# ---- block 1 ----
block_1/met4.png
Bar = 50 um.
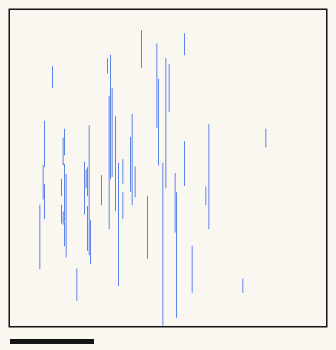

==> src/rtl/lifo_stack_32_bit.sv <==
// Eight-entry x 32-bit LIFO stack with push, pop and non-destructive peek.
// Data_Out is registered. Empty/full flags are decoded from the occupancy pointer.
module lifo_stack_32_bit #(
  parameter int DATA_WIDTH = 32,
  parameter int DEPTH      = 8
) (
  input  logic                  Clk_In,
  input  logic                  Reset_In,
  input  logic [DATA_WIDTH-1:0] Data_In,
  output logic [DATA_WIDTH-1:0] Data_Out,
  input  logic                  Push_In,
  input  logic                  Pop_In,
  input  logic                  Peek_In,
  output logic                  LIFO_Empty,
  output logic                  LIFO_Full
);

  localparam int IDX_W = $clog2(DEPTH);
  localparam int PTR_W = IDX_W + 1;

  logic [DATA_WIDTH-1:0] mem [DEPTH];
  logic [PTR_W-1:0]      ptr;
  logic [PTR_W-1:0]      ptr_dec;
  logic [IDX_W-1:0]      wr_idx;
  logic [IDX_W-1:0]      top_idx;

  // ptr equals occupancy; the top entry sits one below it
  assign ptr_dec    = ptr - PTR_W'(1);
  assign wr_idx     = ptr[IDX_W-1:0];
  assign top_idx    = ptr_dec[IDX_W-1:0];
  assign LIFO_Empty = (ptr == '0);
  assign LIFO_Full  = (ptr == PTR_W'(DEPTH));

  always_ff @(posedge Clk_In) begin
    if (!Reset_In) begin
      ptr      <= '0;
      Data_Out <= '0;
      for (int i = 0; i < DEPTH; i++) begin
        mem[i] <= '0;
      end
    end else if (Push_In) begin
      // A push while full swallows the whole cycle, including any pop
      if (!LIFO_Full) begin
        mem[wr_idx] <= Data_In;
        ptr         <= ptr + PTR_W'(1);
      end
    end else if (Pop_In) begin
      if (!LIFO_Empty) begin
        Data_Out <= mem[top_idx];
        ptr      <= ptr_dec;
      end
    end else if (Peek_In) begin
      if (!LIFO_Empty) begin
        Data_Out <= mem[top_idx];
      end
    end
  end

endmodule

==> config.mk <==
export PLATFORM = sky130hd
export DESIGN_NAME = lifo_stack_32_bit
export DESIGN_NICKNAME = d
export VERILOG_FILES = /design/src/rtl/lifo_stack_32_bit.sv
export SDC_FILE = /design/constraint.sdc
export NUM_CORES = 1
export LEC_CHECK = 0
export ABC_AREA = 1
export CAP_MARGIN = 20
export CORE_MARGIN = 2
export CORE_UTILIZATION = 40
export CTS_BUF_LIST = sky130_fd_sc_hd__clkbuf_4
export CTS_CLUSTER_DIAMETER = 150
export DETAILED_ROUTE_END_ITERATION = 10
export GPL_TIMING_DRIVEN = 0
export SLEW_MARGIN = 20
export SYNTH_ARGS = -nofsm -noshare
export SYNTH_HDL_FRONTEND = slang
export SYNTH_SLANG_ARGS = --single-unit
==> constraint.sdc <==
create_clock -name Clk_In -period 2.77 [get_ports Clk_In]
set_input_delay 0.554 -clock Clk_In [delete_from_list [all_inputs] [get_ports Clk_In]]
set_output_delay 0.554 -clock Clk_In [all_outputs]
set_load 0.01 [all_outputs]
# ---- block 2 ----
File: src/rtl/uart_rx.sv
// uart_rx: 8N1 UART receiver using mid-bit sampling.
// It recovers one byte per frame from the asynchronous rx pin. Each good byte
// is reported with a one-cycle rx_valid pulse. A low stop bit is reported with
// a one-cycle rx_frame_err pulse instead.
// CLKS_PER_BIT has the same meaning as in uart_tx.

module uart_rx #(
  parameter int CLKS_PER_BIT = 868
) (
  input  logic       clk,
  input  logic       rst,
  input  logic       rx,
  output logic [7:0] rx_data,
  output logic       rx_valid,
  output logic       rx_frame_err,
  output logic       rx_busy
);

  localparam logic [2:0] IDLE      = 3'd0;
  localparam logic [2:0] START_BIT = 3'd1;
  localparam logic [2:0] DATA_BITS = 3'd2;
  localparam logic [2:0] STOP_BIT  = 3'd3;
  localparam logic [2:0] CLEANUP   = 3'd4;

  localparam logic [31:0] HALF = 32'((CLKS_PER_BIT - 1) / 2);
  localparam logic [31:0] LAST = 32'(CLKS_PER_BIT - 1);

  logic        rx_meta_q, rx_meta_d;
  logic        rx_s_q, rx_s_d;
  logic [1:0]  sync_vld_q, sync_vld_d;
  logic        arm_q, arm_d;
  logic [2:0]  state_q, state_d;
  logic [31:0] clk_count_q, clk_count_d;
  logic [2:0]  bit_index_q, bit_index_d;
  logic [7:0]  buffer_q, buffer_d;
  logic [7:0]  rx_data_q, rx_data_d;
  logic        rx_valid_q, rx_valid_d;
  logic        rx_frame_err_q, rx_frame_err_d;

  // Next-state logic: synchronizer, arm flag, and the receive FSM.
  // sync_vld marks when rx_s holds a real sample of the pin rather than its
  // reset value of 1. The arm flag only trusts real samples, so a line held
  // low through reset can never start a frame.
  always_comb begin
    rx_meta_d      = rx;
    rx_s_d         = rx_meta_q;
    sync_vld_d     = {sync_vld_q[0], 1'b1};
    arm_d          = arm_q | (sync_vld_q[1] & rx_s_q);
    state_d        = state_q;
    clk_count_d    = clk_count_q;
    bit_index_d    = bit_index_q;
    buffer_d       = buffer_q;
    rx_data_d      = rx_data_q;
    rx_valid_d     = 1'b0;
    rx_frame_err_d = 1'b0;

    case (state_q)
      IDLE: begin
        clk_count_d = 32'd0;
        bit_index_d = 3'd0;
        if (arm_q && !rx_s_q) begin
          state_d = START_BIT;
        end
      end

      START_BIT: begin
        if (clk_count_q == HALF) begin
          clk_count_d = 32'd0;
          // A line that is high again at mid-start was only a glitch.
          state_d = rx_s_q ? IDLE : DATA_BITS;
        end else begin
          clk_count_d = clk_count_q + 32'd1;
        end
      end

      DATA_BITS: begin
        if (clk_count_q == LAST) begin
          clk_count_d           = 32'd0;
          buffer_d[bit_index_q] = rx_s_q;
          if (bit_index_q == 3'd7) begin
            bit_index_d = 3'd0;
            state_d     = STOP_BIT;
          end else begin
            bit_index_d = bit_index_q + 3'd1;
          end
        end else begin
          clk_count_d = clk_count_q + 32'd1;
        end
      end

      STOP_BIT: begin
        if (clk_count_q == LAST) begin
          clk_count_d = 32'd0;
          if (rx_s_q) begin
            rx_data_d  = buffer_q;
            rx_valid_d = 1'b1;
          end else begin
            rx_frame_err_d = 1'b1;
          end
          state_d = CLEANUP;
        end else begin
          clk_count_d = clk_count_q + 32'd1;
        end
      end

      CLEANUP: begin
        // Wait for the line to return high.
        // This stops a break or framing error from retriggering a start.
        if (rx_s_q) begin
          state_d = IDLE;
        end
      end

      default: begin
        state_d     = IDLE;
        clk_count_d = 32'd0;
        bit_index_d = 3'd0;
      end
    endcase
  end

  // State registers with synchronous active-high reset.
  always_ff @(posedge clk) begin
    if (rst) begin
      rx_meta_q      <= 1'b1;
      rx_s_q         <= 1'b1;
      sync_vld_q     <= 2'b00;
      arm_q          <= 1'b0;
      state_q        <= IDLE;
      clk_count_q    <= 32'd0;
      bit_index_q    <= 3'd0;
      buffer_q       <= 8'h00;
      rx_data_q      <= 8'h00;
      rx_valid_q     <= 1'b0;
      rx_frame_err_q <= 1'b0;
    end else begin
      rx_meta_q      <= rx_meta_d;
      rx_s_q         <= rx_s_d;
      sync_vld_q     <= sync_vld_d;
      arm_q          <= arm_d;
      state_q        <= state_d;
      clk_count_q    <= clk_count_d;
      bit_index_q    <= bit_index_d;
      buffer_q       <= buffer_d;
      rx_data_q      <= rx_data_d;
      rx_valid_q     <= rx_valid_d;
      rx_frame_err_q <= rx_frame_err_d;
    end
  end

  assign rx_data      = rx_data_q;
  assign rx_valid     = rx_valid_q;
  assign rx_frame_err = rx_frame_err_q;
  assign rx_busy      = (state_q != IDLE);

endmodule

File: config.mk
export PLATFORM = sky130hd
export DESIGN_NAME = uart_rx
export DESIGN_NICKNAME = d
export VERILOG_FILES = /design/src/rtl/uart_rx.sv
export SDC_FILE = /design/constraint.sdc
export NUM_CORES = 1
export LEC_CHECK = 0
export ABC_AREA = 0
export CAP_MARGIN = 40
export CORE_ASPECT_RATIO = 0.5
export CORE_MARGIN = 2
export CORE_UTILIZATION = 35
export DETAILED_ROUTE_END_ITERATION = 10
export SLEW_MARGIN = 20
export SYNTH_ARGS = -nofsm -noshare
export SYNTH_HDL_FRONTEND = slang
export SYNTH_SLANG_ARGS = --single-unit
File: constraint.sdc
create_clock -name clk -period 3.9 [get_ports clk]
set_clock_uncertainty 0.1 [all_clocks]
set_input_delay 0.78 -clock clk [delete_from_list [all_inputs] [get_ports clk]]
set_output_delay 0.78 -clock clk [all_outputs]
set_load 0.02 [all_outputs]
# ---- block 3 ----
$ cat config.mk
export PLATFORM = sky130hd
export DESIGN_NAME = npu_config_decoder
export DESIGN_NICKNAME = d
export VERILOG_FILES = /design/src/rtl/npu_config_decoder.sv
export SDC_FILE = /design/constraint.sdc
export NUM_CORES = 1
export LEC_CHECK = 0
export ABC_AREA = 0
export CAP_MARGIN = 20
export CORE_ASPECT_RATIO = 1.75
export CORE_MARGIN = 1
export CORE_UTILIZATION = 50
export CTS_CLUSTER_DIAMETER = 50
export DETAILED_ROUTE_END_ITERATION = 6
export PLACE_DENSITY_LB_ADDON = 0.08
export SYNTH_ARGS = -nofsm -noshare
export SYNTH_HDL_FRONTEND = slang
export SYNTH_SLANG_ARGS = --single-unit
$ cat constraint.sdc
create_clock -name CLK -period 2.4 [get_ports CLK]
set_input_delay 0.36 -clock CLK [delete_from_list [all_inputs] [get_ports CLK]]
set_output_delay 0.36 -clock CLK [all_outputs]
set_load 0.03 [all_outputs]
$ cat src/rtl/npu_config_decoder.sv
// NPU configuration word decoder: pops header/payload packets from the
// config FIFO and drives state-machine register loads and weight writes.
module npu_config_decoder #(
  parameter int DATA_WIDTH  = 16,
  parameter int WADDR_WIDTH = 8
) (
  input  logic                   CLK,
  input  logic                   RST,
  input  logic [DATA_WIDTH-1:0]  cfg_fifo_data,
  input  logic                   cfg_fifo_empty,
  output logic                   cfg_fifo_read_en,
  input  logic                   npu_state_config,
  output logic [DATA_WIDTH-1:0]  npu_state_data_in,
  output logic                   npu_state_input_reg_enable,
  output logic                   npu_state_output_reg_enable,
  output logic                   weight_wr_en,
  output logic [WADDR_WIDTH-1:0] weight_wr_addr,
  output logic [DATA_WIDTH-1:0]  weight_wr_data,
  output logic                   cfg_busy,
  output logic                   cfg_error
);

  typedef enum logic [1:0] {
    HDR = 2'd0,
    P1  = 2'd1,
    PW  = 2'd2
  } state_t;

  typedef enum logic [1:0] {
    T_IN    = 2'd0,
    T_OUT   = 2'd1,
    T_WADDR = 2'd2
  } tgt_t;

  localparam logic [WADDR_WIDTH-1:0] PTR_ONE = 1;

  state_t                 state_q, state_d;
  tgt_t                   tgt_q, tgt_d;
  logic [11:0]            rem_q, rem_d;
  logic [WADDR_WIDTH-1:0] ptr_q, ptr_d;
  logic                   rd_pending;

  logic                   err_d;
  logic                   in_en_d, out_en_d, wr_en_d;
  logic [DATA_WIDTH-1:0]  data_d, wdata_d;
  logic [WADDR_WIDTH-1:0] waddr_d;

  logic [3:0]             op;
  logic [11:0]            len;

  assign op  = cfg_fifo_data[DATA_WIDTH-1 -: 4];
  assign len = cfg_fifo_data[11:0];

  assign cfg_fifo_read_en = npu_state_config & ~cfg_fifo_empty;
  assign cfg_busy = (state_q != HDR) | rd_pending;

  // Decode the word that arrived this cycle; outputs default to holding.
  always_comb begin
    state_d  = state_q;
    tgt_d    = tgt_q;
    rem_d    = rem_q;
    ptr_d    = ptr_q;
    err_d    = cfg_error;
    in_en_d  = 1'b0;
    out_en_d = 1'b0;
    wr_en_d  = 1'b0;
    data_d   = npu_state_data_in;
    waddr_d  = weight_wr_addr;
    wdata_d  = weight_wr_data;
    if (rd_pending) begin
      unique case (state_q)
        HDR: begin
          unique case (op)
            4'h0: begin
              state_d = HDR;
            end
            4'h1: begin
              state_d = P1;
              tgt_d   = T_IN;
            end
            4'h2: begin
              state_d = P1;
              tgt_d   = T_OUT;
            end
            4'h3: begin
              state_d = P1;
              tgt_d   = T_WADDR;
            end
            4'h4: begin
              if (len != 12'd0) begin
                state_d = PW;
                rem_d   = len;
              end
            end
            default: begin
              err_d = 1'b1;
            end
          endcase
        end
        P1: begin
          state_d = HDR;
          unique case (tgt_q)
            T_IN: begin
              in_en_d = 1'b1;
              data_d  = cfg_fifo_data;
            end
            T_OUT: begin
              out_en_d = 1'b1;
              data_d   = cfg_fifo_data;
            end
            default: begin
              ptr_d = cfg_fifo_data[WADDR_WIDTH-1:0];
            end
          endcase
        end
        PW: begin
          wr_en_d = 1'b1;
          waddr_d = ptr_q;
          wdata_d = cfg_fifo_data;
          ptr_d   = ptr_q + PTR_ONE;
          rem_d   = rem_q - 12'd1;
          if (rem_q == 12'd1) state_d = HDR;
        end
        default: begin
          state_d = HDR;
        end
      endcase
    end
  end

  // State, pointer and registered outputs; reset abandons any packet.
  always_ff @(posedge CLK) begin
    if (RST) begin
      state_q                     <= HDR;
      tgt_q                       <= T_IN;
      rem_q                       <= '0;
      ptr_q                       <= '0;
      rd_pending                  <= 1'b0;
      cfg_error                   <= 1'b0;
      npu_state_input_reg_enable  <= 1'b0;
      npu_state_output_reg_enable <= 1'b0;
      weight_wr_en                <= 1'b0;
      npu_state_data_in           <= '0;
      weight_wr_addr              <= '0;
      weight_wr_data              <= '0;
    end else begin
      state_q                     <= state_d;
      tgt_q                       <= tgt_d;
      rem_q                       <= rem_d;
      ptr_q                       <= ptr_d;
      rd_pending                  <= cfg_fifo_read_en;
      cfg_error                   <= err_d;
      npu_state_input_reg_enable  <= in_en_d;
      npu_state_output_reg_enable <= out_en_d;
      weight_wr_en                <= wr_en_d;
      npu_state_data_in           <= data_d;
      weight_wr_addr              <= waddr_d;
      weight_wr_data              <= wdata_d;
    end
  end

endmodule
# ---- block 4 ----
`src/rtl/wb_axil_bridge_v2.sv`:
```
// Wishbone-classic target to AXI4-Lite master bridge with response timeout,
// hung-slave lockout and a saturating error counter.
//
// state | meaning
// IDLE  | waiting for wb_cyc_i & wb_stb_i, timeout counter cleared
// ADDR  | AW+W (write) or AR (read) valids presented
// RESP  | bready/rready high, waiting for B or R
// TERM  | one-cycle wb_ack_o or wb_err_o
// HUNG  | timed out; draining outstanding AXI handshakes, WB answered with err
module wb_axil_bridge_v2 #(
  parameter int ADDR_BITS      = 18,
  parameter int DATA_BITS      = 32,
  parameter int TIMEOUT_CYCLES = 1023,
  parameter int ERRCNT_BITS    = 8
) (
  input  logic                     aclk,
  input  logic                     aresetn,
  input  logic                     wb_cyc_i,
  input  logic                     wb_stb_i,
  input  logic                     wb_we_i,
  input  logic [ADDR_BITS-1:0]     wb_adr_i,
  input  logic [DATA_BITS-1:0]     wb_dat_i,
  input  logic [DATA_BITS/8-1:0]   wb_sel_i,
  output logic [DATA_BITS-1:0]     wb_dat_o,
  output logic                     wb_ack_o,
  output logic                     wb_err_o,
  output logic                     wb_rty_o,
  output logic [ADDR_BITS-1:0]     m_axi_awaddr,
  output logic [2:0]               m_axi_awprot,
  output logic                     m_axi_awvalid,
  input  logic                     m_axi_awready,
  output logic [DATA_BITS-1:0]     m_axi_wdata,
  output logic [DATA_BITS/8-1:0]   m_axi_wstrb,
  output logic                     m_axi_wvalid,
  input  logic                     m_axi_wready,
  input  logic [1:0]               m_axi_bresp,
  input  logic                     m_axi_bvalid,
  output logic                     m_axi_bready,
  output logic [ADDR_BITS-1:0]     m_axi_araddr,
  output logic [2:0]               m_axi_arprot,
  output logic                     m_axi_arvalid,
  input  logic                     m_axi_arready,
  input  logic [DATA_BITS-1:0]     m_axi_rdata,
  input  logic [1:0]               m_axi_rresp,
  input  logic                     m_axi_rvalid,
  output logic                     m_axi_rready,
  output logic                     bridge_err_o,
  output logic                     timeout_o,
  output logic [ERRCNT_BITS-1:0]   err_count_o
);

  localparam int SEL_BITS = DATA_BITS / 8;
  localparam int CNT_BITS = (TIMEOUT_CYCLES > 0) ? $clog2(TIMEOUT_CYCLES + 1) : 1;

  typedef enum logic [2:0] {IDLE, ADDR, RESP, TERM, HUNG} state_t;
  state_t state, state_nxt;

  logic                   we_q;
  logic [ADDR_BITS-1:0]   adr_q;
  logic [DATA_BITS-1:0]   dat_q;
  logic [SEL_BITS-1:0]    sel_q;
  logic [DATA_BITS-1:0]   rdata_q;
  logic                   aw_done, w_done, ar_done, resp_done;
  logic                   err_pending, hung_err;
  logic [CNT_BITS-1:0]    tmo_cnt;
  logic [ERRCNT_BITS-1:0] err_cnt;

  logic aw_hs, w_hs, ar_hs, b_hs, r_hs;
  logic aw_all, w_all, ar_all, resp_all, addr_fin, advance, tmo_fire, wb_req;

  assign wb_req        = wb_cyc_i & wb_stb_i;
  assign m_axi_awaddr  = adr_q;
  assign m_axi_araddr  = adr_q;
  assign m_axi_wdata   = dat_q;
  assign m_axi_wstrb   = sel_q;
  assign m_axi_awprot  = 3'b000;
  assign m_axi_arprot  = 3'b000;
  assign wb_rty_o      = 1'b0;
  assign wb_dat_o      = rdata_q;
  assign err_count_o   = err_cnt;

  always_comb begin
    m_axi_awvalid = (state == ADDR || state == HUNG) && we_q && !aw_done;
    m_axi_wvalid  = (state == ADDR || state == HUNG) && we_q && !w_done;
    m_axi_arvalid = (state == ADDR || state == HUNG) && !we_q && !ar_done;
    m_axi_bready  = (state == RESP || state == HUNG) && we_q && !resp_done;
    m_axi_rready  = (state == RESP || state == HUNG) && !we_q && !resp_done;

    aw_hs    = m_axi_awvalid & m_axi_awready;
    w_hs     = m_axi_wvalid & m_axi_wready;
    ar_hs    = m_axi_arvalid & m_axi_arready;
    b_hs     = m_axi_bvalid & m_axi_bready;
    r_hs     = m_axi_rvalid & m_axi_rready;
    aw_all   = aw_done | aw_hs;
    w_all    = w_done | w_hs;
    ar_all   = ar_done | ar_hs;
    resp_all = resp_done | b_hs | r_hs;
    addr_fin = we_q ? (aw_all & w_all) : ar_all;
    advance  = ((state == ADDR) && addr_fin) || ((state == RESP) && (b_hs || r_hs));
    // a handshake landing on the expiry cycle wins over the timeout
    tmo_fire = (TIMEOUT_CYCLES != 0) && (state == ADDR || state == RESP) &&
               (tmo_cnt == CNT_BITS'(TIMEOUT_CYCLES)) && !advance;

    timeout_o    = tmo_fire;
    wb_ack_o     = (state == TERM) && !err_pending;
    wb_err_o     = ((state == TERM) && err_pending) || tmo_fire || hung_err;
    bridge_err_o = wb_err_o;

    state_nxt = state;
    case (state)
      IDLE: if (wb_req) state_nxt = ADDR;
      ADDR: begin
        if (tmo_fire)      state_nxt = HUNG;
        else if (addr_fin) state_nxt = RESP;
      end
      RESP: begin
        if (tmo_fire)          state_nxt = HUNG;
        else if (b_hs || r_hs) state_nxt = TERM;
      end
      TERM: state_nxt = IDLE;
      HUNG: if (addr_fin && resp_all && !hung_err && !wb_req) state_nxt = IDLE;
      default: state_nxt = IDLE;
    endcase
  end

  always_ff @(posedge aclk or negedge aresetn) begin
    if (!aresetn) begin
      state       <= IDLE;
      we_q        <= 1'b0;
      adr_q       <= '0;
      dat_q       <= '0;
      sel_q       <= '0;
      rdata_q     <= '0;
      aw_done     <= 1'b0;
      w_done      <= 1'b0;
      ar_done     <= 1'b0;
      resp_done   <= 1'b0;
      err_pending <= 1'b0;
      hung_err    <= 1'b0;
      tmo_cnt     <= '0;
      err_cnt     <= '0;
    end else begin
      state    <= state_nxt;
      hung_err <= (state == HUNG) && wb_req && !hung_err;
      if (wb_err_o && err_cnt != '1) err_cnt <= err_cnt + 1'b1;
      case (state)
        IDLE: begin
          tmo_cnt     <= '0;
          aw_done     <= 1'b0;
          w_done      <= 1'b0;
          ar_done     <= 1'b0;
          resp_done   <= 1'b0;
          err_pending <= 1'b0;
          if (wb_req) begin
            we_q  <= wb_we_i;
            adr_q <= wb_adr_i;
            dat_q <= wb_dat_i;
            sel_q <= wb_sel_i;
          end
        end
        ADDR, RESP, HUNG: begin
          aw_done   <= aw_all;
          w_done    <= w_all;
          ar_done   <= ar_all;
          resp_done <= resp_all;
          if (state != HUNG && TIMEOUT_CYCLES != 0) tmo_cnt <= tmo_cnt + 1'b1;
          // late responses arriving in HUNG are drained but never reach WB
          if (state == RESP && (b_hs || r_hs)) begin
            err_pending <= we_q ? m_axi_bresp[1] : m_axi_rresp[1];
            if (r_hs) rdata_q <= m_axi_rdata;
          end
        end
        default: ;
      endcase
    end
  end

endmodule

```
`config.mk`:
```
export PLATFORM = sky130hd
export DESIGN_NAME = wb_axil_bridge_v2
export DESIGN_NICKNAME = d
export VERILOG_FILES = /design/src/rtl/wb_axil_bridge_v2.sv
export SDC_FILE = /design/constraint.sdc
export NUM_CORES = 1
export LEC_CHECK = 0
export CAP_MARGIN = 20
export CORE_MARGIN = 4
export CORE_UTILIZATION = 25
export DETAILED_ROUTE_END_ITERATION = 8
export PLACE_DENSITY_LB_ADDON = 0.2
export SLEW_MARGIN = 20
export SYNTH_ARGS = -nofsm -noshare
export SYNTH_HDL_FRONTEND = slang
export SYNTH_SLANG_ARGS = --single-unit
export TNS_END_PERCENT = 1
```
`constraint.sdc`:
```
create_clock -name aclk -period 2.5 [get_ports aclk]
set_input_delay 0.25 -clock aclk [delete_from_list [all_inputs] [get_ports aclk]]
set_output_delay 0.25 -clock aclk [all_outputs]
set_load 0.01 [all_outputs]
```
# ---- block 5 ----
**config.mk**
```make
export PLATFORM = sky130hd
export DESIGN_NAME = quant_gain_loader
export DESIGN_NICKNAME = d
export VERILOG_FILES = /design/src/rtl/quant_gain_loader.sv
export SDC_FILE = /design/constraint.sdc
export NUM_CORES = 1
export LEC_CHECK = 0
export CAP_MARGIN = 40
export CORE_UTILIZATION = 55
export CTS_CLUSTER_DIAMETER = 150
export CTS_CLUSTER_SIZE = 8
export DETAILED_ROUTE_END_ITERATION = 8
export GPL_TIMING_DRIVEN = 0
export PLACE_DENSITY = 0.83
export SLEW_MARGIN = 0
export SYNTH_ARGS = -nofsm -noshare
export SYNTH_HDL_FRONTEND = slang
export SYNTH_SLANG_ARGS = --single-unit
```
**constraint.sdc**
```tcl
create_clock -name user_clk -period 8.4 [get_ports user_clk]
set_input_delay 1.68 -clock user_clk [delete_from_list [all_inputs] [get_ports user_clk]]
set_output_delay 1.68 -clock user_clk [all_outputs]
set_load 0.02 [all_outputs]
```
**src/rtl/quant_gain_loader.sv**
```systemverilog
// Quantizer gain table loader: decodes the software gain word and writes the gain RAM.
// Optional macro GAIN_SYNC_ALIGN_EN holds each commit until the next sync_in pulse.
module quant_gain_loader #(
   parameter int ADDR_W = 10,
   parameter int GAIN_W = 16
) (
   input  logic              user_clk,
   input  logic              user_rst,
   input  logic [31:0]       ctrl_word,
   input  logic              sync_in,
   output logic              ram_we,
   output logic [ADDR_W-1:0] ram_addr,
   output logic [GAIN_W-1:0] ram_data,
   output logic              busy,
   output logic              ack_toggle,
   output logic [15:0]       commit_cnt
);

`ifdef GAIN_SYNC_ALIGN_EN
   typedef enum logic [1:0] {IDLE, WAIT_SYNC, WRITE, DONE} state_t;
`else
   typedef enum logic [1:0] {IDLE, WRITE, DONE} state_t;
   logic unused_sync;
   assign unused_sync = sync_in;
`endif

   state_t            state;
   logic [31:0]       q1;
   logic [31:0]       q2;
   logic              tog;
   logic              bcast;
   logic              last;
   logic [ADDR_W-1:0] addr;
   logic [ADDR_W-1:0] idx;
   logic [GAIN_W-1:0] gain;
   logic              req;

   // Two matching samples filter out a word caught mid-update by software.
   assign req = (q1 == q2) && (q2[31] != ack_toggle);

   always_ff @(posedge user_clk or posedge user_rst) begin
      if (user_rst) begin
         state      <= IDLE;
         q1         <= '0;
         q2         <= '0;
         tog        <= 1'b0;
         bcast      <= 1'b0;
         last       <= 1'b0;
         addr       <= '0;
         idx        <= '0;
         gain       <= '0;
         ram_we     <= 1'b0;
         ram_addr   <= '0;
         ram_data   <= '0;
         busy       <= 1'b0;
         ack_toggle <= 1'b0;
         commit_cnt <= '0;
      end else begin
         q1 <= ctrl_word;
         q2 <= q1;
         case (state)
            IDLE: begin
               if (req) begin
                  tog   <= q2[31];
                  bcast <= q2[30];
                  addr  <= q2[16 +: ADDR_W];
                  gain  <= q2[0 +: GAIN_W];
                  idx   <= '0;
                  last  <= 1'b0;
                  busy  <= 1'b1;
`ifdef GAIN_SYNC_ALIGN_EN
                  state <= sync_in ? WRITE : WAIT_SYNC;
`else
                  state <= WRITE;
`endif
               end
            end
`ifdef GAIN_SYNC_ALIGN_EN
            WAIT_SYNC: begin
               if (sync_in) begin
                  state <= WRITE;
               end
            end
`endif
            WRITE: begin
               if (last) begin
                  ram_we <= 1'b0;
                  state  <= DONE;
               end else begin
                  ram_we   <= 1'b1;
                  ram_data <= gain;
                  if (bcast) begin
                     ram_addr <= idx;
                     idx      <= idx + ADDR_W'(1);
                     last     <= (idx == '1);
                  end else begin
                     ram_addr <= addr;
                     last     <= 1'b1;
                  end
               end
            end
            DONE: begin
               ack_toggle <= tog;
               commit_cnt <= commit_cnt + 16'd1;
               busy       <= 1'b0;
               state      <= IDLE;
            end
            default: state <= IDLE;
         endcase
      end
   end

endmodule

```
block_5/met3.png
Bar = 20 um. Cells faint in the background.
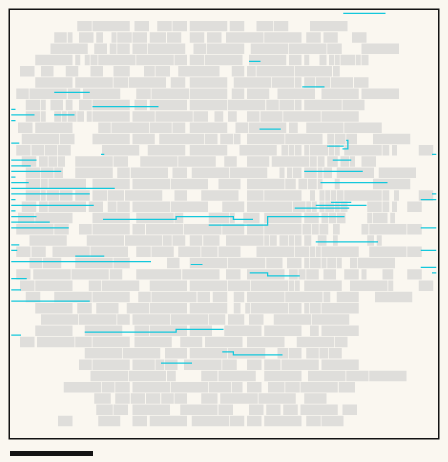
longest straight run: 33.4 um
main direction: horizontal

block_5/met1.png
Bar = 20 um. Cells faint in the background.
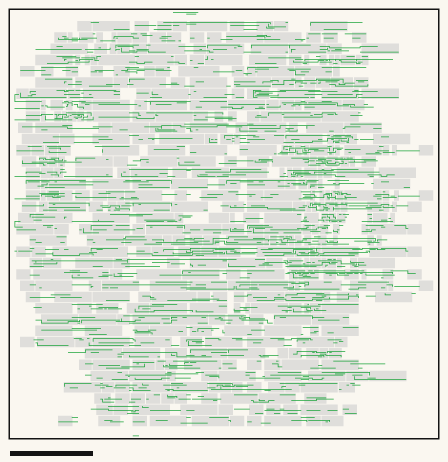
main direction: horizontal
longest straight run: 29.4 um
share of all routed wire: 41%
wire length on this layer: 4370 um
nets with wire on the layer: 486

==> flow_summary.yaml, block 5 <==
# generated from flow reports
placement:
  place_area_mm2: 0.00661
global_route:
  grt_util_met3: 0.0698
  grt.overflow.total: 0
  grt_antenna_before_repair: 0
cells_and_area:
  nets: 525
  drive_gt1_frac: 0.172
  layout.area.comb_mm2: 0.00179
die:
  chipArea_mm2: 0.0106
  die_w_um: 103
  fp-utilization: 0.571
  coreArea_mm2: 0.00986
sta:
  rsz0062_at_grt: "no"
  fmax_ghz: 0.304
  tightest_slew_ps: 784
  setup_slack_ps: 5110
  fin_skew_ps: 5.35
power_and_ir_drop:
  clkPwrFrac: 0.496
  power_frac_comb: 0.028
  pg_clk_uw: 783
  pwr-share-seq: 0.476
  top_power_group: "clock"
  p_switching_uw: 332
  p_int_mw: 1.25
  p_seq_uw: 750
  p_leak_nw: 3.33
worst_hold_path:
  whs_endpoint: "q2[30]"
  hold_path.class: "flop to flop"
  hold_depth: 0
routing:
  drt-initial-drc-count: 166
  detailedRoute.firstPassIterationCount: 4
  wl_per_cell_um: 16.9
synth:
  yosys-stat-cells: 390
  synth_warnings: 0
  ys_seq_share: 0.667
  top_cells_by_count: "dfrtp_1 (150), xor2_1 (37), mux2_4 (28)"
  ys.flops: 150
  mux_area_frac: 0.130
  edf_count: 0
  synthCells: 390
clock_network:
  root_buffer: "clkbuf_8"
  path_clk_slew_ps: 60
critical_path:
  cp.arrival_ps: 1610
  cp.depth: 1
  critPathLaunchType: "flop"
status:
  status: "finished clean"
[block 5: cell type report]
class / count / share of cell area
Clock inverter: 15 / 0.0281
Tap cell: 133 / 0.0230
Buffer: 14 / 0.0104
Clock buffer: 17 / 0.0573
Sequential cell: 150 / 0.519
Timing Repair Buffer: 79 / 0.112
Inverter: 4 / 0.00277
Multi-Input combinational cell: 222 / 0.247
[block 5: layer usage]
| layer | vias to the layer above | wire (um) |
|---|---|---|
| met2 | 74 | 5690 |
| met5 | - | 0 |
| met3 | 14 | 490 |
| met1 | 1693 | 4370 |
| met4 | 0 | 184 |
| li1 | 1544 | - |
[block 5: sequential cells by signal, indices dropped and copies added (netlist names)]
name	cells
addr	10
bcast	1
ram_we	1
q2	32
tog	1
ram_addr	10
gain	16
busy	1
ack_toggle	1
state	2
last	1
q1	32
ram_data	16
idx	10
commit_cnt	16
[block 5: placed cells by master (no fill, tap or decap), types with 13 or more instances in the layout]
cell type,instances
dfrtp_1,150
clkdlybuf4s50_1,78
xor2_1,37
xnor2_1,13
nor2_1,21
nand2_1,17
mux2_4,28
clkbuf_16,16
mux2_2,18
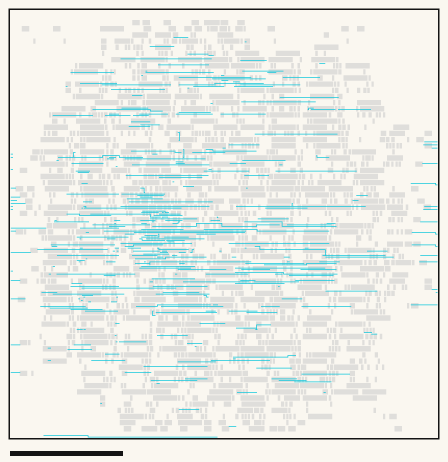
block_1/met3.png
Bar = 50 um. Cells faint in the background.
nets with wire on the layer: 155
share of all routed wire: 9.5%

Notes on block_1/met4.png above:
longest straight run: 97.2 um
main direction: vertical

==> flow_summary.yaml, block 1 <==
# generated from flow reports
die:
  fp-utilization: 0.408
  chipArea_mm2: 0.0358
synth:
  fp_nets: 1630
  edf_count: 256
  yosysUniqueCellTypes: 21
critical_path:
  cpPeakStageDelay_ps: 350
  timing.rr.start: "ptr[0]"
  r2r_cells: 11
  crit_fanout: 16
cells_and_area:
  fill_cells: 3192
  biggestCellCategory: "registers"
  mostFrequentLayoutCells: "nand2_1 (360), inv_1 (325), nor2_1 (268)"
  comb_cells: 893
  buffers_excl_clock: 164
  fin_cells: 2272
  fin_area_mm2: 0.0165
  diodes: 1
  final_common_cell: "nand2_1"
sta:
  fmax_ghz: 0.367
  finalHoldViolations: 0
  rsz0062_at_grt: "no"
  whs_ps: 237
  fin_crit_sh: 0.985
placement:
  place_area_mm2: 0.0150
clock_network:
  insertion_delay_ps: 690
global_route:
  grt_antenna_before_repair: 1
flow_run:
  warnings: 27
power_and_ir_drop:
  ir_drop_v: 0.000245
routing:
  routed-via-count: 11300
  drt-initial-drc-count: 1051
  detail-route-antenna-nets: 0
  wl_met2_mm: 19.2
status:
  status: "finished clean"
-- block 1: kinds of logic after synthesis --
| logic type | synth area share |
|---|---|
| xor+xnor | 0.00246 |
| fa+ha+maj | 0.00182 |
| compound gates | 0.0146 |
| simple gates | 0.250 |
| flops | 0.613 |
| buf+inv | 0.118 |
-- block 1: power breakdown --
| group | switching, mW | internal, mW |
|---|---|---|
| Clock | 1.81 | 2.26 |
| Sequential | 0.105 | 5.09 |
| Combinational | 1.79 | 0.819 |
| Total | 3.71 | 8.17 |
-- block 1: registers in the layout, summed over array words and instances (netlist names) --
signal and flops:
ptr 4, mem 256, Data_Out 32
-- block 1: worst max-delay path by stage --
stage,slack (ps),start,endpoint
after floorplan,140,ptr[0],mem[6][0]
after global placement,-990,ptr[0],mem[5][5]
after detailed placement,-1030,ptr[0],mem[5][5]
after CTS,10,ptr[0],LIFO_Empty
after global routing,1,ptr[0],mem[3][12]
final,40,ptr[0],mem[6][21]
-- block 1: worst register-to-register path, cell delays in order (launching register included) --
cell	delay, ps
dfxtp_2	350
buf_6	130
inv_4	40
buf_8	140
buf_12	140
ha_4	190
nand3_2	120
nand3_1	150
nor2_2	190
nand3_1	260
buf_4	320
nand2_4	340
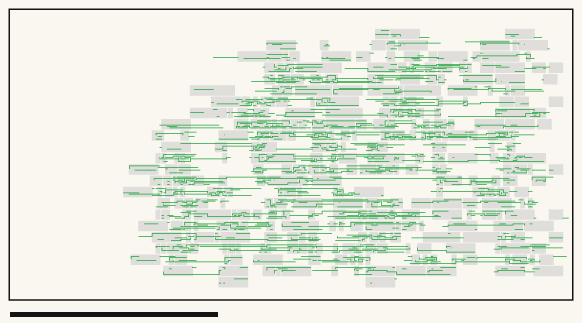
block_2/met1.png
Bar = 50 um. Cells faint in the background.
longest straight run: 42.3 um
nets with wire on the layer: 345
wire length on this layer: 3400 um
main direction: horizontal
share of all routed wire: 47%

==> flow_summary.yaml, block 2 <==
# generated from flow reports
status:
  status: "finished clean"
synth:
  xor_share: 0.0580
  yosys-stat-cells: 353
  ys_sh_aoi: 0.106
  yosysTopAreaCellShare: 0.404
power_and_ir_drop:
  p_int_mw: 1.24
  pg_clk_uw: 882
critical_path:
  r2r_slack_ps: 1390
sta:
  slew_viol_final: 0
  setup_slack_ps: 1310
  tightest_slew_ps: 687
cells_and_area:
  fill_cells: 809
  drive_gt1_frac: 0.0716
  diodes: 0
global_route:
  grt_antenna_before_repair: 0
die:
  io_pins: 14
  chipArea_mm2: 0.00944
placement:
  hpwl_mm: 4.96
routing:
  via_per_inst: 5.57
-- block 2: critical path, cell delays in order, from the launching register on --
cell and delay, ps:
dfxtp_1 430, or3_1 410, clkdlybuf4s50_1 540
-- block 2: per-layer routing --
metal	wire, um	share of wire	GRT usage	vias to the layer above
met5	0	0	0	-
met4	74	0.010	0.0532	0
met3	397	0.054	0.0702	5
met2	3420	0.47	0.255	60
met1	3400	0.47	0.212	1268
li1	-	-	-	1314
-- block 2: worst min path at each step --
stage / startpoint / to / slack [ps]
5_1_grt: rx_meta_q / rx_s_q / 330
6_report: rx_meta_q / rx_s_q / 310
3_5_place_dp: rx_meta_q / rx_s_q / 310
2_1_floorplan: rx_meta_q / rx_s_q / 290
4_1_cts: rx_meta_q / rx_s_q / 320
3_3_place_gp: rx_meta_q / rx_s_q / 290
-- block 2: cell type report --
type                            count  area, um^2  share of cell area
Inverter                            6        22.5             0.00631
Tap cell                          112         140              0.0393
Multi-Input combinational cell    264        1690               0.474
Timing Repair Buffer               17         160              0.0449
Clock inverter                      3        67.6              0.0189
Clock buffer                       12         267              0.0747
Sequential cell                    61        1220               0.342
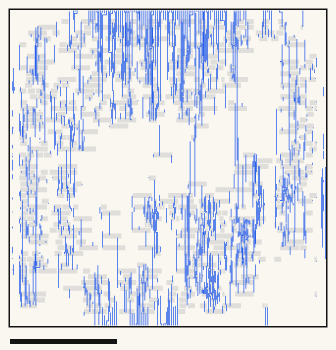
block_4/met2.png
Bar = 50 um. Cells faint in the background.
wire length on this layer: 6840 um
main direction: vertical

==> flow_summary.yaml, block 4 <==
# generated from flow reports
critical_path:
  cp-endpoint: "wb_err_o"
  critPathLaunchType: "flop"
  r2r_slack_ps: 150
  crit_type: "flop to output port"
clock_network:
  clock_path_buffers: 2
  root_buffer: "clkbuf_16"
power_and_ir_drop:
  p_leak_nw: 3.33
  power_frac_comb: 0.427
  pg_clk_mw: 2.41
  powerComb_mw: 4.09
die:
  die_w_um: 148
worst_hold_path:
  hold_path.class: "input pin to async pin"
synth:
  simple_gate_area_frac: 0.0792
  top_area_cell: "dfrtp_1"
  edf_count: 0
status:
  status: "finished clean"
placement:
  port_buffers: 218
routing:
  routed-via-count: 3698
## block 4: cell type report
type	instances	area [um^2]	share of cell area
Multi-Input combinational cell	217	1810	0.227
Tap cell	265	332	0.0415
Timing Repair Buffer	242	2390	0.299
Inverter	3	11.3	0.00141
Clock buffer	18	439	0.0550
Sequential cell	114	2850	0.357
Clock inverter	14	154	0.0193
## block 4: through the flow
| stage | cells | setup TNS [ps] | hold WS, ps | util | instance area [um^2] |
|---|---|---|---|---|---|
| 4_1_cts | 873 | -88.6 | 248 | 0.411 | 7970 |
| 2_1_floorplan | 377 | 0 | -45.6 | - | 4930 |
| 5_1_grt | 873 | -201 | 270 | 0.412 | 7990 |
| 3_3_place_gp | 838 | -339 | 152 | 0.379 | 7350 |
| 6_report | 873 | 0 | 267 | 0.412 | 7990 |
| 3_5_place_dp | 838 | -400 | 156 | 0.379 | 7350 |
## block 4: metal layers
metal,vias up,global-route usage,wire length [um]
li1,1731,-,-
met1,1813,0.141,5370
met2,135,0.214,6840
met3,17,0.0582,1150
met4,2,0.0499,273
met5,-,0,20
block_3/met1.png
Bar = 20 um. Cells faint in the background.
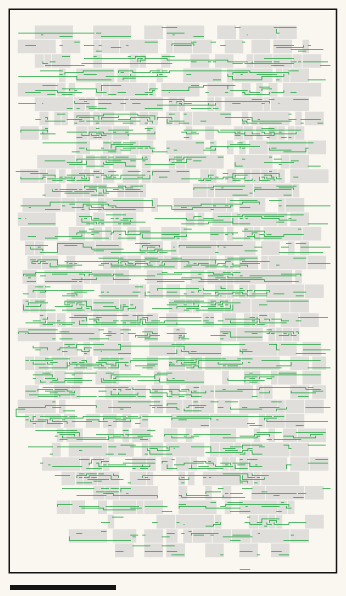
nets with wire on the layer: 463
share of all routed wire: 38%
main direction: horizontal
wire length on this layer: 3480 um
longest straight run: 23.9 um

block_3/met4.png
Bar = 20 um.
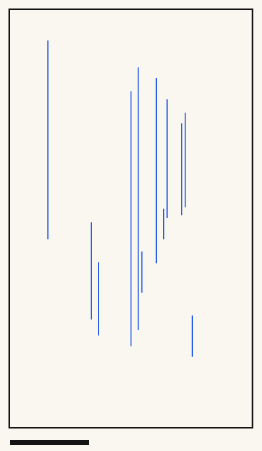
share of all routed wire: 4.1%
main direction: vertical
nets with wire on the layer: 11
longest straight run: 66.6 um

==> flow_summary.yaml, block 3 <==
# generated from flow reports
status:
  status: "finished clean"
synth:
  synthArstFlopShare: 0
  synthAdderAreaFrac: 0.0121
  mux_area_frac: 0.00645
  ys_area_mm2: 0.00310
  synth_area_per_cell_um2: 7.87
  synthesis.area_mm2: 0.00310
  yosys-stat-cells: 394
cells_and_area:
  mostFrequentLayoutCells: "nand2_1 (99), dfxtp_1 (69), clkdlybuf4s50_1 (64)"
  drive_gt1_frac: 0.101
  comb_cells: 293
  area_delta_synth_final_pct: 33.4
  inverters: 6
critical_path:
  cp-endpoint: "cfg_busy"
  crit_chain: "nor2_1, nand2_1, clkdlybuf4s50_1"
  crit_fanout: 10
  worst_setup_path_end_kind: "output port"
  cp.arrival_ps: 1830
  required_ps: 2040
  crit_type: "flop to output port"
  cpPeakStageDelay_ps: 670
sta:
  fin_tns_setup_ps: 0
  period_minus_slack_ps: 2190
  setup_violations: 0
clock_network:
  post_cts_buffers: 0
  cts_tree: "built"
routing:
  wl_met1_mm: 3.48
  routed-via-count: 3236
die:
  die_w_um: 61.5
  rows: 37
worst_hold_path:
  whs_endpoint: "weight_wr_addr[3]"
global_route:
  grtUsageMet2: 0.509
  grtUsageTotal: 0.307
placement:
  post-place-ws_ps: 40.4
  gp_congestion: 0.899
power_and_ir_drop:
  p_int_mw: 1.70
  power_frac_comb: 0.065
  pwr-share-seq: 0.506
[block 3: cell usage after synthesis, types with 4 or more instances]
master,number,area share
a211o_1,7,0.020
a21oi_1,62,0.10
and3_1,4,0.0081
buf_2,13,0.021
clkbuf_1,12,0.015
dfxtp_1,69,0.45
inv_1,6,0.0073
nand2_1,99,0.12
nand3_1,7,0.011
nor2_1,21,0.025
nor3_1,8,0.013
nor4_1,5,0.010
o21a_1,5,0.012
o21ai_0,7,0.011
o31ai_1,7,0.017
o32ai_1,4,0.011
or3_1,5,0.010
[block 3: worst min-delay path, stage by stage (launching register included)]
cell     delay [ps]
dfxtp_1         310
nand2_1          50
a21oi_1          50
[block 3: logic make-up (layout without fill, tap and decap cells)]
family / count (synthesis) / after routing
mux: 2 / 2
simple gates: 175 / 175
compound gates: 113 / 113
buf+inv: 32 / 113
fa+ha+maj: 3 / 3
flops: 69 / 69
[block 3: stage by stage]
step	std cells	instance area, um^2	util	power [mW]
floorplan	394	3100	-	1.23
global route	553	4140	0.698	2.34
finish	553	4140	0.698	2.27
CTS	553	4140	0.698	2.29
global placement	537	3940	0.664	1.32
detailed placement	537	3940	0.664	1.32

# ---- block 6 ----
block_6/met4.png
Bar = 50 um.
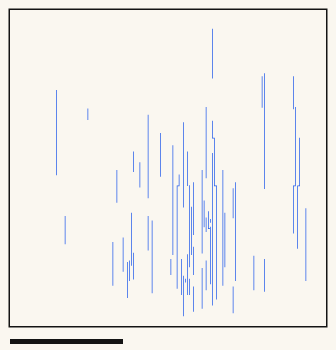

File: config.mk
export PLATFORM = sky130hd
export DESIGN_NAME = branch_predictor
export DESIGN_NICKNAME = d
export VERILOG_FILES = /design/src/rtl/branch_predictor.sv
export SDC_FILE = /design/constraint.sdc
export NUM_CORES = 1
export LEC_CHECK = 0
export CAP_MARGIN = 20
export CORE_MARGIN = 1.5
export CORE_UTILIZATION = 57
export CTS_CLUSTER_SIZE = 28
export DETAILED_ROUTE_END_ITERATION = 16
export PLACE_DENSITY = 0.82
export REMOVE_ABC_BUFFERS = 1
export SYNTH_ARGS = -nofsm -noshare
export SYNTH_HDL_FRONTEND = slang
export SYNTH_SLANG_ARGS = --single-unit
export TNS_END_PERCENT = 1
File: constraint.sdc
create_clock -name clk -period 6.45 [get_ports clk]
set_input_delay 1.29 -clock clk [delete_from_list [all_inputs] [get_ports clk]]
set_output_delay 1.29 -clock clk [all_outputs]
set_load 0.05 [all_outputs]
File: src/rtl/branch_predictor.sv
`default_nettype none
// ============================================================================
//  Module      : branch_predictor
//  Description : Fetch-stage branch predictor. Pre-decodes beq/bne in F,
//                predicts from a table of saturating counters (bimodal when
//                GHR_W = 0, gshare otherwise), carries the prediction into D
//                and trains on the D-stage resolution. Defining BP_RAS_EN adds
//                a return-address stack that predicts `jr $ra` targets
//                (RAS_DEPTH must then be a power of two, at least 2).
//  Revision    : 1.0 - initial parametrised release
// ============================================================================
module branch_predictor #(
   parameter int ENTRIES   = 64,
   parameter int CTR_W     = 2,
   parameter int GHR_W     = 6,
   parameter int RAS_DEPTH = 8
) (
   input  logic        clk,
   input  logic        reset,
   input  logic        en,
   input  logic        flushD,
   input  logic [31:0] pcF,
   input  logic [31:0] instrF,
   output logic [31:0] predict_pc,
   output logic        takenD,
   input  logic        updD,
   input  logic        actual_takenD,
   output logic        mispredictD,
   output logic        jr_predD,
   output logic [31:0] jr_targetD
);

   localparam int               c_IDX_W    = $clog2(ENTRIES);
   localparam logic [CTR_W-1:0] c_CTR_INIT = CTR_W'((1 << (CTR_W - 1)) - 1);
   localparam logic [CTR_W-1:0] c_CTR_MAX  = {CTR_W{1'b1}};

   // ------------------------------------------------------------------
   // F-stage pre-decode and target arithmetic
   // ------------------------------------------------------------------
   logic [5:0]  w_op;
   logic        w_brF;
   logic [31:0] w_pcPlus4;
   logic [31:0] w_brTarget;
   logic        w_unused;

   assign w_op       = instrF[31:26];
   assign w_brF      = (w_op == 6'b000100) | (w_op == 6'b000101);
   assign w_pcPlus4  = pcF + 32'd4;
   assign w_brTarget = w_pcPlus4 + {{14{instrF[15]}}, instrF[15:0], 2'b00};
   assign w_unused   = &{1'b0, instrF[25:16]};

   // ------------------------------------------------------------------
   // Counter table (asynchronous read) and D-stage prediction register
   // ------------------------------------------------------------------
   logic [CTR_W-1:0]   r_ctr [ENTRIES];
   logic [c_IDX_W-1:0] w_idxF;
   logic               w_predF;
   logic               r_brvalidD;
   logic               r_takenD;
   logic [c_IDX_W-1:0] r_idxD;
   logic               w_commit;
   logic               w_rasHit;
   logic [31:0]        w_rasTop;

   assign w_predF     = w_brF & r_ctr[w_idxF][CTR_W-1];
   assign w_commit    = updD & en & r_brvalidD;
   assign takenD      = r_takenD;
   assign mispredictD = updD & r_brvalidD & (r_takenD != actual_takenD);

   // Index generation: plain PC bits, optionally hashed with global history
   generate
      if (GHR_W > 0) begin : g_gshare
         logic [GHR_W-1:0] r_ghr;

         assign w_idxF = pcF[c_IDX_W+1:2] ^ c_IDX_W'(r_ghr);

         // Shift resolved direction into history on every committed update
         always_ff @(posedge clk) begin
            if (reset) begin
               r_ghr <= '0;
            end else if (w_commit) begin
               r_ghr <= GHR_W'({r_ghr, actual_takenD});
            end
         end
      end else begin : g_bimodal
         assign w_idxF = pcF[c_IDX_W+1:2];
      end
   endgenerate

   // Next fetch PC: predicted-taken branch beats RAS, default is fall-through
   always_comb begin
      predict_pc = w_pcPlus4;
      if (w_predF) begin
         predict_pc = w_brTarget;
      end else if (w_rasHit) begin
         predict_pc = w_rasTop;
      end
   end

   // F->D prediction register: flush squashes, stall holds
   always_ff @(posedge clk) begin
      if (reset || flushD) begin
         r_brvalidD <= 1'b0;
         r_takenD   <= 1'b0;
         r_idxD     <= '0;
      end else if (en) begin
         r_brvalidD <= w_brF;
         r_takenD   <= w_predF;
         r_idxD     <= w_idxF;
      end
   end

   // Saturating counter training from the D-stage resolution
   always_ff @(posedge clk) begin
      if (reset) begin
         for (int i = 0; i < ENTRIES; i++) begin
            r_ctr[i] <= c_CTR_INIT;
         end
      end else if (w_commit) begin
         if (actual_takenD) begin
            if (r_ctr[r_idxD] != c_CTR_MAX) begin
               r_ctr[r_idxD] <= r_ctr[r_idxD] + CTR_W'(1);
            end
         end else if (r_ctr[r_idxD] != '0) begin
            r_ctr[r_idxD] <= r_ctr[r_idxD] - CTR_W'(1);
         end
      end
   end

`ifdef BP_RAS_EN
   // ------------------------------------------------------------------
   // Return-address stack: circular, speculative at fetch, never repaired
   // ------------------------------------------------------------------
   localparam int                c_RAS_AW   = (RAS_DEPTH > 1) ? $clog2(RAS_DEPTH) : 1;
   localparam logic [c_RAS_AW:0] c_RAS_FULL = (c_RAS_AW + 1)'(RAS_DEPTH);

   logic [31:0]         r_ras [RAS_DEPTH];
   logic [c_RAS_AW-1:0] r_rasPtr;      // next free slot
   logic [c_RAS_AW:0]   r_rasCnt;
   logic [c_RAS_AW-1:0] w_topPtr;
   logic                w_jalF;
   logic                w_jrraF;
   logic                r_jrvalidD;
   logic [31:0]         r_jrTargetD;

   assign w_jalF     = (w_op == 6'b000011);
   assign w_jrraF    = (w_op == 6'b000000) & (instrF[5:0] == 6'b001000) & (instrF[25:21] == 5'd31);
   assign w_topPtr   = r_rasPtr - c_RAS_AW'(1);
   assign w_rasTop   = r_ras[w_topPtr];
   assign w_rasHit   = w_jrraF & (r_rasCnt != '0);
   assign jr_predD   = r_jrvalidD;
   assign jr_targetD = r_jrTargetD;

   // Stack storage: a push when full simply overwrites the oldest slot
   always_ff @(posedge clk) begin
      if (en && w_jalF) begin
         r_ras[r_rasPtr] <= w_pcPlus4;
      end
   end

   // Stack pointer and occupancy; occupancy saturates at the depth
   always_ff @(posedge clk) begin
      if (reset) begin
         r_rasPtr <= '0;
         r_rasCnt <= '0;
      end else if (en) begin
         if (w_jalF) begin
            r_rasPtr <= r_rasPtr + c_RAS_AW'(1);
            if (r_rasCnt != c_RAS_FULL) begin
               r_rasCnt <= r_rasCnt + (c_RAS_AW + 1)'(1);
            end
         end else if (w_rasHit) begin
            r_rasPtr <= w_topPtr;
            r_rasCnt <= r_rasCnt - (c_RAS_AW + 1)'(1);
         end
      end
   end

   // D-stage copy of the return prediction, same flush/stall rules as branches
   always_ff @(posedge clk) begin
      if (reset || flushD) begin
         r_jrvalidD  <= 1'b0;
         r_jrTargetD <= '0;
      end else if (en) begin
         r_jrvalidD  <= w_rasHit;
         r_jrTargetD <= w_rasHit ? w_rasTop : 32'd0;
      end
   end
`else
   assign w_rasHit   = 1'b0;
   assign w_rasTop   = '0;
   assign jr_predD   = 1'b0;
   assign jr_targetD = '0;
`endif

endmodule
`default_nettype wire

# ---- block 7 ----
<file path="src/rtl/gamepad_pmod_pkg.sv">
// Shared definitions for the Gamepad Pmod serial link (transmitter and receiver).
// Button bit positions, frame sizes, FSM state encoding and frame-word helper.
package gamepad_pmod_pkg;

    localparam int GP_BITS       = 12;
    localparam int GP_FRAME_BITS = 24;

    localparam int GP_B      = 11;
    localparam int GP_Y      = 10;
    localparam int GP_SELECT = 9;
    localparam int GP_START  = 8;
    localparam int GP_UP     = 7;
    localparam int GP_DOWN   = 6;
    localparam int GP_LEFT   = 5;
    localparam int GP_RIGHT  = 4;
    localparam int GP_A      = 3;
    localparam int GP_X      = 2;
    localparam int GP_L      = 1;
    localparam int GP_R      = 0;

    localparam logic [GP_BITS-1:0] GP_ABSENT = 12'hFFF;

    typedef enum logic [2:0] {
        GP_IDLE     = 3'd0,
        GP_LATCH    = 3'd1,
        GP_SHIFT_LO = 3'd2,
        GP_SHIFT_HI = 3'd3,
        GP_GAP      = 3'd4
    } gp_state_t;

    function automatic int gp_max3(input int a, input int b, input int c);
        int m;
        m = (a > b) ? a : b;
        return (m > c) ? m : c;
    endfunction

    // An unplugged controller reads as all ones on the wire.
    function automatic logic [GP_FRAME_BITS-1:0] gp_frame_word(
        input logic [GP_BITS-1:0] b1,
        input logic [GP_BITS-1:0] b2,
        input logic               p1,
        input logic               p2
    );
        return {(p1 ? b1 : GP_ABSENT), (p2 ? b2 : GP_ABSENT)};
    endfunction

endpackage

</file>
<file path="src/rtl/gamepad_pmod_tx.sv">
// Transmit end of the Gamepad Pmod link: serialises two 12-bit controller words
// MSB first on pmod_latch/pmod_clk/pmod_data; all outputs are registered.
module gamepad_pmod_tx
    import gamepad_pmod_pkg::*;
#(
    parameter int HALF_DIV     = 4,
    parameter int LATCH_CYCLES = 8,
    parameter int GAP_CYCLES   = 16,
    parameter int FREE_RUN     = 0
) (
    input  logic               clk,
    input  logic               rst_n,
    input  logic               start,
    input  logic [GP_BITS-1:0] btn1,
    input  logic [GP_BITS-1:0] btn2,
    input  logic               present1,
    input  logic               present2,
    output logic               pmod_latch,
    output logic               pmod_clk,
    output logic               pmod_data,
    output logic               busy,
    output logic               done,
    output gp_state_t          dbg_state
);

    localparam int CW = $clog2(gp_max3(HALF_DIV, LATCH_CYCLES, GAP_CYCLES) + 1);
    localparam logic [CW-1:0] LATCH_LOAD = CW'(LATCH_CYCLES - 1);
    localparam logic [CW-1:0] HALF_LOAD  = CW'(HALF_DIV - 1);
    localparam logic [CW-1:0] GAP_LOAD   = (GAP_CYCLES > 0) ? CW'(GAP_CYCLES - 1) : '0;

    gp_state_t                r_state;
    logic [CW-1:0]            r_cnt;
    logic [4:0]               r_idx;
    logic [GP_FRAME_BITS-1:0] r_word;
    logic                     r_latch;
    logic                     r_pclk;
    logic                     r_data;
    logic                     r_busy;
    logic                     r_done;

    gp_state_t                w_state_nx;
    logic [CW-1:0]            w_cnt_nx;
    logic [4:0]               w_idx_nx;
    logic [GP_FRAME_BITS-1:0] w_word_nx;
    logic                     w_done_nx;
    logic                     w_shifting_nx;

    // r_busy is still high in the done cycle, which is what makes a start
    // arriving alongside done get ignored.
    always_comb begin
        w_state_nx = r_state;
        w_cnt_nx   = r_cnt;
        w_idx_nx   = r_idx;
        w_word_nx  = r_word;
        w_done_nx  = 1'b0;
        unique case (r_state)
            GP_IDLE: begin
                if ((FREE_RUN != 0) || (start && !r_busy)) begin
                    w_state_nx = GP_LATCH;
                    w_cnt_nx   = LATCH_LOAD;
                    w_word_nx  = gp_frame_word(btn1, btn2, present1, present2);
                end
            end
            GP_LATCH: begin
                if (r_cnt == '0) begin
                    w_state_nx = GP_SHIFT_LO;
                    w_cnt_nx   = HALF_LOAD;
                    w_idx_nx   = 5'(GP_FRAME_BITS - 1);
                end else begin
                    w_cnt_nx = r_cnt - 1'b1;
                end
            end
            GP_SHIFT_LO: begin
                if (r_cnt == '0) begin
                    w_state_nx = GP_SHIFT_HI;
                    w_cnt_nx   = HALF_LOAD;
                end else begin
                    w_cnt_nx = r_cnt - 1'b1;
                end
            end
            GP_SHIFT_HI: begin
                if (r_cnt != '0) begin
                    w_cnt_nx = r_cnt - 1'b1;
                end else if (r_idx != 5'd0) begin
                    w_state_nx = GP_SHIFT_LO;
                    w_cnt_nx   = HALF_LOAD;
                    w_idx_nx   = r_idx - 5'd1;
                end else if (GAP_CYCLES == 0) begin
                    w_state_nx = GP_IDLE;
                    w_done_nx  = 1'b1;
                end else begin
                    w_state_nx = GP_GAP;
                    w_cnt_nx   = GAP_LOAD;
                end
            end
            GP_GAP: begin
                if (r_cnt == '0) begin
                    w_state_nx = GP_IDLE;
                    w_done_nx  = 1'b1;
                end else begin
                    w_cnt_nx = r_cnt - 1'b1;
                end
            end
            default: begin
                w_state_nx = GP_IDLE;
                w_cnt_nx   = '0;
            end
        endcase
        w_shifting_nx = (w_state_nx == GP_SHIFT_LO) || (w_state_nx == GP_SHIFT_HI);
    end

    always_ff @(posedge clk) begin
        if (!rst_n) begin
            r_state <= GP_IDLE;
            r_cnt   <= '0;
            r_idx   <= '0;
            r_word  <= '0;
            r_latch <= 1'b0;
            r_pclk  <= 1'b0;
            r_data  <= 1'b0;
            r_busy  <= 1'b0;
            r_done  <= 1'b0;
        end else begin
            r_state <= w_state_nx;
            r_cnt   <= w_cnt_nx;
            r_idx   <= w_idx_nx;
            r_word  <= w_word_nx;
            r_latch <= (w_state_nx == GP_LATCH);
            r_pclk  <= (w_state_nx == GP_SHIFT_HI);
            r_data  <= w_shifting_nx ? w_word_nx[w_idx_nx] : 1'b0;
            r_busy  <= (w_state_nx != GP_IDLE) || w_done_nx;
            r_done  <= w_done_nx;
        end
    end

    assign pmod_latch = r_latch;
    assign pmod_clk   = r_pclk;
    assign pmod_data  = r_data;
    assign busy       = r_busy;
    assign done       = r_done;
    assign dbg_state  = r_state;

endmodule

</file>
<file path="config.mk">
export PLATFORM = sky130hd
export DESIGN_NAME = gamepad_pmod_tx
export DESIGN_NICKNAME = d
export VERILOG_FILES = /design/src/rtl/gamepad_pmod_pkg.sv /design/src/rtl/gamepad_pmod_tx.sv
export SDC_FILE = /design/constraint.sdc
export NUM_CORES = 1
export LEC_CHECK = 0
export CAP_MARGIN = 25
export CORE_UTILIZATION = 50
export CTS_BUF_LIST = sky130_fd_sc_hd__clkbuf_8
export DETAILED_ROUTE_END_ITERATION = 10
export GPL_TIMING_DRIVEN = 0
export PLACE_DENSITY_LB_ADDON = 0.08
export SLEW_MARGIN = 20
export SYNTH_ARGS = -nofsm -noshare
export SYNTH_HDL_FRONTEND = slang
export SYNTH_SLANG_ARGS = --single-unit
</file>
<file path="constraint.sdc">
create_clock -name clk -period 4.7 [get_ports clk]
set_input_delay 0.94 -clock clk [delete_from_list [all_inputs] [get_ports clk]]
set_output_delay 0.94 -clock clk [all_outputs]
set_load 0.02 [all_outputs]
</file>
# ---- block 8 ----
## config.mk

```make
export PLATFORM = sky130hd
export DESIGN_NAME = hydration_reminder_fsm
export DESIGN_NICKNAME = d
export VERILOG_FILES = /design/src/rtl/hydration_reminder_fsm.sv
export SDC_FILE = /design/constraint.sdc
export NUM_CORES = 1
export LEC_CHECK = 0
export CORE_MARGIN = 4
export CORE_UTILIZATION = 31
export CTS_BUF_LIST = sky130_fd_sc_hd__clkbuf_4 sky130_fd_sc_hd__clkbuf_8
export DETAILED_ROUTE_END_ITERATION = 10
export DONT_BUFFER_PORTS = 1
export PLACE_DENSITY = 0.46
export SLEW_MARGIN = 20
export SYNTH_ARGS = -nofsm -noshare
export SYNTH_HDL_FRONTEND = slang
export SYNTH_SLANG_ARGS = --single-unit
```

## constraint.sdc

```tcl
create_clock -name clk -period 2.6 [get_ports clk]
set_clock_uncertainty 0.05 [all_clocks]
set_input_delay 0.52 -clock clk [delete_from_list [all_inputs] [get_ports clk]]
set_output_delay 0.52 -clock clk [all_outputs]
set_load 0.005 [all_outputs]
```

## src/rtl/hydration_reminder_fsm.sv

```systemverilog
// Hydration reminder: BCD minute countdown, drink alert, snooze and missed-drink logging.
// Optional build macro ALERT_BLINK_EN makes the alert blink on secTick while in ALERT.
module hydration_reminder_fsm #(
   parameter int INTERVAL_MIN      = 30,
   parameter int SNOOZE_MIN        = 5,
   parameter int ALERT_TIMEOUT_MIN = 10
) (
   input  logic       clk,
   input  logic       reset,
   input  logic       enable,
   input  logic       minTick,
   input  logic       secTick,
   input  logic       ack,
   input  logic       snooze,
   output logic [3:0] remTens,
   output logic [3:0] remOnes,
   output logic       alert,
   output logic [7:0] drinkCount,
   output logic [7:0] missedCount,
   output logic [1:0] state
);

   typedef enum logic [1:0] {
      IDLE      = 2'd0,
      COUNTDOWN = 2'd1,
      ALERT     = 2'd2,
      SNOOZE    = 2'd3
   } state_t;

   localparam logic [3:0] INT_T   = 4'(INTERVAL_MIN / 10);
   localparam logic [3:0] INT_O   = 4'(INTERVAL_MIN % 10);
   localparam logic [3:0] SNZ_T   = 4'(SNOOZE_MIN / 10);
   localparam logic [3:0] SNZ_O   = 4'(SNOOZE_MIN % 10);
   localparam logic [6:0] TO_LAST = 7'(ALERT_TIMEOUT_MIN - 1);

   state_t     state_q, state_d;
   logic [3:0] tens_q, tens_d, ones_q, ones_d;
   logic       alert_q, alert_d;
   logic [7:0] drink_q, drink_d, missed_q, missed_d;
   logic [6:0] timer_q, timer_d;
   logic       tickPrev;
   logic       tickEvt;

   assign tickEvt = minTick & ~tickPrev;

   function automatic logic [7:0] sat_inc(input logic [7:0] v);
      return (v == 8'hFF) ? v : v + 8'd1;
   endfunction

   // Returns {tens, ones} after a one-minute BCD decrement.
   function automatic logic [7:0] bcd_dec(input logic [3:0] t, input logic [3:0] o);
      return (o == 4'd0) ? {t - 4'd1, 4'd9} : {t, o - 4'd1};
   endfunction

`ifndef ALERT_BLINK_EN
   logic unused_sectick;
   assign unused_sectick = secTick;
`endif

   always_ff @(posedge clk) begin
      if (reset) begin
         state_q  <= IDLE;
         tens_q   <= 4'd0;
         ones_q   <= 4'd0;
         alert_q  <= 1'b0;
         drink_q  <= 8'd0;
         missed_q <= 8'd0;
         timer_q  <= 7'd0;
         tickPrev <= 1'b0;
      end else begin
         state_q  <= state_d;
         tens_q   <= tens_d;
         ones_q   <= ones_d;
         alert_q  <= alert_d;
         drink_q  <= drink_d;
         missed_q <= missed_d;
         timer_q  <= timer_d;
         tickPrev <= minTick;
      end
   end

   always_comb begin
      state_d  = state_q;
      tens_d   = tens_q;
      ones_d   = ones_q;
      alert_d  = alert_q;
      drink_d  = drink_q;
      missed_d = missed_q;
      timer_d  = timer_q;
      if (!enable) begin
         state_d = IDLE;
         tens_d  = 4'd0;
         ones_d  = 4'd0;
         alert_d = 1'b0;
      end else begin
         case (state_q)
            IDLE: begin
               state_d = COUNTDOWN;
               tens_d  = INT_T;
               ones_d  = INT_O;
               alert_d = 1'b0;
            end
            COUNTDOWN, SNOOZE: begin
               alert_d = 1'b0;
               if (ack) begin
                  state_d = COUNTDOWN;
                  tens_d  = INT_T;
                  ones_d  = INT_O;
                  drink_d = sat_inc(drink_q);
               end else if (tickEvt) begin
                  if (tens_q == 4'd0 && ones_q == 4'd1) begin
                     state_d = ALERT;
                     tens_d  = 4'd0;
                     ones_d  = 4'd0;
                     alert_d = 1'b1;
                     timer_d = 7'd0;
                  end else begin
                     {tens_d, ones_d} = bcd_dec(tens_q, ones_q);
                  end
               end
            end
            ALERT: begin
`ifdef ALERT_BLINK_EN
               if (secTick) alert_d = ~alert_q;
`else
               alert_d = 1'b1;
`endif
               // Leaving ALERT always forces the alert low, overriding any blink toggle.
               if (ack) begin
                  state_d = COUNTDOWN;
                  tens_d  = INT_T;
                  ones_d  = INT_O;
                  drink_d = sat_inc(drink_q);
                  alert_d = 1'b0;
               end else if (snooze) begin
                  state_d = SNOOZE;
                  tens_d  = SNZ_T;
                  ones_d  = SNZ_O;
                  alert_d = 1'b0;
               end else if (tickEvt) begin
                  if (timer_q == TO_LAST) begin
                     state_d  = COUNTDOWN;
                     tens_d   = INT_T;
                     ones_d   = INT_O;
                     missed_d = sat_inc(missed_q);
                     alert_d  = 1'b0;
                  end else begin
                     timer_d = timer_q + 7'd1;
                  end
               end
            end
            default: state_d = IDLE;
         endcase
      end
   end

   assign state       = state_q;
   assign remTens     = tens_q;
   assign remOnes     = ones_q;
   assign alert       = alert_q;
   assign drinkCount  = drink_q;
   assign missedCount = missed_q;

endmodule

```


==> layout pictures side by side <==
Metal 3.
picture 1
Bar = 20 um. Cells faint in the background.
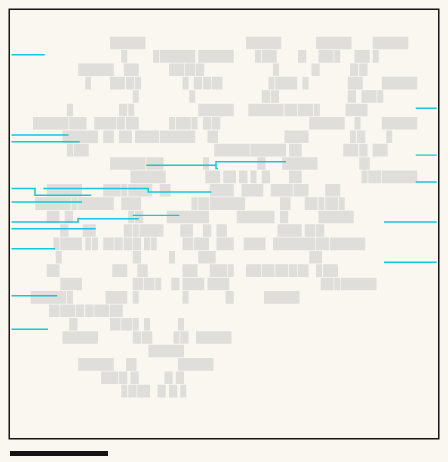
picture 2
Bar = 50 um. Cells faint in the background.
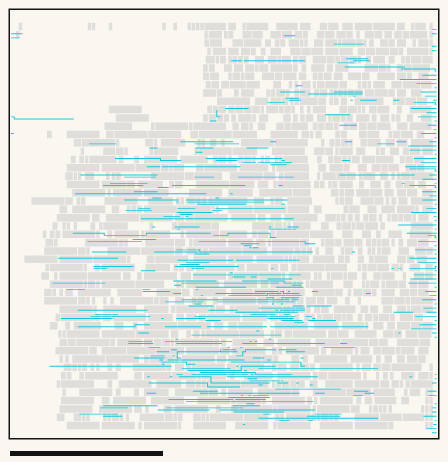
picture 3
Bar = 20 um. Cells faint in the background.
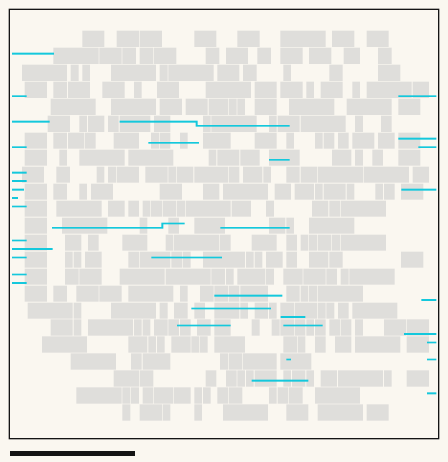
- block 8 = picture 1
- block 7 = picture 3
- block 6 = picture 2
The one with the smallest die is picture 3.

Key to picture 2:
nets with wire on the layer: 217
main direction: horizontal
wire length on this layer: 3000 um

block_6/met1.png
Bar = 50 um. Cells faint in the background.
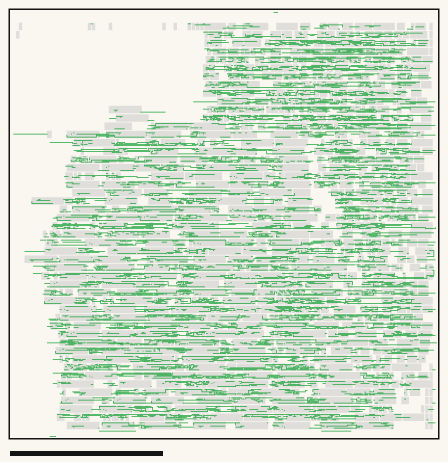
wire length on this layer: 11000 um
share of all routed wire: 38%
longest straight run: 42.8 um

block_6/met2.png
Bar = 50 um. Cells faint in the background.
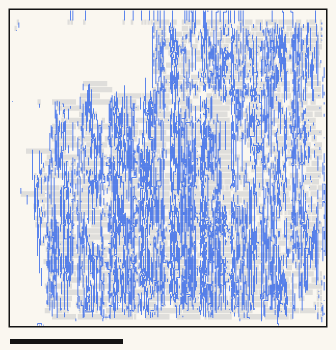
main direction: vertical
nets with wire on the layer: 1080
share of all routed wire: 47%
longest straight run: 53.0 um
wire length on this layer: 13600 um

## Picture notes: block_6/met4.png
wire length on this layer: 1320 um
longest straight run: 67.3 um
share of all routed wire: 4.6%

==> flow_summary.yaml, block 6 <==
# generated from flow reports
status:
  status: "finished clean"
critical_path:
  r2r_cells: 10
  required_ps: 5160
  critPathLaunchType: "input pin"
  r2r-end: "r_ctr[39][1]"
  cp.arrival_ps: 5080
clock_network:
  clock_path_buffers: 2
synth:
  ys_area_mm2: 0.0107
  synthArstFlopShare: 0
  xor_share: 0.0533
routing:
  drt-initial-drc-count: 1023
  via_per_inst: 6.50
die:
  coreArea_mm2: 0.0182
  io_pins: 137
  chipArea_mm2: 0.0196
  fp-utilization: 0.588
global_route:
  grt_max_degree: 65
  grt_pass1_vias: 8669
  grtUsageTotal: 0.297
placement:
  gp_congestion: 0.896
sta:
  fin_crit_sh: 0.987
  fin_skew_ps: 11.7
  fmax_ghz: 0.157
cells_and_area:
  layout.area.comb_mm2: 0.00604
  diodes: 0
  area_delta_synth_final_pct: 18.0
  fill_cells: 1230
power_and_ir_drop:
  p_total_mw: 2.63
## block 6: critical path, cell delays in order
cell	delay, ps
clkdlybuf4s50_1	530
ha_1	220
nand3_2	140
buf_4	190
nor3_1	220
xor2_1	230
ha_1	320
a211oi_1	230
o21ai_0	120
a22oi_1	320
a211oi_2	120
buf_4	170
nor4b_2	210
o21bai_1	110
xor2_1	150
mux2_1	300
buf_4	190
## block 6: layout make-up
cell class,count,share of cell area
tap,229,0.0227
clock inverter,15,0.0130
inverter,11,0.00327
sequential,148,0.336
timing repair buffer,144,0.113
clock buffer,17,0.0337
multi-input combinational,787,0.478
## block 6: routing by layer
layer	GRT usage	wire length [um]	part of all wire	vias to the layer above
li1	-	-	-	3928
met1	0.385	11000	0.38	4164
met2	0.466	13600	0.47	554
met3	0.0814	3000	0.10	130
met4	0.140	1320	0.045	0
met5	0	0	0	-
## block 6: timing repair
action                                 in CTS  in global routing
setup endpoints to repair                   5                 11
pin swaps                                   1                 15
resized                                     4                 32
buffers inserted                            0                  1
endpoints found under the hold margin       0                  0
## block 6: state kept, by name, summed over array words and instances, names as in the netlist, named ones only
register,count
r_ctr,128
r_brvalidD,1
r_idxD,6
g_gshare.r_ghr,6
takenD,1
block_8/final_congestion.png
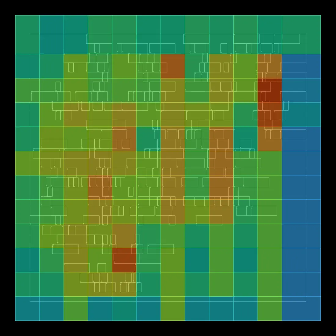
GR peak layer: met2
average wire per standard cell: 14.9 um

==> flow_summary.yaml, block 8 <==
# generated from flow reports
die:
  chipArea_mm2: 0.00756
  coreArea_mm2: 0.00599
synth:
  ys.flops: 35
  synthCells: 225
cells_and_area:
  fin_area_mm2: 0.00208
  nets: 239
  final_core_util: 0.347
  fin_cells: 301
  area_delta_synth_final_pct: 7.51
critical_path:
  timing.rr.start: "state[0]"
  cp-endpoint: "state[1]"
  r2r_cells: 5
  r2r_slack_ps: 660
  required_ps: 2720
power_and_ir_drop:
  p_int_uw: 771
  p_switching_uw: 244
routing:
  drc: 0
clock_network:
  clock_sinks: 35
  post_cts_buffers: 0
  cts_resized: 0
sta:
  finalHoldViolations: 0
  tightest_slew_ps: 558
global_route:
  grtUsageMet2: 0.189
  grt_antenna_before_repair: 0
flow_run:
  maxCapViolations: 0
worst_hold_path:
  hold_depth: 1
status:
  status: "finished clean"
block 8: logic make-up (layout without fill, tap and decap cells):
family                     after synthesis  after routing  synth area share
adders and majority gates                6              6            0.0389
xor gates and xnor gates                11             11            0.0499
DFF                                     35             35             0.363
and+or+nand+nor                        103            103             0.314
buffers and inverters                   15             16            0.0382
muxes                                    1              1           0.00518
AOI/OAI and AO/OA                       54             54             0.191
block 8: cell type report:
type                            count  area (um^2)  area share
Clock buffer                        6         82.6      0.0398
Clock inverter                      1         5.00     0.00241
Inverter                            8         30.0      0.0145
Multi-Input combinational cell    175         1160       0.557
Sequential cell                    35          701       0.337
Tap cell                           75         93.8      0.0452
Timing Repair Buffer                1         7.51     0.00361
block 8: state kept, by name, indices dropped and copies added, names as in the netlist:
name,flops
remTens,4
tickPrev,1
remOnes,4
missedCount,8
drinkCount,8
state,2
alert,1
timer_q,7
block 8: critical path, stage by stage, from the launching register on:
cell and delay, ps:
dfxtp_1 670, nand2b_1 310, nor2_1 230, o22a_1 260, nor2_1 70, o221a_2 240
block_7/met2.png
Bar = 20 um. Cells faint in the background.
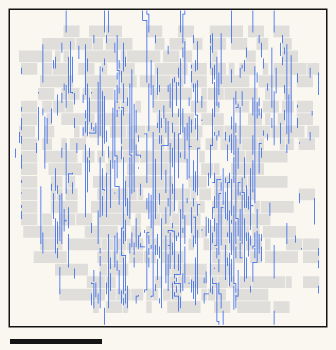
share of all routed wire: 43%
longest straight run: 35.5 um
nets with wire on the layer: 271
main direction: vertical

block_7/pins.png
Bar = 20 um. Pins as bars across the die edge, other pins in grey.
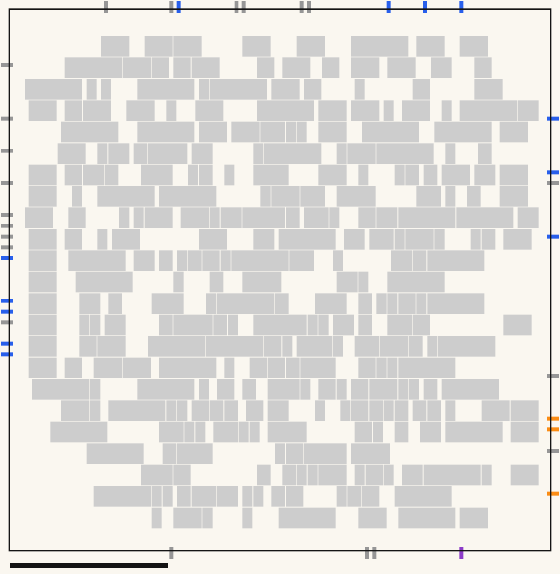
[done] purple | pins: 1 | direction: output | edge: bottom
[dbg_state] orange | pins: 3 | direction: output | edge: right
[btn1] blue | pins: 12 | direction: input | edge: 5 left, 4 top, 3 right
all pins by edge: 14 left, 10 top, 9 right, 4 bottom

==> flow_summary.yaml, block 7 <==
# generated from flow reports
status:
  status: "finished clean"
sta:
  slew_viol_final: 0
  tightest_slew_ps: 906
  setup_violations: 0
  rsz0062_at_grt: "no"
  finalHoldViolations: 0
routing:
  wirelength_mm: 4.78
  via_per_inst: 5.60
  wl_per_cell_um: 13.5
critical_path:
  critPathLaunchType: "input pin"
  critPathTopFamily: "AND-OR/OR-AND gates"
  crit_type: "input pin to flop"
  cpPeakStageDelay_ps: 470
  required_ps: 4920
  crit_fanout: 10
synth:
  synthAdderAreaFrac: 0.0113
  fp_nets: 292
  top_cells_by_count: "dfxtp_1 (42), nor2_1 (42), mux2i_1 (25)"
  simple_gate_area_frac: 0.271
  synth_area_per_cell_um2: 8.48
worst_hold_path:
  whs_endpoint: "r_word[11]"
  hold_path.class: "flop to flop"
cells_and_area:
  mostFrequentLayoutCells: "nor2_1 (42), dfxtp_1 (42), clkdlybuf4s50_1 (36)"
  fill_cells: 391
die:
  die_w_um: 68.5
clock_network:
  path_clk_slew_ps: 70
  cts_hold_buf: 0
placement:
  gp_congestion: 0.906
global_route:
  grt_antenna_before_repair: 0
  grt_pass1_wl_mm: 8.04
  grtUsageTotal: 0.236
## block 7: metal layers
layer / GRT usage / wire length (um) / up-vias
met2: 0.333 / 2070 / 46
met4: 0.0885 / 65 / 0
met3: 0.0543 / 201 / 6
met1: 0.343 / 2440 / 918
li1: - / - / 1011
met5: 0 / 0 / -
## block 7: cell type report
| class | instances | area (um^2) | share of cell area |
|---|---|---|---|
| Timing Repair Buffer | 36 | 360 | 0.133 |
| Multi-Input combinational cell | 194 | 1270 | 0.470 |
| Tap cell | 50 | 62.6 | 0.0231 |
| Sequential cell | 42 | 841 | 0.310 |
| Inverter | 8 | 30.0 | 0.0111 |
| Clock inverter | 2 | 7.51 | 0.00277 |
| Buffer | 17 | 68.8 | 0.0254 |
| Clock buffer | 5 | 68.8 | 0.0254 |
## block 7: tightest hold or removal path, cell delays in order (launching register included)
cell and delay [ps]:
dfxtp_1 310, mux2i_1 70, nor2_1 80
## block 7: flip-flops by register name (all words and copies together), names as in the netlist
signal      flops
pmod_clk        1
r_word         24
dbg_state       3
r_idx           5
busy            1
pmod_latch      1
pmod_data       1
r_cnt           5
done            1

# ---- block 9 ----
block_9/final_congestion.png
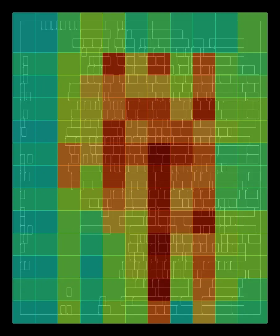

[src/rtl/cma_host_ctrl.sv]
// rtl/cma_host_ctrl.sv - host-side sequencer: delay, load image, run until DONE, read back result window
module cma_host_ctrl #(
  parameter int    DATA_W      = 24,
  parameter int    EXA_W       = 15,
  parameter int    ROMULTIC_W  = 8,
  parameter int    LOAD_COUNT  = 64,
  parameter string INIT_FILE   = "load.hex",
  parameter int    START_DELAY = 100,
  parameter bit    RUN_BANK    = 1'b0,
  parameter logic [EXA_W-1:0] RD_BASE = '0,
  parameter int    RD_COUNT    = 16,
  // load table image; entry 0 in the LSBs
  parameter logic [LOAD_COUNT*(1+ROMULTIC_W+EXA_W+DATA_W)-1:0] LOAD_IMAGE = '0
) (
  input  logic                  CLK,
  input  logic                  RST_N,
  output logic                  RUN,
  output logic                  BANK_SEL,
  output logic                  RE_FROM_EXTERNAL,
  output logic                  WE_FROM_EXTERNAL,
  output logic [ROMULTIC_W-1:0] ROMULTIC_BITS_FROM_EXTERNAL,
  output logic [EXA_W-1:0]      GLB_ADR_FROM_EXTERNAL,
  output logic [DATA_W-1:0]     DATA_FROM_EXTERNAL,
  input  logic [DATA_W-1:0]     DATA_TO_EXTERNAL,
  input  logic                  DONE
);

  localparam int WORD_W = 1 + ROMULTIC_W + EXA_W + DATA_W;
  localparam int IDX_W  = (LOAD_COUNT > 1) ? $clog2(LOAD_COUNT) : 1;

  typedef enum logic [2:0] {
    S_IDLE, S_WAIT, S_LOAD, S_RUN, S_DRAIN, S_READ, S_FINISH
  } state_t;

  logic [WORD_W-1:0] rom [LOAD_COUNT];

  generate
    for (genvar g = 0; g < LOAD_COUNT; g++) begin : g_w
      assign rom[g] = LOAD_IMAGE[g*WORD_W +: WORD_W];
    end
  endgenerate

  state_t                  state_q, state_d;
  logic [31:0]             cnt_q, cnt_d;
  logic                    start_load;
  logic [IDX_W-1:0]        idx;
  logic [WORD_W-1:0]       entry;
  logic                    run_d, we_d, re_d, bank_d;
  logic [ROMULTIC_W-1:0]   rom_d;
  logic [EXA_W-1:0]        adr_d;
  logic [DATA_W-1:0]       data_d;
  logic                    rd_pending;
  logic [DATA_W-1:0]       rd_last;

  // outputs are registered from the next-state decode, so they line up with the state register
  always_comb begin
    state_d = state_q;
    cnt_d   = cnt_q;
    run_d   = 1'b0;
    we_d    = 1'b0;
    re_d    = 1'b0;
    bank_d  = 1'b0;
    rom_d   = '0;
    adr_d   = '0;
    data_d  = '0;
    start_load = ((state_q == S_IDLE) && (START_DELAY == 0)) ||
                 ((state_q == S_WAIT) && (cnt_q == 32'(START_DELAY - 1)));
    idx   = start_load ? '0 : IDX_W'(cnt_q + 32'd1);
    entry = rom[idx];
    case (state_q)
      S_IDLE: begin
        state_d = S_WAIT;
        cnt_d   = '0;
      end
      S_WAIT: cnt_d = cnt_q + 32'd1;
      S_LOAD: begin
        if (cnt_q == 32'(LOAD_COUNT - 1)) begin
          state_d = S_RUN;
          run_d   = 1'b1;
          bank_d  = RUN_BANK;
        end else begin
          cnt_d = cnt_q + 32'd1;
          we_d  = 1'b1;
          {bank_d, rom_d, adr_d, data_d} = entry;
        end
      end
      S_RUN: begin
        bank_d = RUN_BANK;
        if (DONE) state_d = S_DRAIN;
        else      run_d   = 1'b1;
      end
      S_DRAIN: begin
        state_d = S_READ;
        bank_d  = RUN_BANK;
        cnt_d   = '0;
        re_d    = 1'b1;
        adr_d   = RD_BASE;
      end
      S_READ: begin
        bank_d = RUN_BANK;
        if (cnt_q == 32'(RD_COUNT - 1)) begin
          state_d = S_FINISH;
        end else begin
          cnt_d = cnt_q + 32'd1;
          re_d  = 1'b1;
          adr_d = RD_BASE + cnt_q[EXA_W-1:0] + EXA_W'(1);
        end
      end
      S_FINISH: bank_d = RUN_BANK;
      default:  state_d = S_IDLE;
    endcase
    if (start_load) begin
      state_d = S_LOAD;
      cnt_d   = '0;
      we_d    = 1'b1;
      {bank_d, rom_d, adr_d, data_d} = entry;
    end
  end

  always_ff @(posedge CLK or negedge RST_N) begin
    if (!RST_N) begin
      state_q                     <= S_IDLE;
      cnt_q                       <= '0;
      RUN                         <= 1'b0;
      BANK_SEL                    <= 1'b0;
      RE_FROM_EXTERNAL            <= 1'b0;
      WE_FROM_EXTERNAL            <= 1'b0;
      ROMULTIC_BITS_FROM_EXTERNAL <= '0;
      GLB_ADR_FROM_EXTERNAL       <= '0;
      DATA_FROM_EXTERNAL          <= '0;
      rd_pending                  <= 1'b0;
      rd_last                     <= '0;
    end else begin
      state_q                     <= state_d;
      cnt_q                       <= cnt_d;
      RUN                         <= run_d;
      BANK_SEL                    <= bank_d;
      RE_FROM_EXTERNAL            <= re_d;
      WE_FROM_EXTERNAL            <= we_d;
      ROMULTIC_BITS_FROM_EXTERNAL <= rom_d;
      GLB_ADR_FROM_EXTERNAL       <= adr_d;
      DATA_FROM_EXTERNAL          <= data_d;
      // array answers one cycle after RE; capture that word and keep the last one
      rd_pending                  <= RE_FROM_EXTERNAL;
      if (rd_pending) rd_last <= DATA_TO_EXTERNAL;
    end
  end

endmodule

[config.mk]
export PLATFORM = sky130hd
export DESIGN_NAME = cma_host_ctrl
export DESIGN_NICKNAME = d
export VERILOG_FILES = /design/src/rtl/cma_host_ctrl.sv
export SDC_FILE = /design/constraint.sdc
export NUM_CORES = 1
export LEC_CHECK = 0
export CAP_MARGIN = 20
export CORE_AREA = 2 2 76 93
export CTS_CLUSTER_SIZE = 12
export DETAILED_ROUTE_END_ITERATION = 12
export DIE_AREA = 0 0 78 95
export PLACE_DENSITY = 0.86
export SYNTH_ARGS = -nofsm -noshare
export SYNTH_HDL_FRONTEND = slang
export SYNTH_SLANG_ARGS = --single-unit
[constraint.sdc]
create_clock -name CLK -period 2.4 [get_ports CLK]
set_input_delay 0.36 -clock CLK [delete_from_list [all_inputs] [get_ports CLK]]
set_output_delay 0.36 -clock CLK [all_outputs]
set_load 0.01 [all_outputs]
# ---- block 10 ----
===== src/rtl/slice_arb_pkg.sv =====
// rtl/slice_arb_pkg.sv - shared types and constants for the slice arbiter
package slice_arb_pkg;

    typedef enum logic [1:0] {
        IDLE   = 2'd0,
        ISSUE  = 2'd1,
        SAMPLE = 2'd2
    } state_e;

    localparam int LUT_W    = 4;
    localparam int NREQ_MIN = 2;
    localparam int NREQ_MAX = 8;

endpackage


===== src/rtl/slice_arbiter_rr_pick.sv =====
// rtl/slice_arbiter_rr_pick.sv - combinational round-robin picker
module rr_pick #(
    parameter int NREQ = 4,
    parameter int IW   = 2
) (
    input  logic [NREQ-1:0] req_i,
    input  logic [IW-1:0]   ptr_i,
    output logic [NREQ-1:0] onehot_o,
    output logic [IW-1:0]   idx_o,
    output logic            valid_o
);

    int            j;
    logic [IW-1:0] jj;

    // Scan from the pointer upward with wrap; the first requester found wins.
    always_comb begin
        onehot_o = '0;
        idx_o    = '0;
        valid_o  = 1'b0;
        j        = 0;
        jj       = '0;
        for (int i = 0; i < NREQ; i++) begin
            j = int'(ptr_i) + i;
            if (j >= NREQ) begin
                j = j - NREQ;
            end
            jj = IW'(j);
            if (!valid_o && req_i[jj]) begin
                valid_o      = 1'b1;
                idx_o        = jj;
                onehot_o[jj] = 1'b1;
            end
        end
    end

endmodule


===== src/rtl/slice_arbiter.sv =====
// rtl/slice_arbiter.sv - round-robin sharing of one LUT/MUX/FF slice between NREQ requesters
// Optional requester lock enabled by defining SLICE_ARB_LOCK_EN.
module slice_arbiter
    import slice_arb_pkg::*;
#(
    parameter int NREQ = 4
) (
    input  logic                  C,
    input  logic                  RN,
    input  logic [NREQ-1:0]       REQ,
    input  logic [LUT_W*NREQ-1:0] REQ_I,
    input  logic [NREQ-1:0]       REQ_D,
    input  logic [NREQ-1:0]       REQ_S,
    output logic [NREQ-1:0]       GNT,
    output logic                  ACK,
    output logic                  RES,
    output logic [LUT_W-1:0]      SL_I,
    output logic                  SL_D,
    output logic                  SL_S,
    input  logic                  SL_Q
`ifdef SLICE_ARB_LOCK_EN
    ,
    input  logic [NREQ-1:0]       LOCK
`endif
);

    localparam int IW = (NREQ > 1) ? $clog2(NREQ) : 1;

    if (NREQ < NREQ_MIN || NREQ > NREQ_MAX) begin : g_bad_nreq
        $error("slice_arbiter: NREQ out of range");
    end

    state_e            state_q, state_d;
    logic [IW-1:0]     ptr_q, ptr_d;
    logic [IW-1:0]     idx_q, idx_d;
    logic [NREQ-1:0]   gnt_q, gnt_d;
    logic              ack_q, ack_d;
    logic              res_q, res_d;
    logic [LUT_W-1:0]  sl_i_q, sl_i_d;
    logic              sl_d_q, sl_d_d;
    logic              sl_s_q, sl_s_d;

    logic [NREQ-1:0]   win_oh;
    logic [IW-1:0]     win_idx;
    logic              win_vld;
    logic [LUT_W-1:0]  fld [NREQ];

    rr_pick #(
        .NREQ (NREQ),
        .IW   (IW)
    ) u_pick (
        .req_i    (REQ),
        .ptr_i    (ptr_q),
        .onehot_o (win_oh),
        .idx_o    (win_idx),
        .valid_o  (win_vld)
    );

    always_comb begin
        for (int i = 0; i < NREQ; i++) begin
            fld[i] = REQ_I[i*LUT_W +: LUT_W];
        end
    end

    always_comb begin
        state_d = state_q;
        ptr_d   = ptr_q;
        idx_d   = idx_q;
        gnt_d   = gnt_q;
        ack_d   = 1'b0;
        res_d   = res_q;
        sl_i_d  = sl_i_q;
        sl_d_d  = sl_d_q;
        sl_s_d  = sl_s_q;
        case (state_q)
            IDLE: begin
                // Requester fields are captured only here; later changes cannot disturb the slice.
                if (win_vld) begin
                    state_d = ISSUE;
                    gnt_d   = win_oh;
                    idx_d   = win_idx;
                    sl_i_d  = fld[win_idx];
                    sl_d_d  = REQ_D[win_idx];
                    sl_s_d  = REQ_S[win_idx];
                end
            end
            ISSUE: begin
                state_d = SAMPLE;
            end
            SAMPLE: begin
                state_d = IDLE;
                res_d   = SL_Q;
                ack_d   = 1'b1;
                gnt_d   = '0;
                ptr_d   = (idx_q == IW'(NREQ - 1)) ? '0 : idx_q + IW'(1);
`ifdef SLICE_ARB_LOCK_EN
                // Parking the pointer on a locked winner makes it first in line in the ACK cycle.
                if (LOCK[idx_q] && REQ[idx_q]) begin
                    ptr_d = idx_q;
                end
`endif
            end
            default: begin
                state_d = IDLE;
            end
        endcase
    end

    always_ff @(posedge C or negedge RN) begin
        if (!RN) begin
            state_q <= IDLE;
            ptr_q   <= '0;
            idx_q   <= '0;
            gnt_q   <= '0;
            ack_q   <= 1'b0;
            res_q   <= 1'b0;
            sl_i_q  <= '0;
            sl_d_q  <= 1'b0;
            sl_s_q  <= 1'b0;
        end else begin
            state_q <= state_d;
            ptr_q   <= ptr_d;
            idx_q   <= idx_d;
            gnt_q   <= gnt_d;
            ack_q   <= ack_d;
            res_q   <= res_d;
            sl_i_q  <= sl_i_d;
            sl_d_q  <= sl_d_d;
            sl_s_q  <= sl_s_d;
        end
    end

    assign GNT  = gnt_q;
    assign ACK  = ack_q;
    assign RES  = res_q;
    assign SL_I = sl_i_q;
    assign SL_D = sl_d_q;
    assign SL_S = sl_s_q;

endmodule


===== config.mk =====
export PLATFORM = sky130hd
export DESIGN_NAME = slice_arbiter
export DESIGN_NICKNAME = d
export VERILOG_FILES = /design/src/rtl/slice_arb_pkg.sv /design/src/rtl/slice_arbiter_rr_pick.sv /design/src/rtl/slice_arbiter.sv
export SDC_FILE = /design/constraint.sdc
export NUM_CORES = 1
export LEC_CHECK = 0
export CAP_MARGIN = 25
export CORE_MARGIN = 2
export CORE_UTILIZATION = 40
export CTS_BUF_LIST = sky130_fd_sc_hd__clkbuf_4
export CTS_CLUSTER_SIZE = 20
export DETAILED_ROUTE_END_ITERATION = 8
export HOLD_SLACK_MARGIN = 0.15
export PLACE_DENSITY = 0.68
export SLEW_MARGIN = 10
export SYNTH_ARGS = -nofsm -noshare
export SYNTH_HDL_FRONTEND = slang
export SYNTH_SLANG_ARGS = --single-unit

===== constraint.sdc =====
create_clock -name C -period 2.8 [get_ports C]
set_clock_uncertainty 0.1 [all_clocks]
set_input_delay 0.56 -clock C [delete_from_list [all_inputs] [get_ports C]]
set_output_delay 0.56 -clock C [all_outputs]
set_load 0.01 [all_outputs]

# ---- block 11 ----
### src/rtl/multicycle_ctrl.sv
// Multi-cycle sequencing controller for an RV32I datapath.
// The FSM walks through FETCH/DECODE/EXEC/MEM/WB. Memory waits are bounded and end in a sticky trap.
module multicycle_ctrl #(
  parameter int unsigned TIMEOUT = 255,
  parameter int unsigned CNT_W   = 8
) (
  input  logic       clk,
  input  logic       rst,
  input  logic [6:0] opcode,
  input  logic [2:0] funct3,
  input  logic       branch_taken,
  input  logic       imem_ready,
  input  logic       dmem_ready,
  output logic       imem_req,
  output logic       ir_en,
  output logic       dmem_req,
  output logic       dmem_we,
  output logic       pc_en,
  output logic [1:0] pc_sel,
  output logic       alu_a_sel,
  output logic       alu_b_sel,
  output logic       rf_wen,
  output logic [1:0] wb_sel,
  output logic       retire,
  output logic       halted,
  output logic       trap
);

  typedef enum logic [2:0] {
    StFetch, StDecode, StExec, StMem, StWb, StHalt, StTrap
  } state_e;

  typedef enum logic [3:0] {
    ClsNone, ClsOp, ClsOpImm, ClsLui, ClsAuipc, ClsJal, ClsJalr,
    ClsBranch, ClsLoad, ClsStore, ClsSystem, ClsIllegal
  } cls_e;

  state_e             state_q, state_d;
  cls_e               cls_q, cls_d, cls_dec;
  logic [CNT_W-1:0]   cnt_q, cnt_d;
  logic               cnt_expired;

  assign cnt_expired = (cnt_q == CNT_W'(TIMEOUT));

  always_comb begin
    case (opcode)
      7'b0110011: cls_dec = ClsOp;
      7'b0010011: cls_dec = ClsOpImm;
      7'b0110111: cls_dec = ClsLui;
      7'b0010111: cls_dec = ClsAuipc;
      7'b1101111: cls_dec = ClsJal;
      7'b1100111: cls_dec = ClsJalr;
      7'b1100011: cls_dec = ClsBranch;
      7'b0000011: cls_dec = ClsLoad;
      7'b0100011: cls_dec = ClsStore;
      7'b1110011: cls_dec = ClsSystem;
      default:    cls_dec = ClsIllegal;
    endcase
  end

  always_comb begin
    state_d   = state_q;
    cls_d     = cls_q;
    cnt_d     = '0;
    imem_req  = 1'b0;
    ir_en     = 1'b0;
    dmem_req  = 1'b0;
    dmem_we   = 1'b0;
    pc_en     = 1'b0;
    pc_sel    = 2'd0;
    alu_a_sel = 1'b0;
    alu_b_sel = 1'b0;
    rf_wen    = 1'b0;
    wb_sel    = 2'd0;
    retire    = 1'b0;
    halted    = 1'b0;
    trap      = 1'b0;

    // ALU selects are held from EXEC through MEM and WB.
    if (state_q == StExec || state_q == StMem || state_q == StWb) begin
      alu_a_sel = (cls_q == ClsAuipc) || (cls_q == ClsJal) || (cls_q == ClsBranch);
      alu_b_sel = !((cls_q == ClsOp) || (cls_q == ClsBranch));
    end

    unique case (state_q)
      StFetch: begin
        imem_req = 1'b1;
        if (imem_ready) begin
          ir_en   = 1'b1;
          state_d = StDecode;
        end else if (cnt_expired) begin
          state_d = StTrap;
        end else begin
          cnt_d = cnt_q + CNT_W'(1);
        end
      end
      StDecode: begin
        cls_d = cls_dec;
        if (cls_dec == ClsIllegal)     state_d = StTrap;
        else if (cls_dec == ClsSystem) state_d = (funct3 == 3'd0) ? StHalt : StTrap;
        else                           state_d = StExec;
      end
      StExec: begin
        if (cls_q == ClsBranch) begin
          pc_en   = 1'b1;
          pc_sel  = branch_taken ? 2'd1 : 2'd0;
          retire  = 1'b1;
          state_d = StFetch;
        end else if (cls_q == ClsLoad || cls_q == ClsStore) begin
          state_d = StMem;
        end else begin
          state_d = StWb;
        end
      end
      StMem: begin
        dmem_req = 1'b1;
        dmem_we  = (cls_q == ClsStore);
        if (dmem_ready) begin
          if (cls_q == ClsStore) begin
            pc_en   = 1'b1;
            retire  = 1'b1;
            state_d = StFetch;
          end else begin
            state_d = StWb;
          end
        end else if (cnt_expired) begin
          state_d = StTrap;
        end else begin
          cnt_d = cnt_q + CNT_W'(1);
        end
      end
      StWb: begin
        rf_wen  = 1'b1;
        pc_en   = 1'b1;
        retire  = 1'b1;
        state_d = StFetch;
        if (cls_q == ClsLoad)                         wb_sel = 2'd1;
        else if (cls_q == ClsJal || cls_q == ClsJalr) wb_sel = 2'd2;
        if (cls_q == ClsJal)       pc_sel = 2'd1;
        else if (cls_q == ClsJalr) pc_sel = 2'd2;
      end
      StHalt: halted = 1'b1;
      StTrap: trap   = 1'b1;
      default: state_d = StTrap;
    endcase

    // Outputs are forced quiet for as long as reset is asserted.
    if (!rst) begin
      imem_req  = 1'b0;
      ir_en     = 1'b0;
      dmem_req  = 1'b0;
      dmem_we   = 1'b0;
      pc_en     = 1'b0;
      pc_sel    = 2'd0;
      alu_a_sel = 1'b0;
      alu_b_sel = 1'b0;
      rf_wen    = 1'b0;
      wb_sel    = 2'd0;
      retire    = 1'b0;
      halted    = 1'b0;
      trap      = 1'b0;
    end
  end

  always_ff @(posedge clk or negedge rst) begin
    if (!rst) begin
      state_q <= StFetch;
      cls_q   <= ClsNone;
      cnt_q   <= '0;
    end else begin
      state_q <= state_d;
      cls_q   <= cls_d;
      cnt_q   <= cnt_d;
    end
  end

endmodule

### config.mk
export PLATFORM = sky130hd
export DESIGN_NAME = multicycle_ctrl
export DESIGN_NICKNAME = d
export VERILOG_FILES = /design/src/rtl/multicycle_ctrl.sv
export SDC_FILE = /design/constraint.sdc
export NUM_CORES = 1
export LEC_CHECK = 0
export CORE_UTILIZATION = 52
export DETAILED_ROUTE_END_ITERATION = 8
export PLACE_DENSITY = 0.92
export SLEW_MARGIN = 15
export SYNTH_ARGS = -nofsm -noshare
export SYNTH_HDL_FRONTEND = slang
export SYNTH_SLANG_ARGS = --single-unit
export TNS_END_PERCENT = 5
### constraint.sdc
create_clock -name clk -period 4.6 [get_ports clk]
set_input_delay 0.69 -clock clk [delete_from_list [all_inputs] [get_ports clk]]
set_output_delay 0.69 -clock clk [all_outputs]
set_load 0.005 [all_outputs]
# ---- block 12 ----
==> config.mk <==
export PLATFORM = sky130hd
export DESIGN_NAME = alu_op_arbiter
export DESIGN_NICKNAME = d
export VERILOG_FILES = /design/src/rtl/periwinkle_alu_pkg.sv /design/src/rtl/alu_rr_pick.sv /design/src/rtl/alu_op_arbiter.sv
export SDC_FILE = /design/constraint.sdc
export NUM_CORES = 1
export LEC_CHECK = 0
export CORE_MARGIN = 2
export CORE_UTILIZATION = 26
export CTS_CLUSTER_DIAMETER = 200
export DETAILED_ROUTE_END_ITERATION = 6
export SYNTH_ARGS = -nofsm -noshare
export SYNTH_HDL_FRONTEND = slang
export SYNTH_SLANG_ARGS = --single-unit
export TNS_END_PERCENT = 100
==> constraint.sdc <==
create_clock -name i_clk -period 2.86 [get_ports i_clk]
set_clock_uncertainty 0.15 [all_clocks]
set_input_delay 0.286 -clock i_clk [delete_from_list [all_inputs] [get_ports i_clk]]
set_output_delay 0.286 -clock i_clk [all_outputs]
set_load 0.03 [all_outputs]
==> src/rtl/periwinkle_alu_pkg.sv <==
// -----------------------------------------------------------------------------
// periwinkle_alu_pkg
// Shared definitions for the ALU op-cell arbiter.
//   - Default sizing for the arbiter (requester count, data width, timeout).
//   - State encoding of the arbiter FSM and the enum type built on it.
// -----------------------------------------------------------------------------
package periwinkle_alu_pkg;

   localparam int DEF_N_REQ   = 4;
   localparam int DEF_WIDTH   = 32;
   localparam int DEF_TIMEOUT = 15;

   localparam logic [2:0] ST_IDLE    = 3'd0;
   localparam logic [2:0] ST_SEND_A  = 3'd1;
   localparam logic [2:0] ST_SEND_B  = 3'd2;
   localparam logic [2:0] ST_WAIT    = 3'd3;
   localparam logic [2:0] ST_DELIVER = 3'd4;

   typedef enum logic [2:0] {
      IDLE    = ST_IDLE,
      SEND_A  = ST_SEND_A,
      SEND_B  = ST_SEND_B,
      WAIT    = ST_WAIT,
      DELIVER = ST_DELIVER
   } arb_state_e;

endpackage

==> src/rtl/alu_rr_pick.sv <==
// -----------------------------------------------------------------------------
// alu_rr_pick
// Combinational round-robin picker: returns the first set bit of i_valid at or
// after i_ptr, wrapping modulo N_REQ.
// Ports:
//   i_valid  in   N_REQ   request vector
//   i_ptr    in   IDX_W   index with highest priority this cycle
//   o_any    out  1       at least one request is set
//   o_idx    out  IDX_W   chosen index (0 when o_any is low)
// -----------------------------------------------------------------------------
module alu_rr_pick #(
   parameter int N_REQ = 4,
   parameter int IDX_W = 2
) (
   input  logic [N_REQ-1:0] i_valid,
   input  logic [IDX_W-1:0] i_ptr,
   output logic             o_any,
   output logic [IDX_W-1:0] o_idx
);

   localparam int SUM_W = IDX_W + 1;

   logic [2*N_REQ-1:0] dbl;
   logic [N_REQ-1:0]   rot;
   logic [SUM_W-1:0]   sum;

   // Rotating a doubled copy puts requester i_ptr at bit 0, so the lowest set
   // bit of rot is the round-robin winner expressed as an offset from i_ptr.
   assign dbl = {i_valid, i_valid} >> i_ptr;
   assign rot = dbl[N_REQ-1:0];

   always_comb begin
      o_any = 1'b0;
      o_idx = '0;
      sum   = '0;
      // Walk offsets from high to low so the smallest offset is written last.
      for (int off = N_REQ - 1; off >= 0; off--) begin
         if (rot[off]) begin
            o_any = 1'b1;
            sum   = {1'b0, i_ptr} + SUM_W'(off);
            if (sum >= SUM_W'(N_REQ)) begin
               sum = sum - SUM_W'(N_REQ);
            end
            o_idx = sum[IDX_W-1:0];
         end
      end
   end

endmodule

==> src/rtl/alu_op_arbiter.sv <==
// -----------------------------------------------------------------------------
// alu_op_arbiter
// Shares a single two-operand ALU op cell between N_REQ requesters. A request
// is granted round-robin, its operands are pushed into the cell as two words
// (A then B), the result is drained and handed back to the granted requester.
// Exactly one transaction is in flight at a time.
// Ports:
//   i_clk, i_rst             clock, synchronous active-high reset
//   i_req_valid/a/b          per-requester operand pair (slice k = [k*WIDTH +: WIDTH])
//   o_req_ready              one-hot accept pulse (IDLE only)
//   o_rsp_valid/data/error   one-hot response, shared data bus, timeout flag
//   i_rsp_ready              per-requester response accept
//   o_cell_data_valid/data   operand words to the op cell
//   o_cell_result_ready      result drain to the op cell
//   i_cell_result_valid/res  result from the op cell
//   o_busy                   high whenever a transaction is in progress
// -----------------------------------------------------------------------------
module alu_op_arbiter
   import periwinkle_alu_pkg::*;
#(
   parameter int N_REQ   = DEF_N_REQ,
   parameter int WIDTH   = DEF_WIDTH,
   parameter int TIMEOUT = DEF_TIMEOUT
) (
   input  logic                   i_clk,
   input  logic                   i_rst,
   input  logic [N_REQ-1:0]       i_req_valid,
   input  logic [N_REQ*WIDTH-1:0] i_req_a,
   input  logic [N_REQ*WIDTH-1:0] i_req_b,
   output logic [N_REQ-1:0]       o_req_ready,
   output logic [N_REQ-1:0]       o_rsp_valid,
   output logic [WIDTH-1:0]       o_rsp_data,
   output logic                   o_rsp_error,
   input  logic [N_REQ-1:0]       i_rsp_ready,
   output logic                   o_cell_data_valid,
   output logic [WIDTH-1:0]       o_cell_data,
   output logic                   o_cell_result_ready,
   input  logic                   i_cell_result_valid,
   input  logic [WIDTH-1:0]       i_cell_result,
   output logic                   o_busy
);

   localparam int IDX_W = (N_REQ > 1) ? $clog2(N_REQ) : 1;
   localparam int CNT_W = $clog2(TIMEOUT + 1);

   arb_state_e       state_q;
   logic [IDX_W-1:0] g_q;
   logic [IDX_W-1:0] ptr_q;
   logic [WIDTH-1:0] a_q;
   logic [WIDTH-1:0] b_q;
   logic [WIDTH-1:0] rsp_q;
   logic             err_q;
   logic [CNT_W-1:0] cnt_q;

   logic             pick_any;
   logic [IDX_W-1:0] pick_idx;
   logic [IDX_W-1:0] ptr_d;

   alu_rr_pick #(
      .N_REQ (N_REQ),
      .IDX_W (IDX_W)
   ) u_pick (
      .i_valid (i_req_valid),
      .i_ptr   (ptr_q),
      .o_any   (pick_any),
      .o_idx   (pick_idx)
   );

   // Priority moves to the requester just after the one served.
   assign ptr_d = (g_q == IDX_W'(N_REQ - 1)) ? '0 : g_q + IDX_W'(1);

   always_ff @(posedge i_clk) begin
      if (i_rst) begin
         state_q <= IDLE;
         g_q     <= '0;
         ptr_q   <= '0;
         a_q     <= '0;
         b_q     <= '0;
         rsp_q   <= '0;
         err_q   <= 1'b0;
         cnt_q   <= '0;
      end else begin
         case (state_q)
            IDLE: begin
               if (pick_any) begin
                  g_q     <= pick_idx;
                  a_q     <= i_req_a[pick_idx*WIDTH +: WIDTH];
                  b_q     <= i_req_b[pick_idx*WIDTH +: WIDTH];
                  state_q <= SEND_A;
               end
            end
            SEND_A: begin
               state_q <= SEND_B;
            end
            SEND_B: begin
               cnt_q   <= '0;
               state_q <= WAIT;
            end
            WAIT: begin
               if (i_cell_result_valid) begin
                  rsp_q   <= i_cell_result;
                  err_q   <= 1'b0;
                  state_q <= DELIVER;
               end else if (cnt_q == CNT_W'(TIMEOUT - 1)) begin
                  // WAIT has lasted TIMEOUT cycles: give up on the cell.
                  rsp_q   <= '0;
                  err_q   <= 1'b1;
                  state_q <= DELIVER;
               end else begin
                  cnt_q <= cnt_q + CNT_W'(1);
               end
            end
            DELIVER: begin
               if (i_rsp_ready[g_q]) begin
                  ptr_q   <= ptr_d;
                  state_q <= IDLE;
               end
            end
            default: begin
               state_q <= IDLE;
            end
         endcase
      end
   end

   // One-hot decodes: the accept pulse must land in the grant cycle itself to
   // reach the 5-cycle turnaround, so it follows the picker while in IDLE.
   generate
      for (genvar gi = 0; gi < N_REQ; gi++) begin : g_onehot
         assign o_req_ready[gi] = (state_q == IDLE) && pick_any && (pick_idx == IDX_W'(gi));
         assign o_rsp_valid[gi] = (state_q == DELIVER) && (g_q == IDX_W'(gi));
      end
   endgenerate

   assign o_rsp_data          = (state_q == DELIVER) ? rsp_q : '0;
   assign o_rsp_error         = (state_q == DELIVER) && err_q;
   assign o_cell_data_valid   = (state_q == SEND_A) || (state_q == SEND_B);
   assign o_cell_data         = (state_q == SEND_A) ? a_q :
                                (state_q == SEND_B) ? b_q : '0;
   // Same-cycle drain: accept the cell result the moment it is offered.
   assign o_cell_result_ready = (state_q == WAIT) && i_cell_result_valid;
   assign o_busy              = (state_q != IDLE);

endmodule

## Gallery

Metal 2.
Plate I
Bar = 20 um. Cells faint in the background.
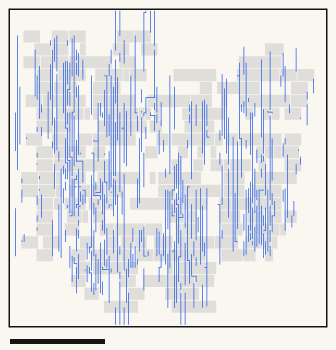
Plate II
Bar = 20 um. Cells faint in the background.
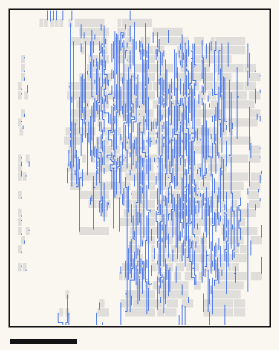
Plate III
Bar = 10 um. Cells faint in the background.
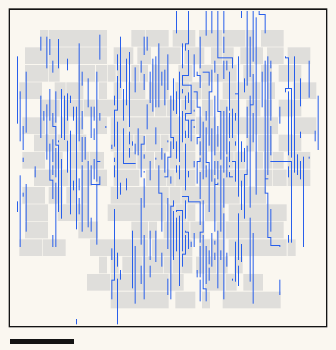
Plate IV
Bar = 50 um. Cells faint in the background.
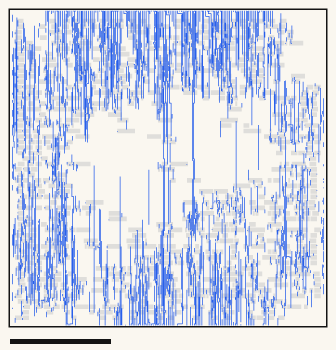
| picture | from |
|---|---|
| Plate IV | block 12 |
| Plate III | block 11 |
| Plate I | block 10 |
| Plate II | block 9 |
- largest die: Plate IV

Key to Plate I:
wire length on this layer: 1990 um
share of all routed wire: 54%

block_11/final_congestion.png
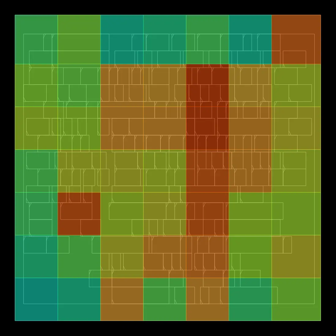
met3 Use GR: 0.0218
met2 Use GR: 0.454
GR peak layer: met2
average wire per standard cell: 13.0 um
Final Util: 0.719

==> flow_summary.yaml, block 11 <==
# generated from flow reports
status:
  status: "finished clean"
clock_network:
  post_cts_buffers: 0
  clock_sinks: 15
synth:
  top_cells_by_count: "nand2_1 (20), nor2_1 (18), dfrtp_1 (15)"
  simple_gate_area_frac: 0.359
  yosys-stat-cells: 154
  ys_area_mm2: 0.00116
  area_leaders: "dfrtp_1 (32%), nand2_1 (6.5%), nor2_1 (5.8%), nor3_1 (5.2%), xnor2_1 (4.5%)"
  top_area_cell: "dfrtp_1"
  ys_sh_aoi: 0.175
worst_hold_path:
  worstHoldStart: "cnt_q[0]"
global_route:
  grtUsageTotal: 0.243
  grt.overflow.total: 0
  grt_antenna_before_repair: 0
critical_path:
  cpPeakStageDelay_ps: 490
  timing.rr.start: "state_q[0]"
  crit_chain: "clkdlybuf4s50_1, buf_4, nand2_1, nor3_1, and2_1, clkdlybuf4s50_1"
  cp.depth: 6
routing:
  routed-via-count: 1197
  wl_met2_mm: 1.38
  wl_met1_mm: 1.12
die:
  die_h_um: 49.3
  io_pins: 30
sta:
  slew_viol_final: 0
  tightest_slew_ps: 495
  finalHoldViolations: 0
[block 11: worst reg2reg max path: cells and delay by family (launching register included)]
kind	cells	cell delay (ps)
and+or+nand+nor	3	880
DFF	1	570
AOI/OAI and AO/OA	1	330
[block 11: power breakdown]
part / switching [mW] / internal (mW) / total [mW]
Combinational: 0.133 / 0.132 / 0.265
Sequential: 0.0689 / 0.160 / 0.229
Clock: 0.0431 / 0.0322 / 0.0753
[block 11: metrics by stage]
stage                     instance area, um^2  setup slack (ps)   util  hold WS, ps
after floorplan                          1160              2460      -          394
after global placement                   1440              1620  0.706          451
after detailed placement                 1440              1540  0.706          459
after CTS                                1470              1520  0.719          480
after global routing                     1470              1390  0.719          493
final                                    1470              1510  0.719          476
[block 11: cell type report]
class	instances	area (um^2)
Multi-Input combinational cell	124	716
Fill cell	176	573
Sequential cell	15	375
Timing Repair Buffer	30	298
Tap cell	27	33.8
Clock buffer	3	22.5
Inverter	5	18.8
Clock inverter	1	5.00
[block 11: sequential cells by signal (all words and copies together) (netlist names)]
name / cells
cls_q: 4
cnt_q: 8
state_q: 3
block_12/final_congestion.png
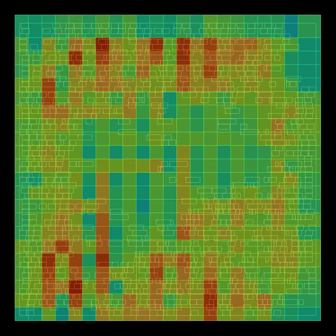
GRT Total Usage: 0.182
met3 Use GR: 0.0399
GR peak layer: met2
met2 Use GR: 0.323
met1 usage: 0.225

==> flow_summary.yaml, block 12 <==
# generated from flow reports
critical_path:
  worst-path-buf-inv: 2
  critPathLaunchType: "input pin"
  cp.arrival_ps: 2370
  r2r-end: "b_q[3]"
  r2r_cells: 8
  crit_chain: "clkdlybuf4s50_1, nor2_1, or4_4, and2_4, nor3b_1, clkdlybuf4s50_1"
routing:
  via_per_inst: 4.85
  routed.top_layer: "met4"
  routed-via-count: 6258
  detailedRoute.firstPassIterationCount: 4
  detail-route-antenna-nets: 0
  wl_per_cell_um: 18.0
die:
  io_pins: 375
  coreArea_mm2: 0.0227
  chipArea_mm2: 0.0245
placement:
  place_area_mm2: 0.0101
  port_buffers: 374
cells_and_area:
  seqCellArea_mm2: 0.00216
  diodes: 0
  fill_cells: 2226
  final_common_cell: "clkdlybuf4s50_1"
power_and_ir_drop:
  p_switching_mw: 1.31
  clkPwrFrac: 0.305
  pwr-share-seq: 0.400
  swShare: 0.306
clock_network:
  post_cts_buffers: 0
  h-tree-depth: 3
  insertion_delay_ps: 360
synth:
  ys_area_mm2: 0.00605
  top_cells_by_count: "mux2i_1 (129), dfxtp_1 (108), nand2_1 (74)"
  synthCells: 644
  synthesis.area_mm2: 0.00605
sta:
  period_minus_slack_ps: 2810
  setup_slack_ps: 52.1
  rsz0062_at_grt: "no"
  fin_tns_setup_ps: 0
worst_hold_path:
  whs_endpoint: "a_q[3]"
  hold_depth: 2
global_route:
  grt_max_degree: 65
status:
  status: "finished clean"
## block 12: flip-flops by register name, indices dropped and copies added (netlist names)
signal / count
a_q: 32
b_q: 32
cnt_q: 4
err_q: 1
g_q: 2
ptr_q: 2
rsp_q: 32
state_q: 3
## block 12: cells by family after synthesis
logic type | synth area share
AND/OR/NAND/NOR | 0.146
multiplexers | 0.217
flip-flops | 0.358
AND-OR/OR-AND | 0.207
adder cells (fa/ha/maj) | 0.0124
buffers and inverters | 0.0600
## block 12: power by group through the flow
stage | Sequential, mW | Clock, mW | Combinational (mW)
after global routing | 1.73 | 1.42 | 1.35
after CTS | 1.72 | 1.36 | 1.28
after floorplan | 1.72 | 0 | 0.605
after global placement | 1.75 | 0 | 1.27
after detailed placement | 1.75 | 0 | 1.27
final | 1.71 | 1.31 | 1.26
## block 12: cell type report
type,count,share of cell area
inverters,5,0.00180
well taps,285,0.0342
flip-flops and latches,108,0.207
clock inverters,7,0.00804
repair buffers,401,0.386
clock buffers,9,0.0216
multi-input cells,475,0.341
## block 12: per-stage QoR
step                      utilization  instances
after floorplan                     -        644
after global placement          0.445       1274
after detailed placement        0.445       1274
after CTS                       0.459       1290
after global routing            0.459       1290
final                           0.459       1290
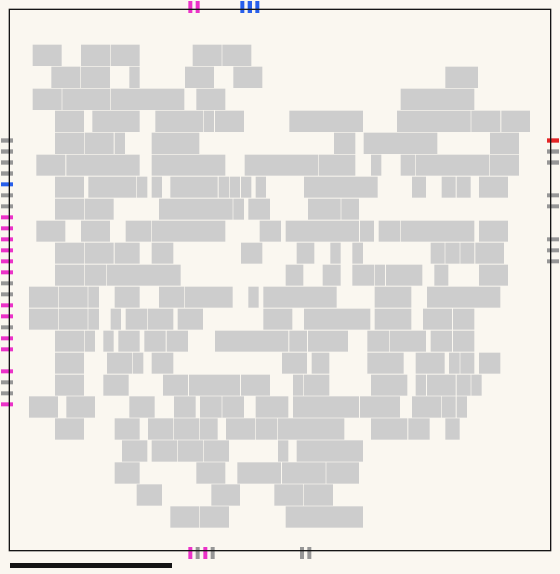
block_10/pins.png
Bar = 20 um. Pins as bars across the die edge, other pins in grey.
[SL_Q] red | pins: 1 | direction: input | edge: right
[SL_I] blue | pins: 4 | direction: output | edge: 3 top, 1 left
[REQ_I] magenta | pins: 16 | direction: input | edge: 12 left, 2 bottom, 2 top
all pins by edge: 24 left, 8 right, 6 bottom, 5 top

==> flow_summary.yaml, block 10 <==
# generated from flow reports
critical_path:
  cp.arrival_ps: 2600
  worst-path-buf-inv: 1
  cp_slowest_cell: "mux4_2"
  cpPeakStageDelay_ps: 620
  cp.depth: 6
  crit_type: "input pin to flop"
  required_ps: 2860
  r2r-end: "SL_I[1]"
clock_network:
  root_buffer: "clkbuf_4"
  path_clk_slew_ps: 100
  cts_inserted_buffers: 3
  insertion_delay_ps: 290
  clock_sinks: 18
power_and_ir_drop:
  clkPwrFrac: 0.058
  swShare: 0.444
  p_seq_uw: 464
cells_and_area:
  fill_cells: 355
  fin_area_mm2: 0.00208
  buffers_excl_clock: 51
routing:
  detail-route-antenna-nets: 0
  wl_met1_mm: 1.46
die:
  io_pins: 43
  nWellTaps: 48
  die_w_um: 66.8
  die_h_um: 66.8
synth:
  synthCells: 148
  synth_warnings: 0
  synthArstFlopShare: 1.00
  yosysTopAreaCellShare: 0.285
worst_hold_path:
  hold_path.class: "flop to flop"
  hold_depth: 1
sta:
  finalHoldViolations: 0
  setup_slack_ps: 259
  whs_ps: 369
  fin_crit_sh: 0.908
  setup_violations: 0
placement:
  port_buffers: 42
  gp_congestion: 0.786
  place_area_mm2: 0.00205
global_route:
  grt_pass1_vias: 1327
status:
  status: "finished clean"
-- block 10: cells in the final DEF, fill, tap and decap left out, types with 2 or more instances in the layout --
cell | synthesis | final
mux2i_1 | 6 | 6
mux2_2 | 2 | 2
buf_4 | 1 | 9
dfrtp_1 | 18 | 18
a21oi_1 | 12 | 12
or3_1 | 2 | 2
nand2_1 | 9 | 9
nor2b_4 | 2 | 2
inv_1 | 13 | 13
clkinv_1 | 1 | 2
mux4_2 | 4 | 4
o311ai_2 | 6 | 6
clkdlybuf4s50_1 | 0 | 42
o2111ai_1 | 12 | 12
a211oi_1 | 6 | 6
o21ai_2 | 2 | 2
ha_1 | 8 | 8
o2bb2ai_1 | 6 | 6
clkbuf_4 | 0 | 3
nor2_1 | 3 | 3
a221o_1 | 4 | 4
a22oi_1 | 4 | 4
-- block 10: cell families after synthesis --
group,Yosys count,synth area share
AOI/OAI and AO/OA,60,0.349
and+or+nand+nor,25,0.103
buffers and inverters,24,0.0801
DFF,18,0.285
muxes,13,0.119
adders and majority gates,8,0.0634
-- block 10: flip-flops by register name (all words and copies together) (netlist names) --
register	count
SL_S	1
ACK	1
SL_I	4
SL_D	1
GNT	4
state_q	2
idx_q	2
RES	1
ptr_q	2
block_9/met3.png
Bar = 20 um. Cells faint in the background.
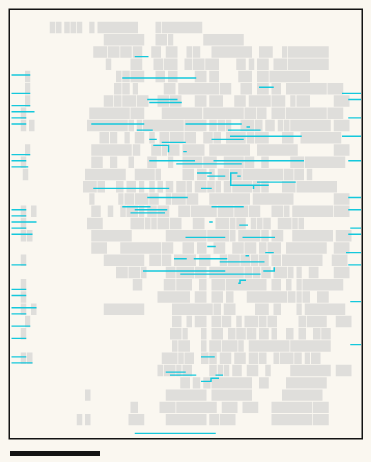
longest straight run: 19.8 um
wire length on this layer: 464 um
main direction: horizontal

## Picture notes: block_9/final_congestion.png
met1 usage: 0.241
Final Util: 0.547
average wire per standard cell: 15.4 um
GR peak layer: met2
met3 Use GR: 0.0201

==> flow_summary.yaml, block 9 <==
# generated from flow reports
status:
  status: "finished clean"
global_route:
  grt_max_degree: 27
placement:
  place_area_mm2: 0.00349
  place_inst: 468
routing:
  routed.top_layer: "met4"
  routed-via-count: 2760
critical_path:
  timing.rr.start: "cnt_q[25]"
synth:
  topCombFamilyByArea: "simple AND/OR/NAND/NOR gates"
  top_cells_by_count: "dfrtp_1 (53), buf_4 (37), nor2_1 (29)"
sta:
  fin_skew_ps: 3.59
  relSlewSlack: 0.625
  fmax_ghz: 0.431
  finalHoldViolations: 0
  period_minus_slack_ps: 2320
  setup_slack_ps: 81.7
clock_network:
  cts_tree: "built"
cells_and_area:
  largest-register: "cnt_q"
worst_hold_path:
  hold_path.class: "input pin to async pin"
## block 9: cell usage in the layout (no fill, tap or decap), types with 8 or more instances in the layout
| master | instances |
|---|---|
| conb_1 | 33 |
| o21ai_0 | 10 |
| dfrtp_1 | 53 |
| nand3_1 | 22 |
| nand4_1 | 10 |
| a21oi_1 | 10 |
| inv_1 | 13 |
| nor4_1 | 9 |
| nand2b_1 | 8 |
| buf_4 | 30 |
| a22oi_1 | 8 |
| nor2_1 | 28 |
| clkdlybuf4s50_1 | 19 |
| and3_1 | 10 |
| nand2_1 | 23 |
## block 9: layout make-up
type | instances | share of cell area
Multi-Input combinational cell | 264 | 0.440
Sequential cell | 53 | 0.367
Timing Repair Buffer | 52 | 0.125
Tap cell | 87 | 0.0301
Clock buffer | 6 | 0.0228
Inverter | 13 | 0.0135
Clock inverter | 1 | 0.00208
## block 9: where the power goes
part	leakage (nW)	switching (mW)	internal (mW)
Combinational	0.793	0.469	0.309
Sequential	0.727	0.0572	0.973
Clock	0.0433	0.274	0.228
Total	1.56	0.800	1.51


## Gallery

Metal 2.
image #1
Bar = 20 um. Cells faint in the background.
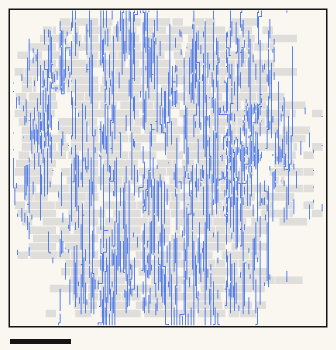
image #2
Bar = 20 um. Cells faint in the background.
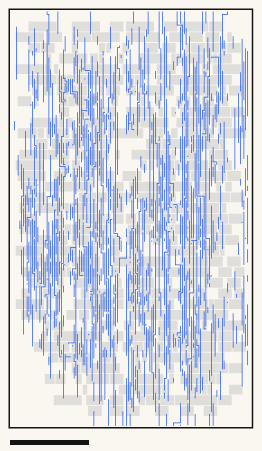
image #3
Bar = 50 um. Cells faint in the background.
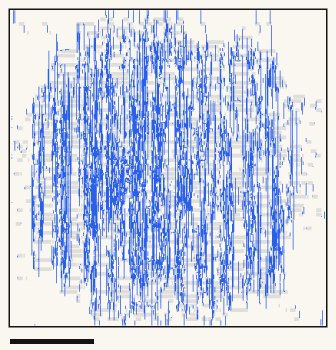
image #4
Bar = 20 um. Cells faint in the background.
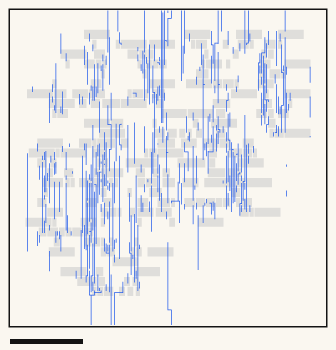
image #5
Bar = 50 um. Cells faint in the background.
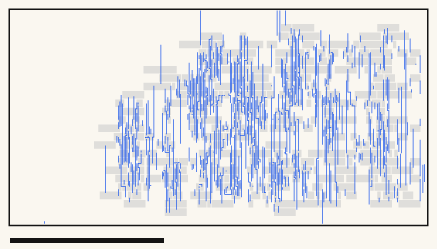
Block 3 is image #2.
Block 8 is image #4.
Block 1 is image #3.
Block 5 is image #1.
Block 2 is image #5.
Of these, smallest die: image #2
Of these, largest die: image #3


==> layout pictures side by side <==
Metal 3.
(a)
Bar = 10 um. Cells faint in the background.
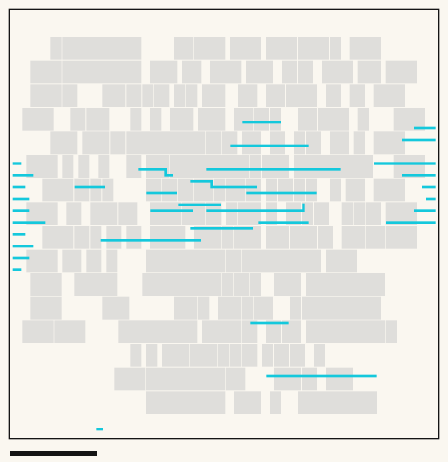
(b)
Bar = 50 um. Cells faint in the background.
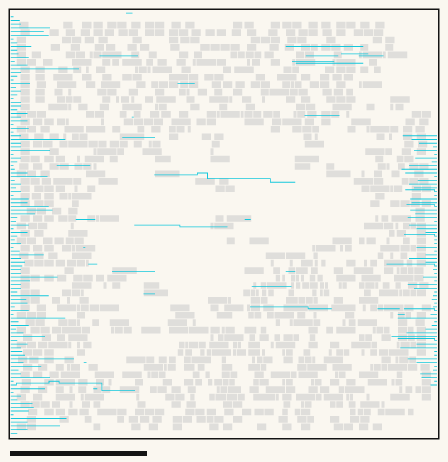
(c)
Bar = 20 um. Cells faint in the background.
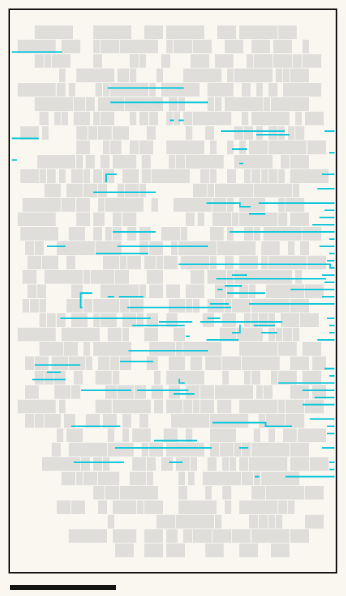
(d)
Bar = 50 um. Cells faint in the background.
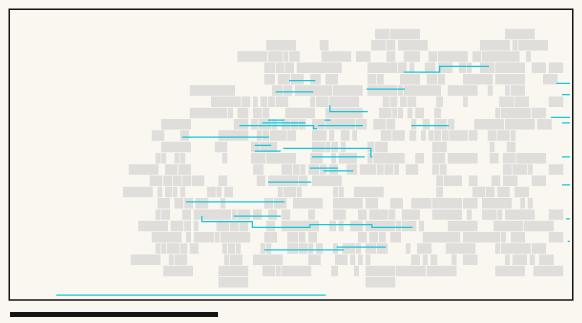
(e)
Bar = 50 um. Cells faint in the background.
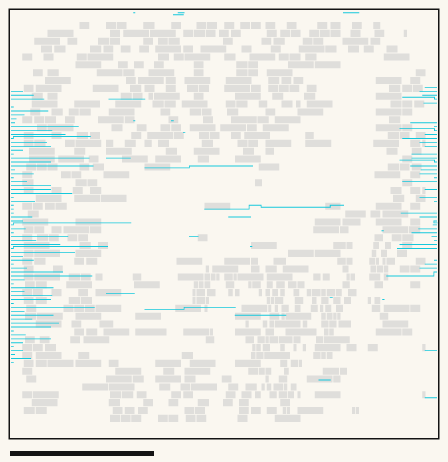
(f)
Bar = 20 um. Cells faint in the background.
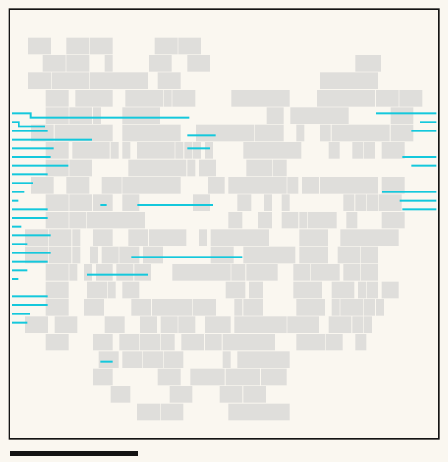
Block 3 is (c).
Block 12 is (b).
Block 4 is (e).
Block 10 is (f).
Block 2 is (d).
Block 11 is (a).

Key to (d):
wire length on this layer: 397 um
main direction: horizontal

No activity file was given, so power comes from the tool's default toggle rates.
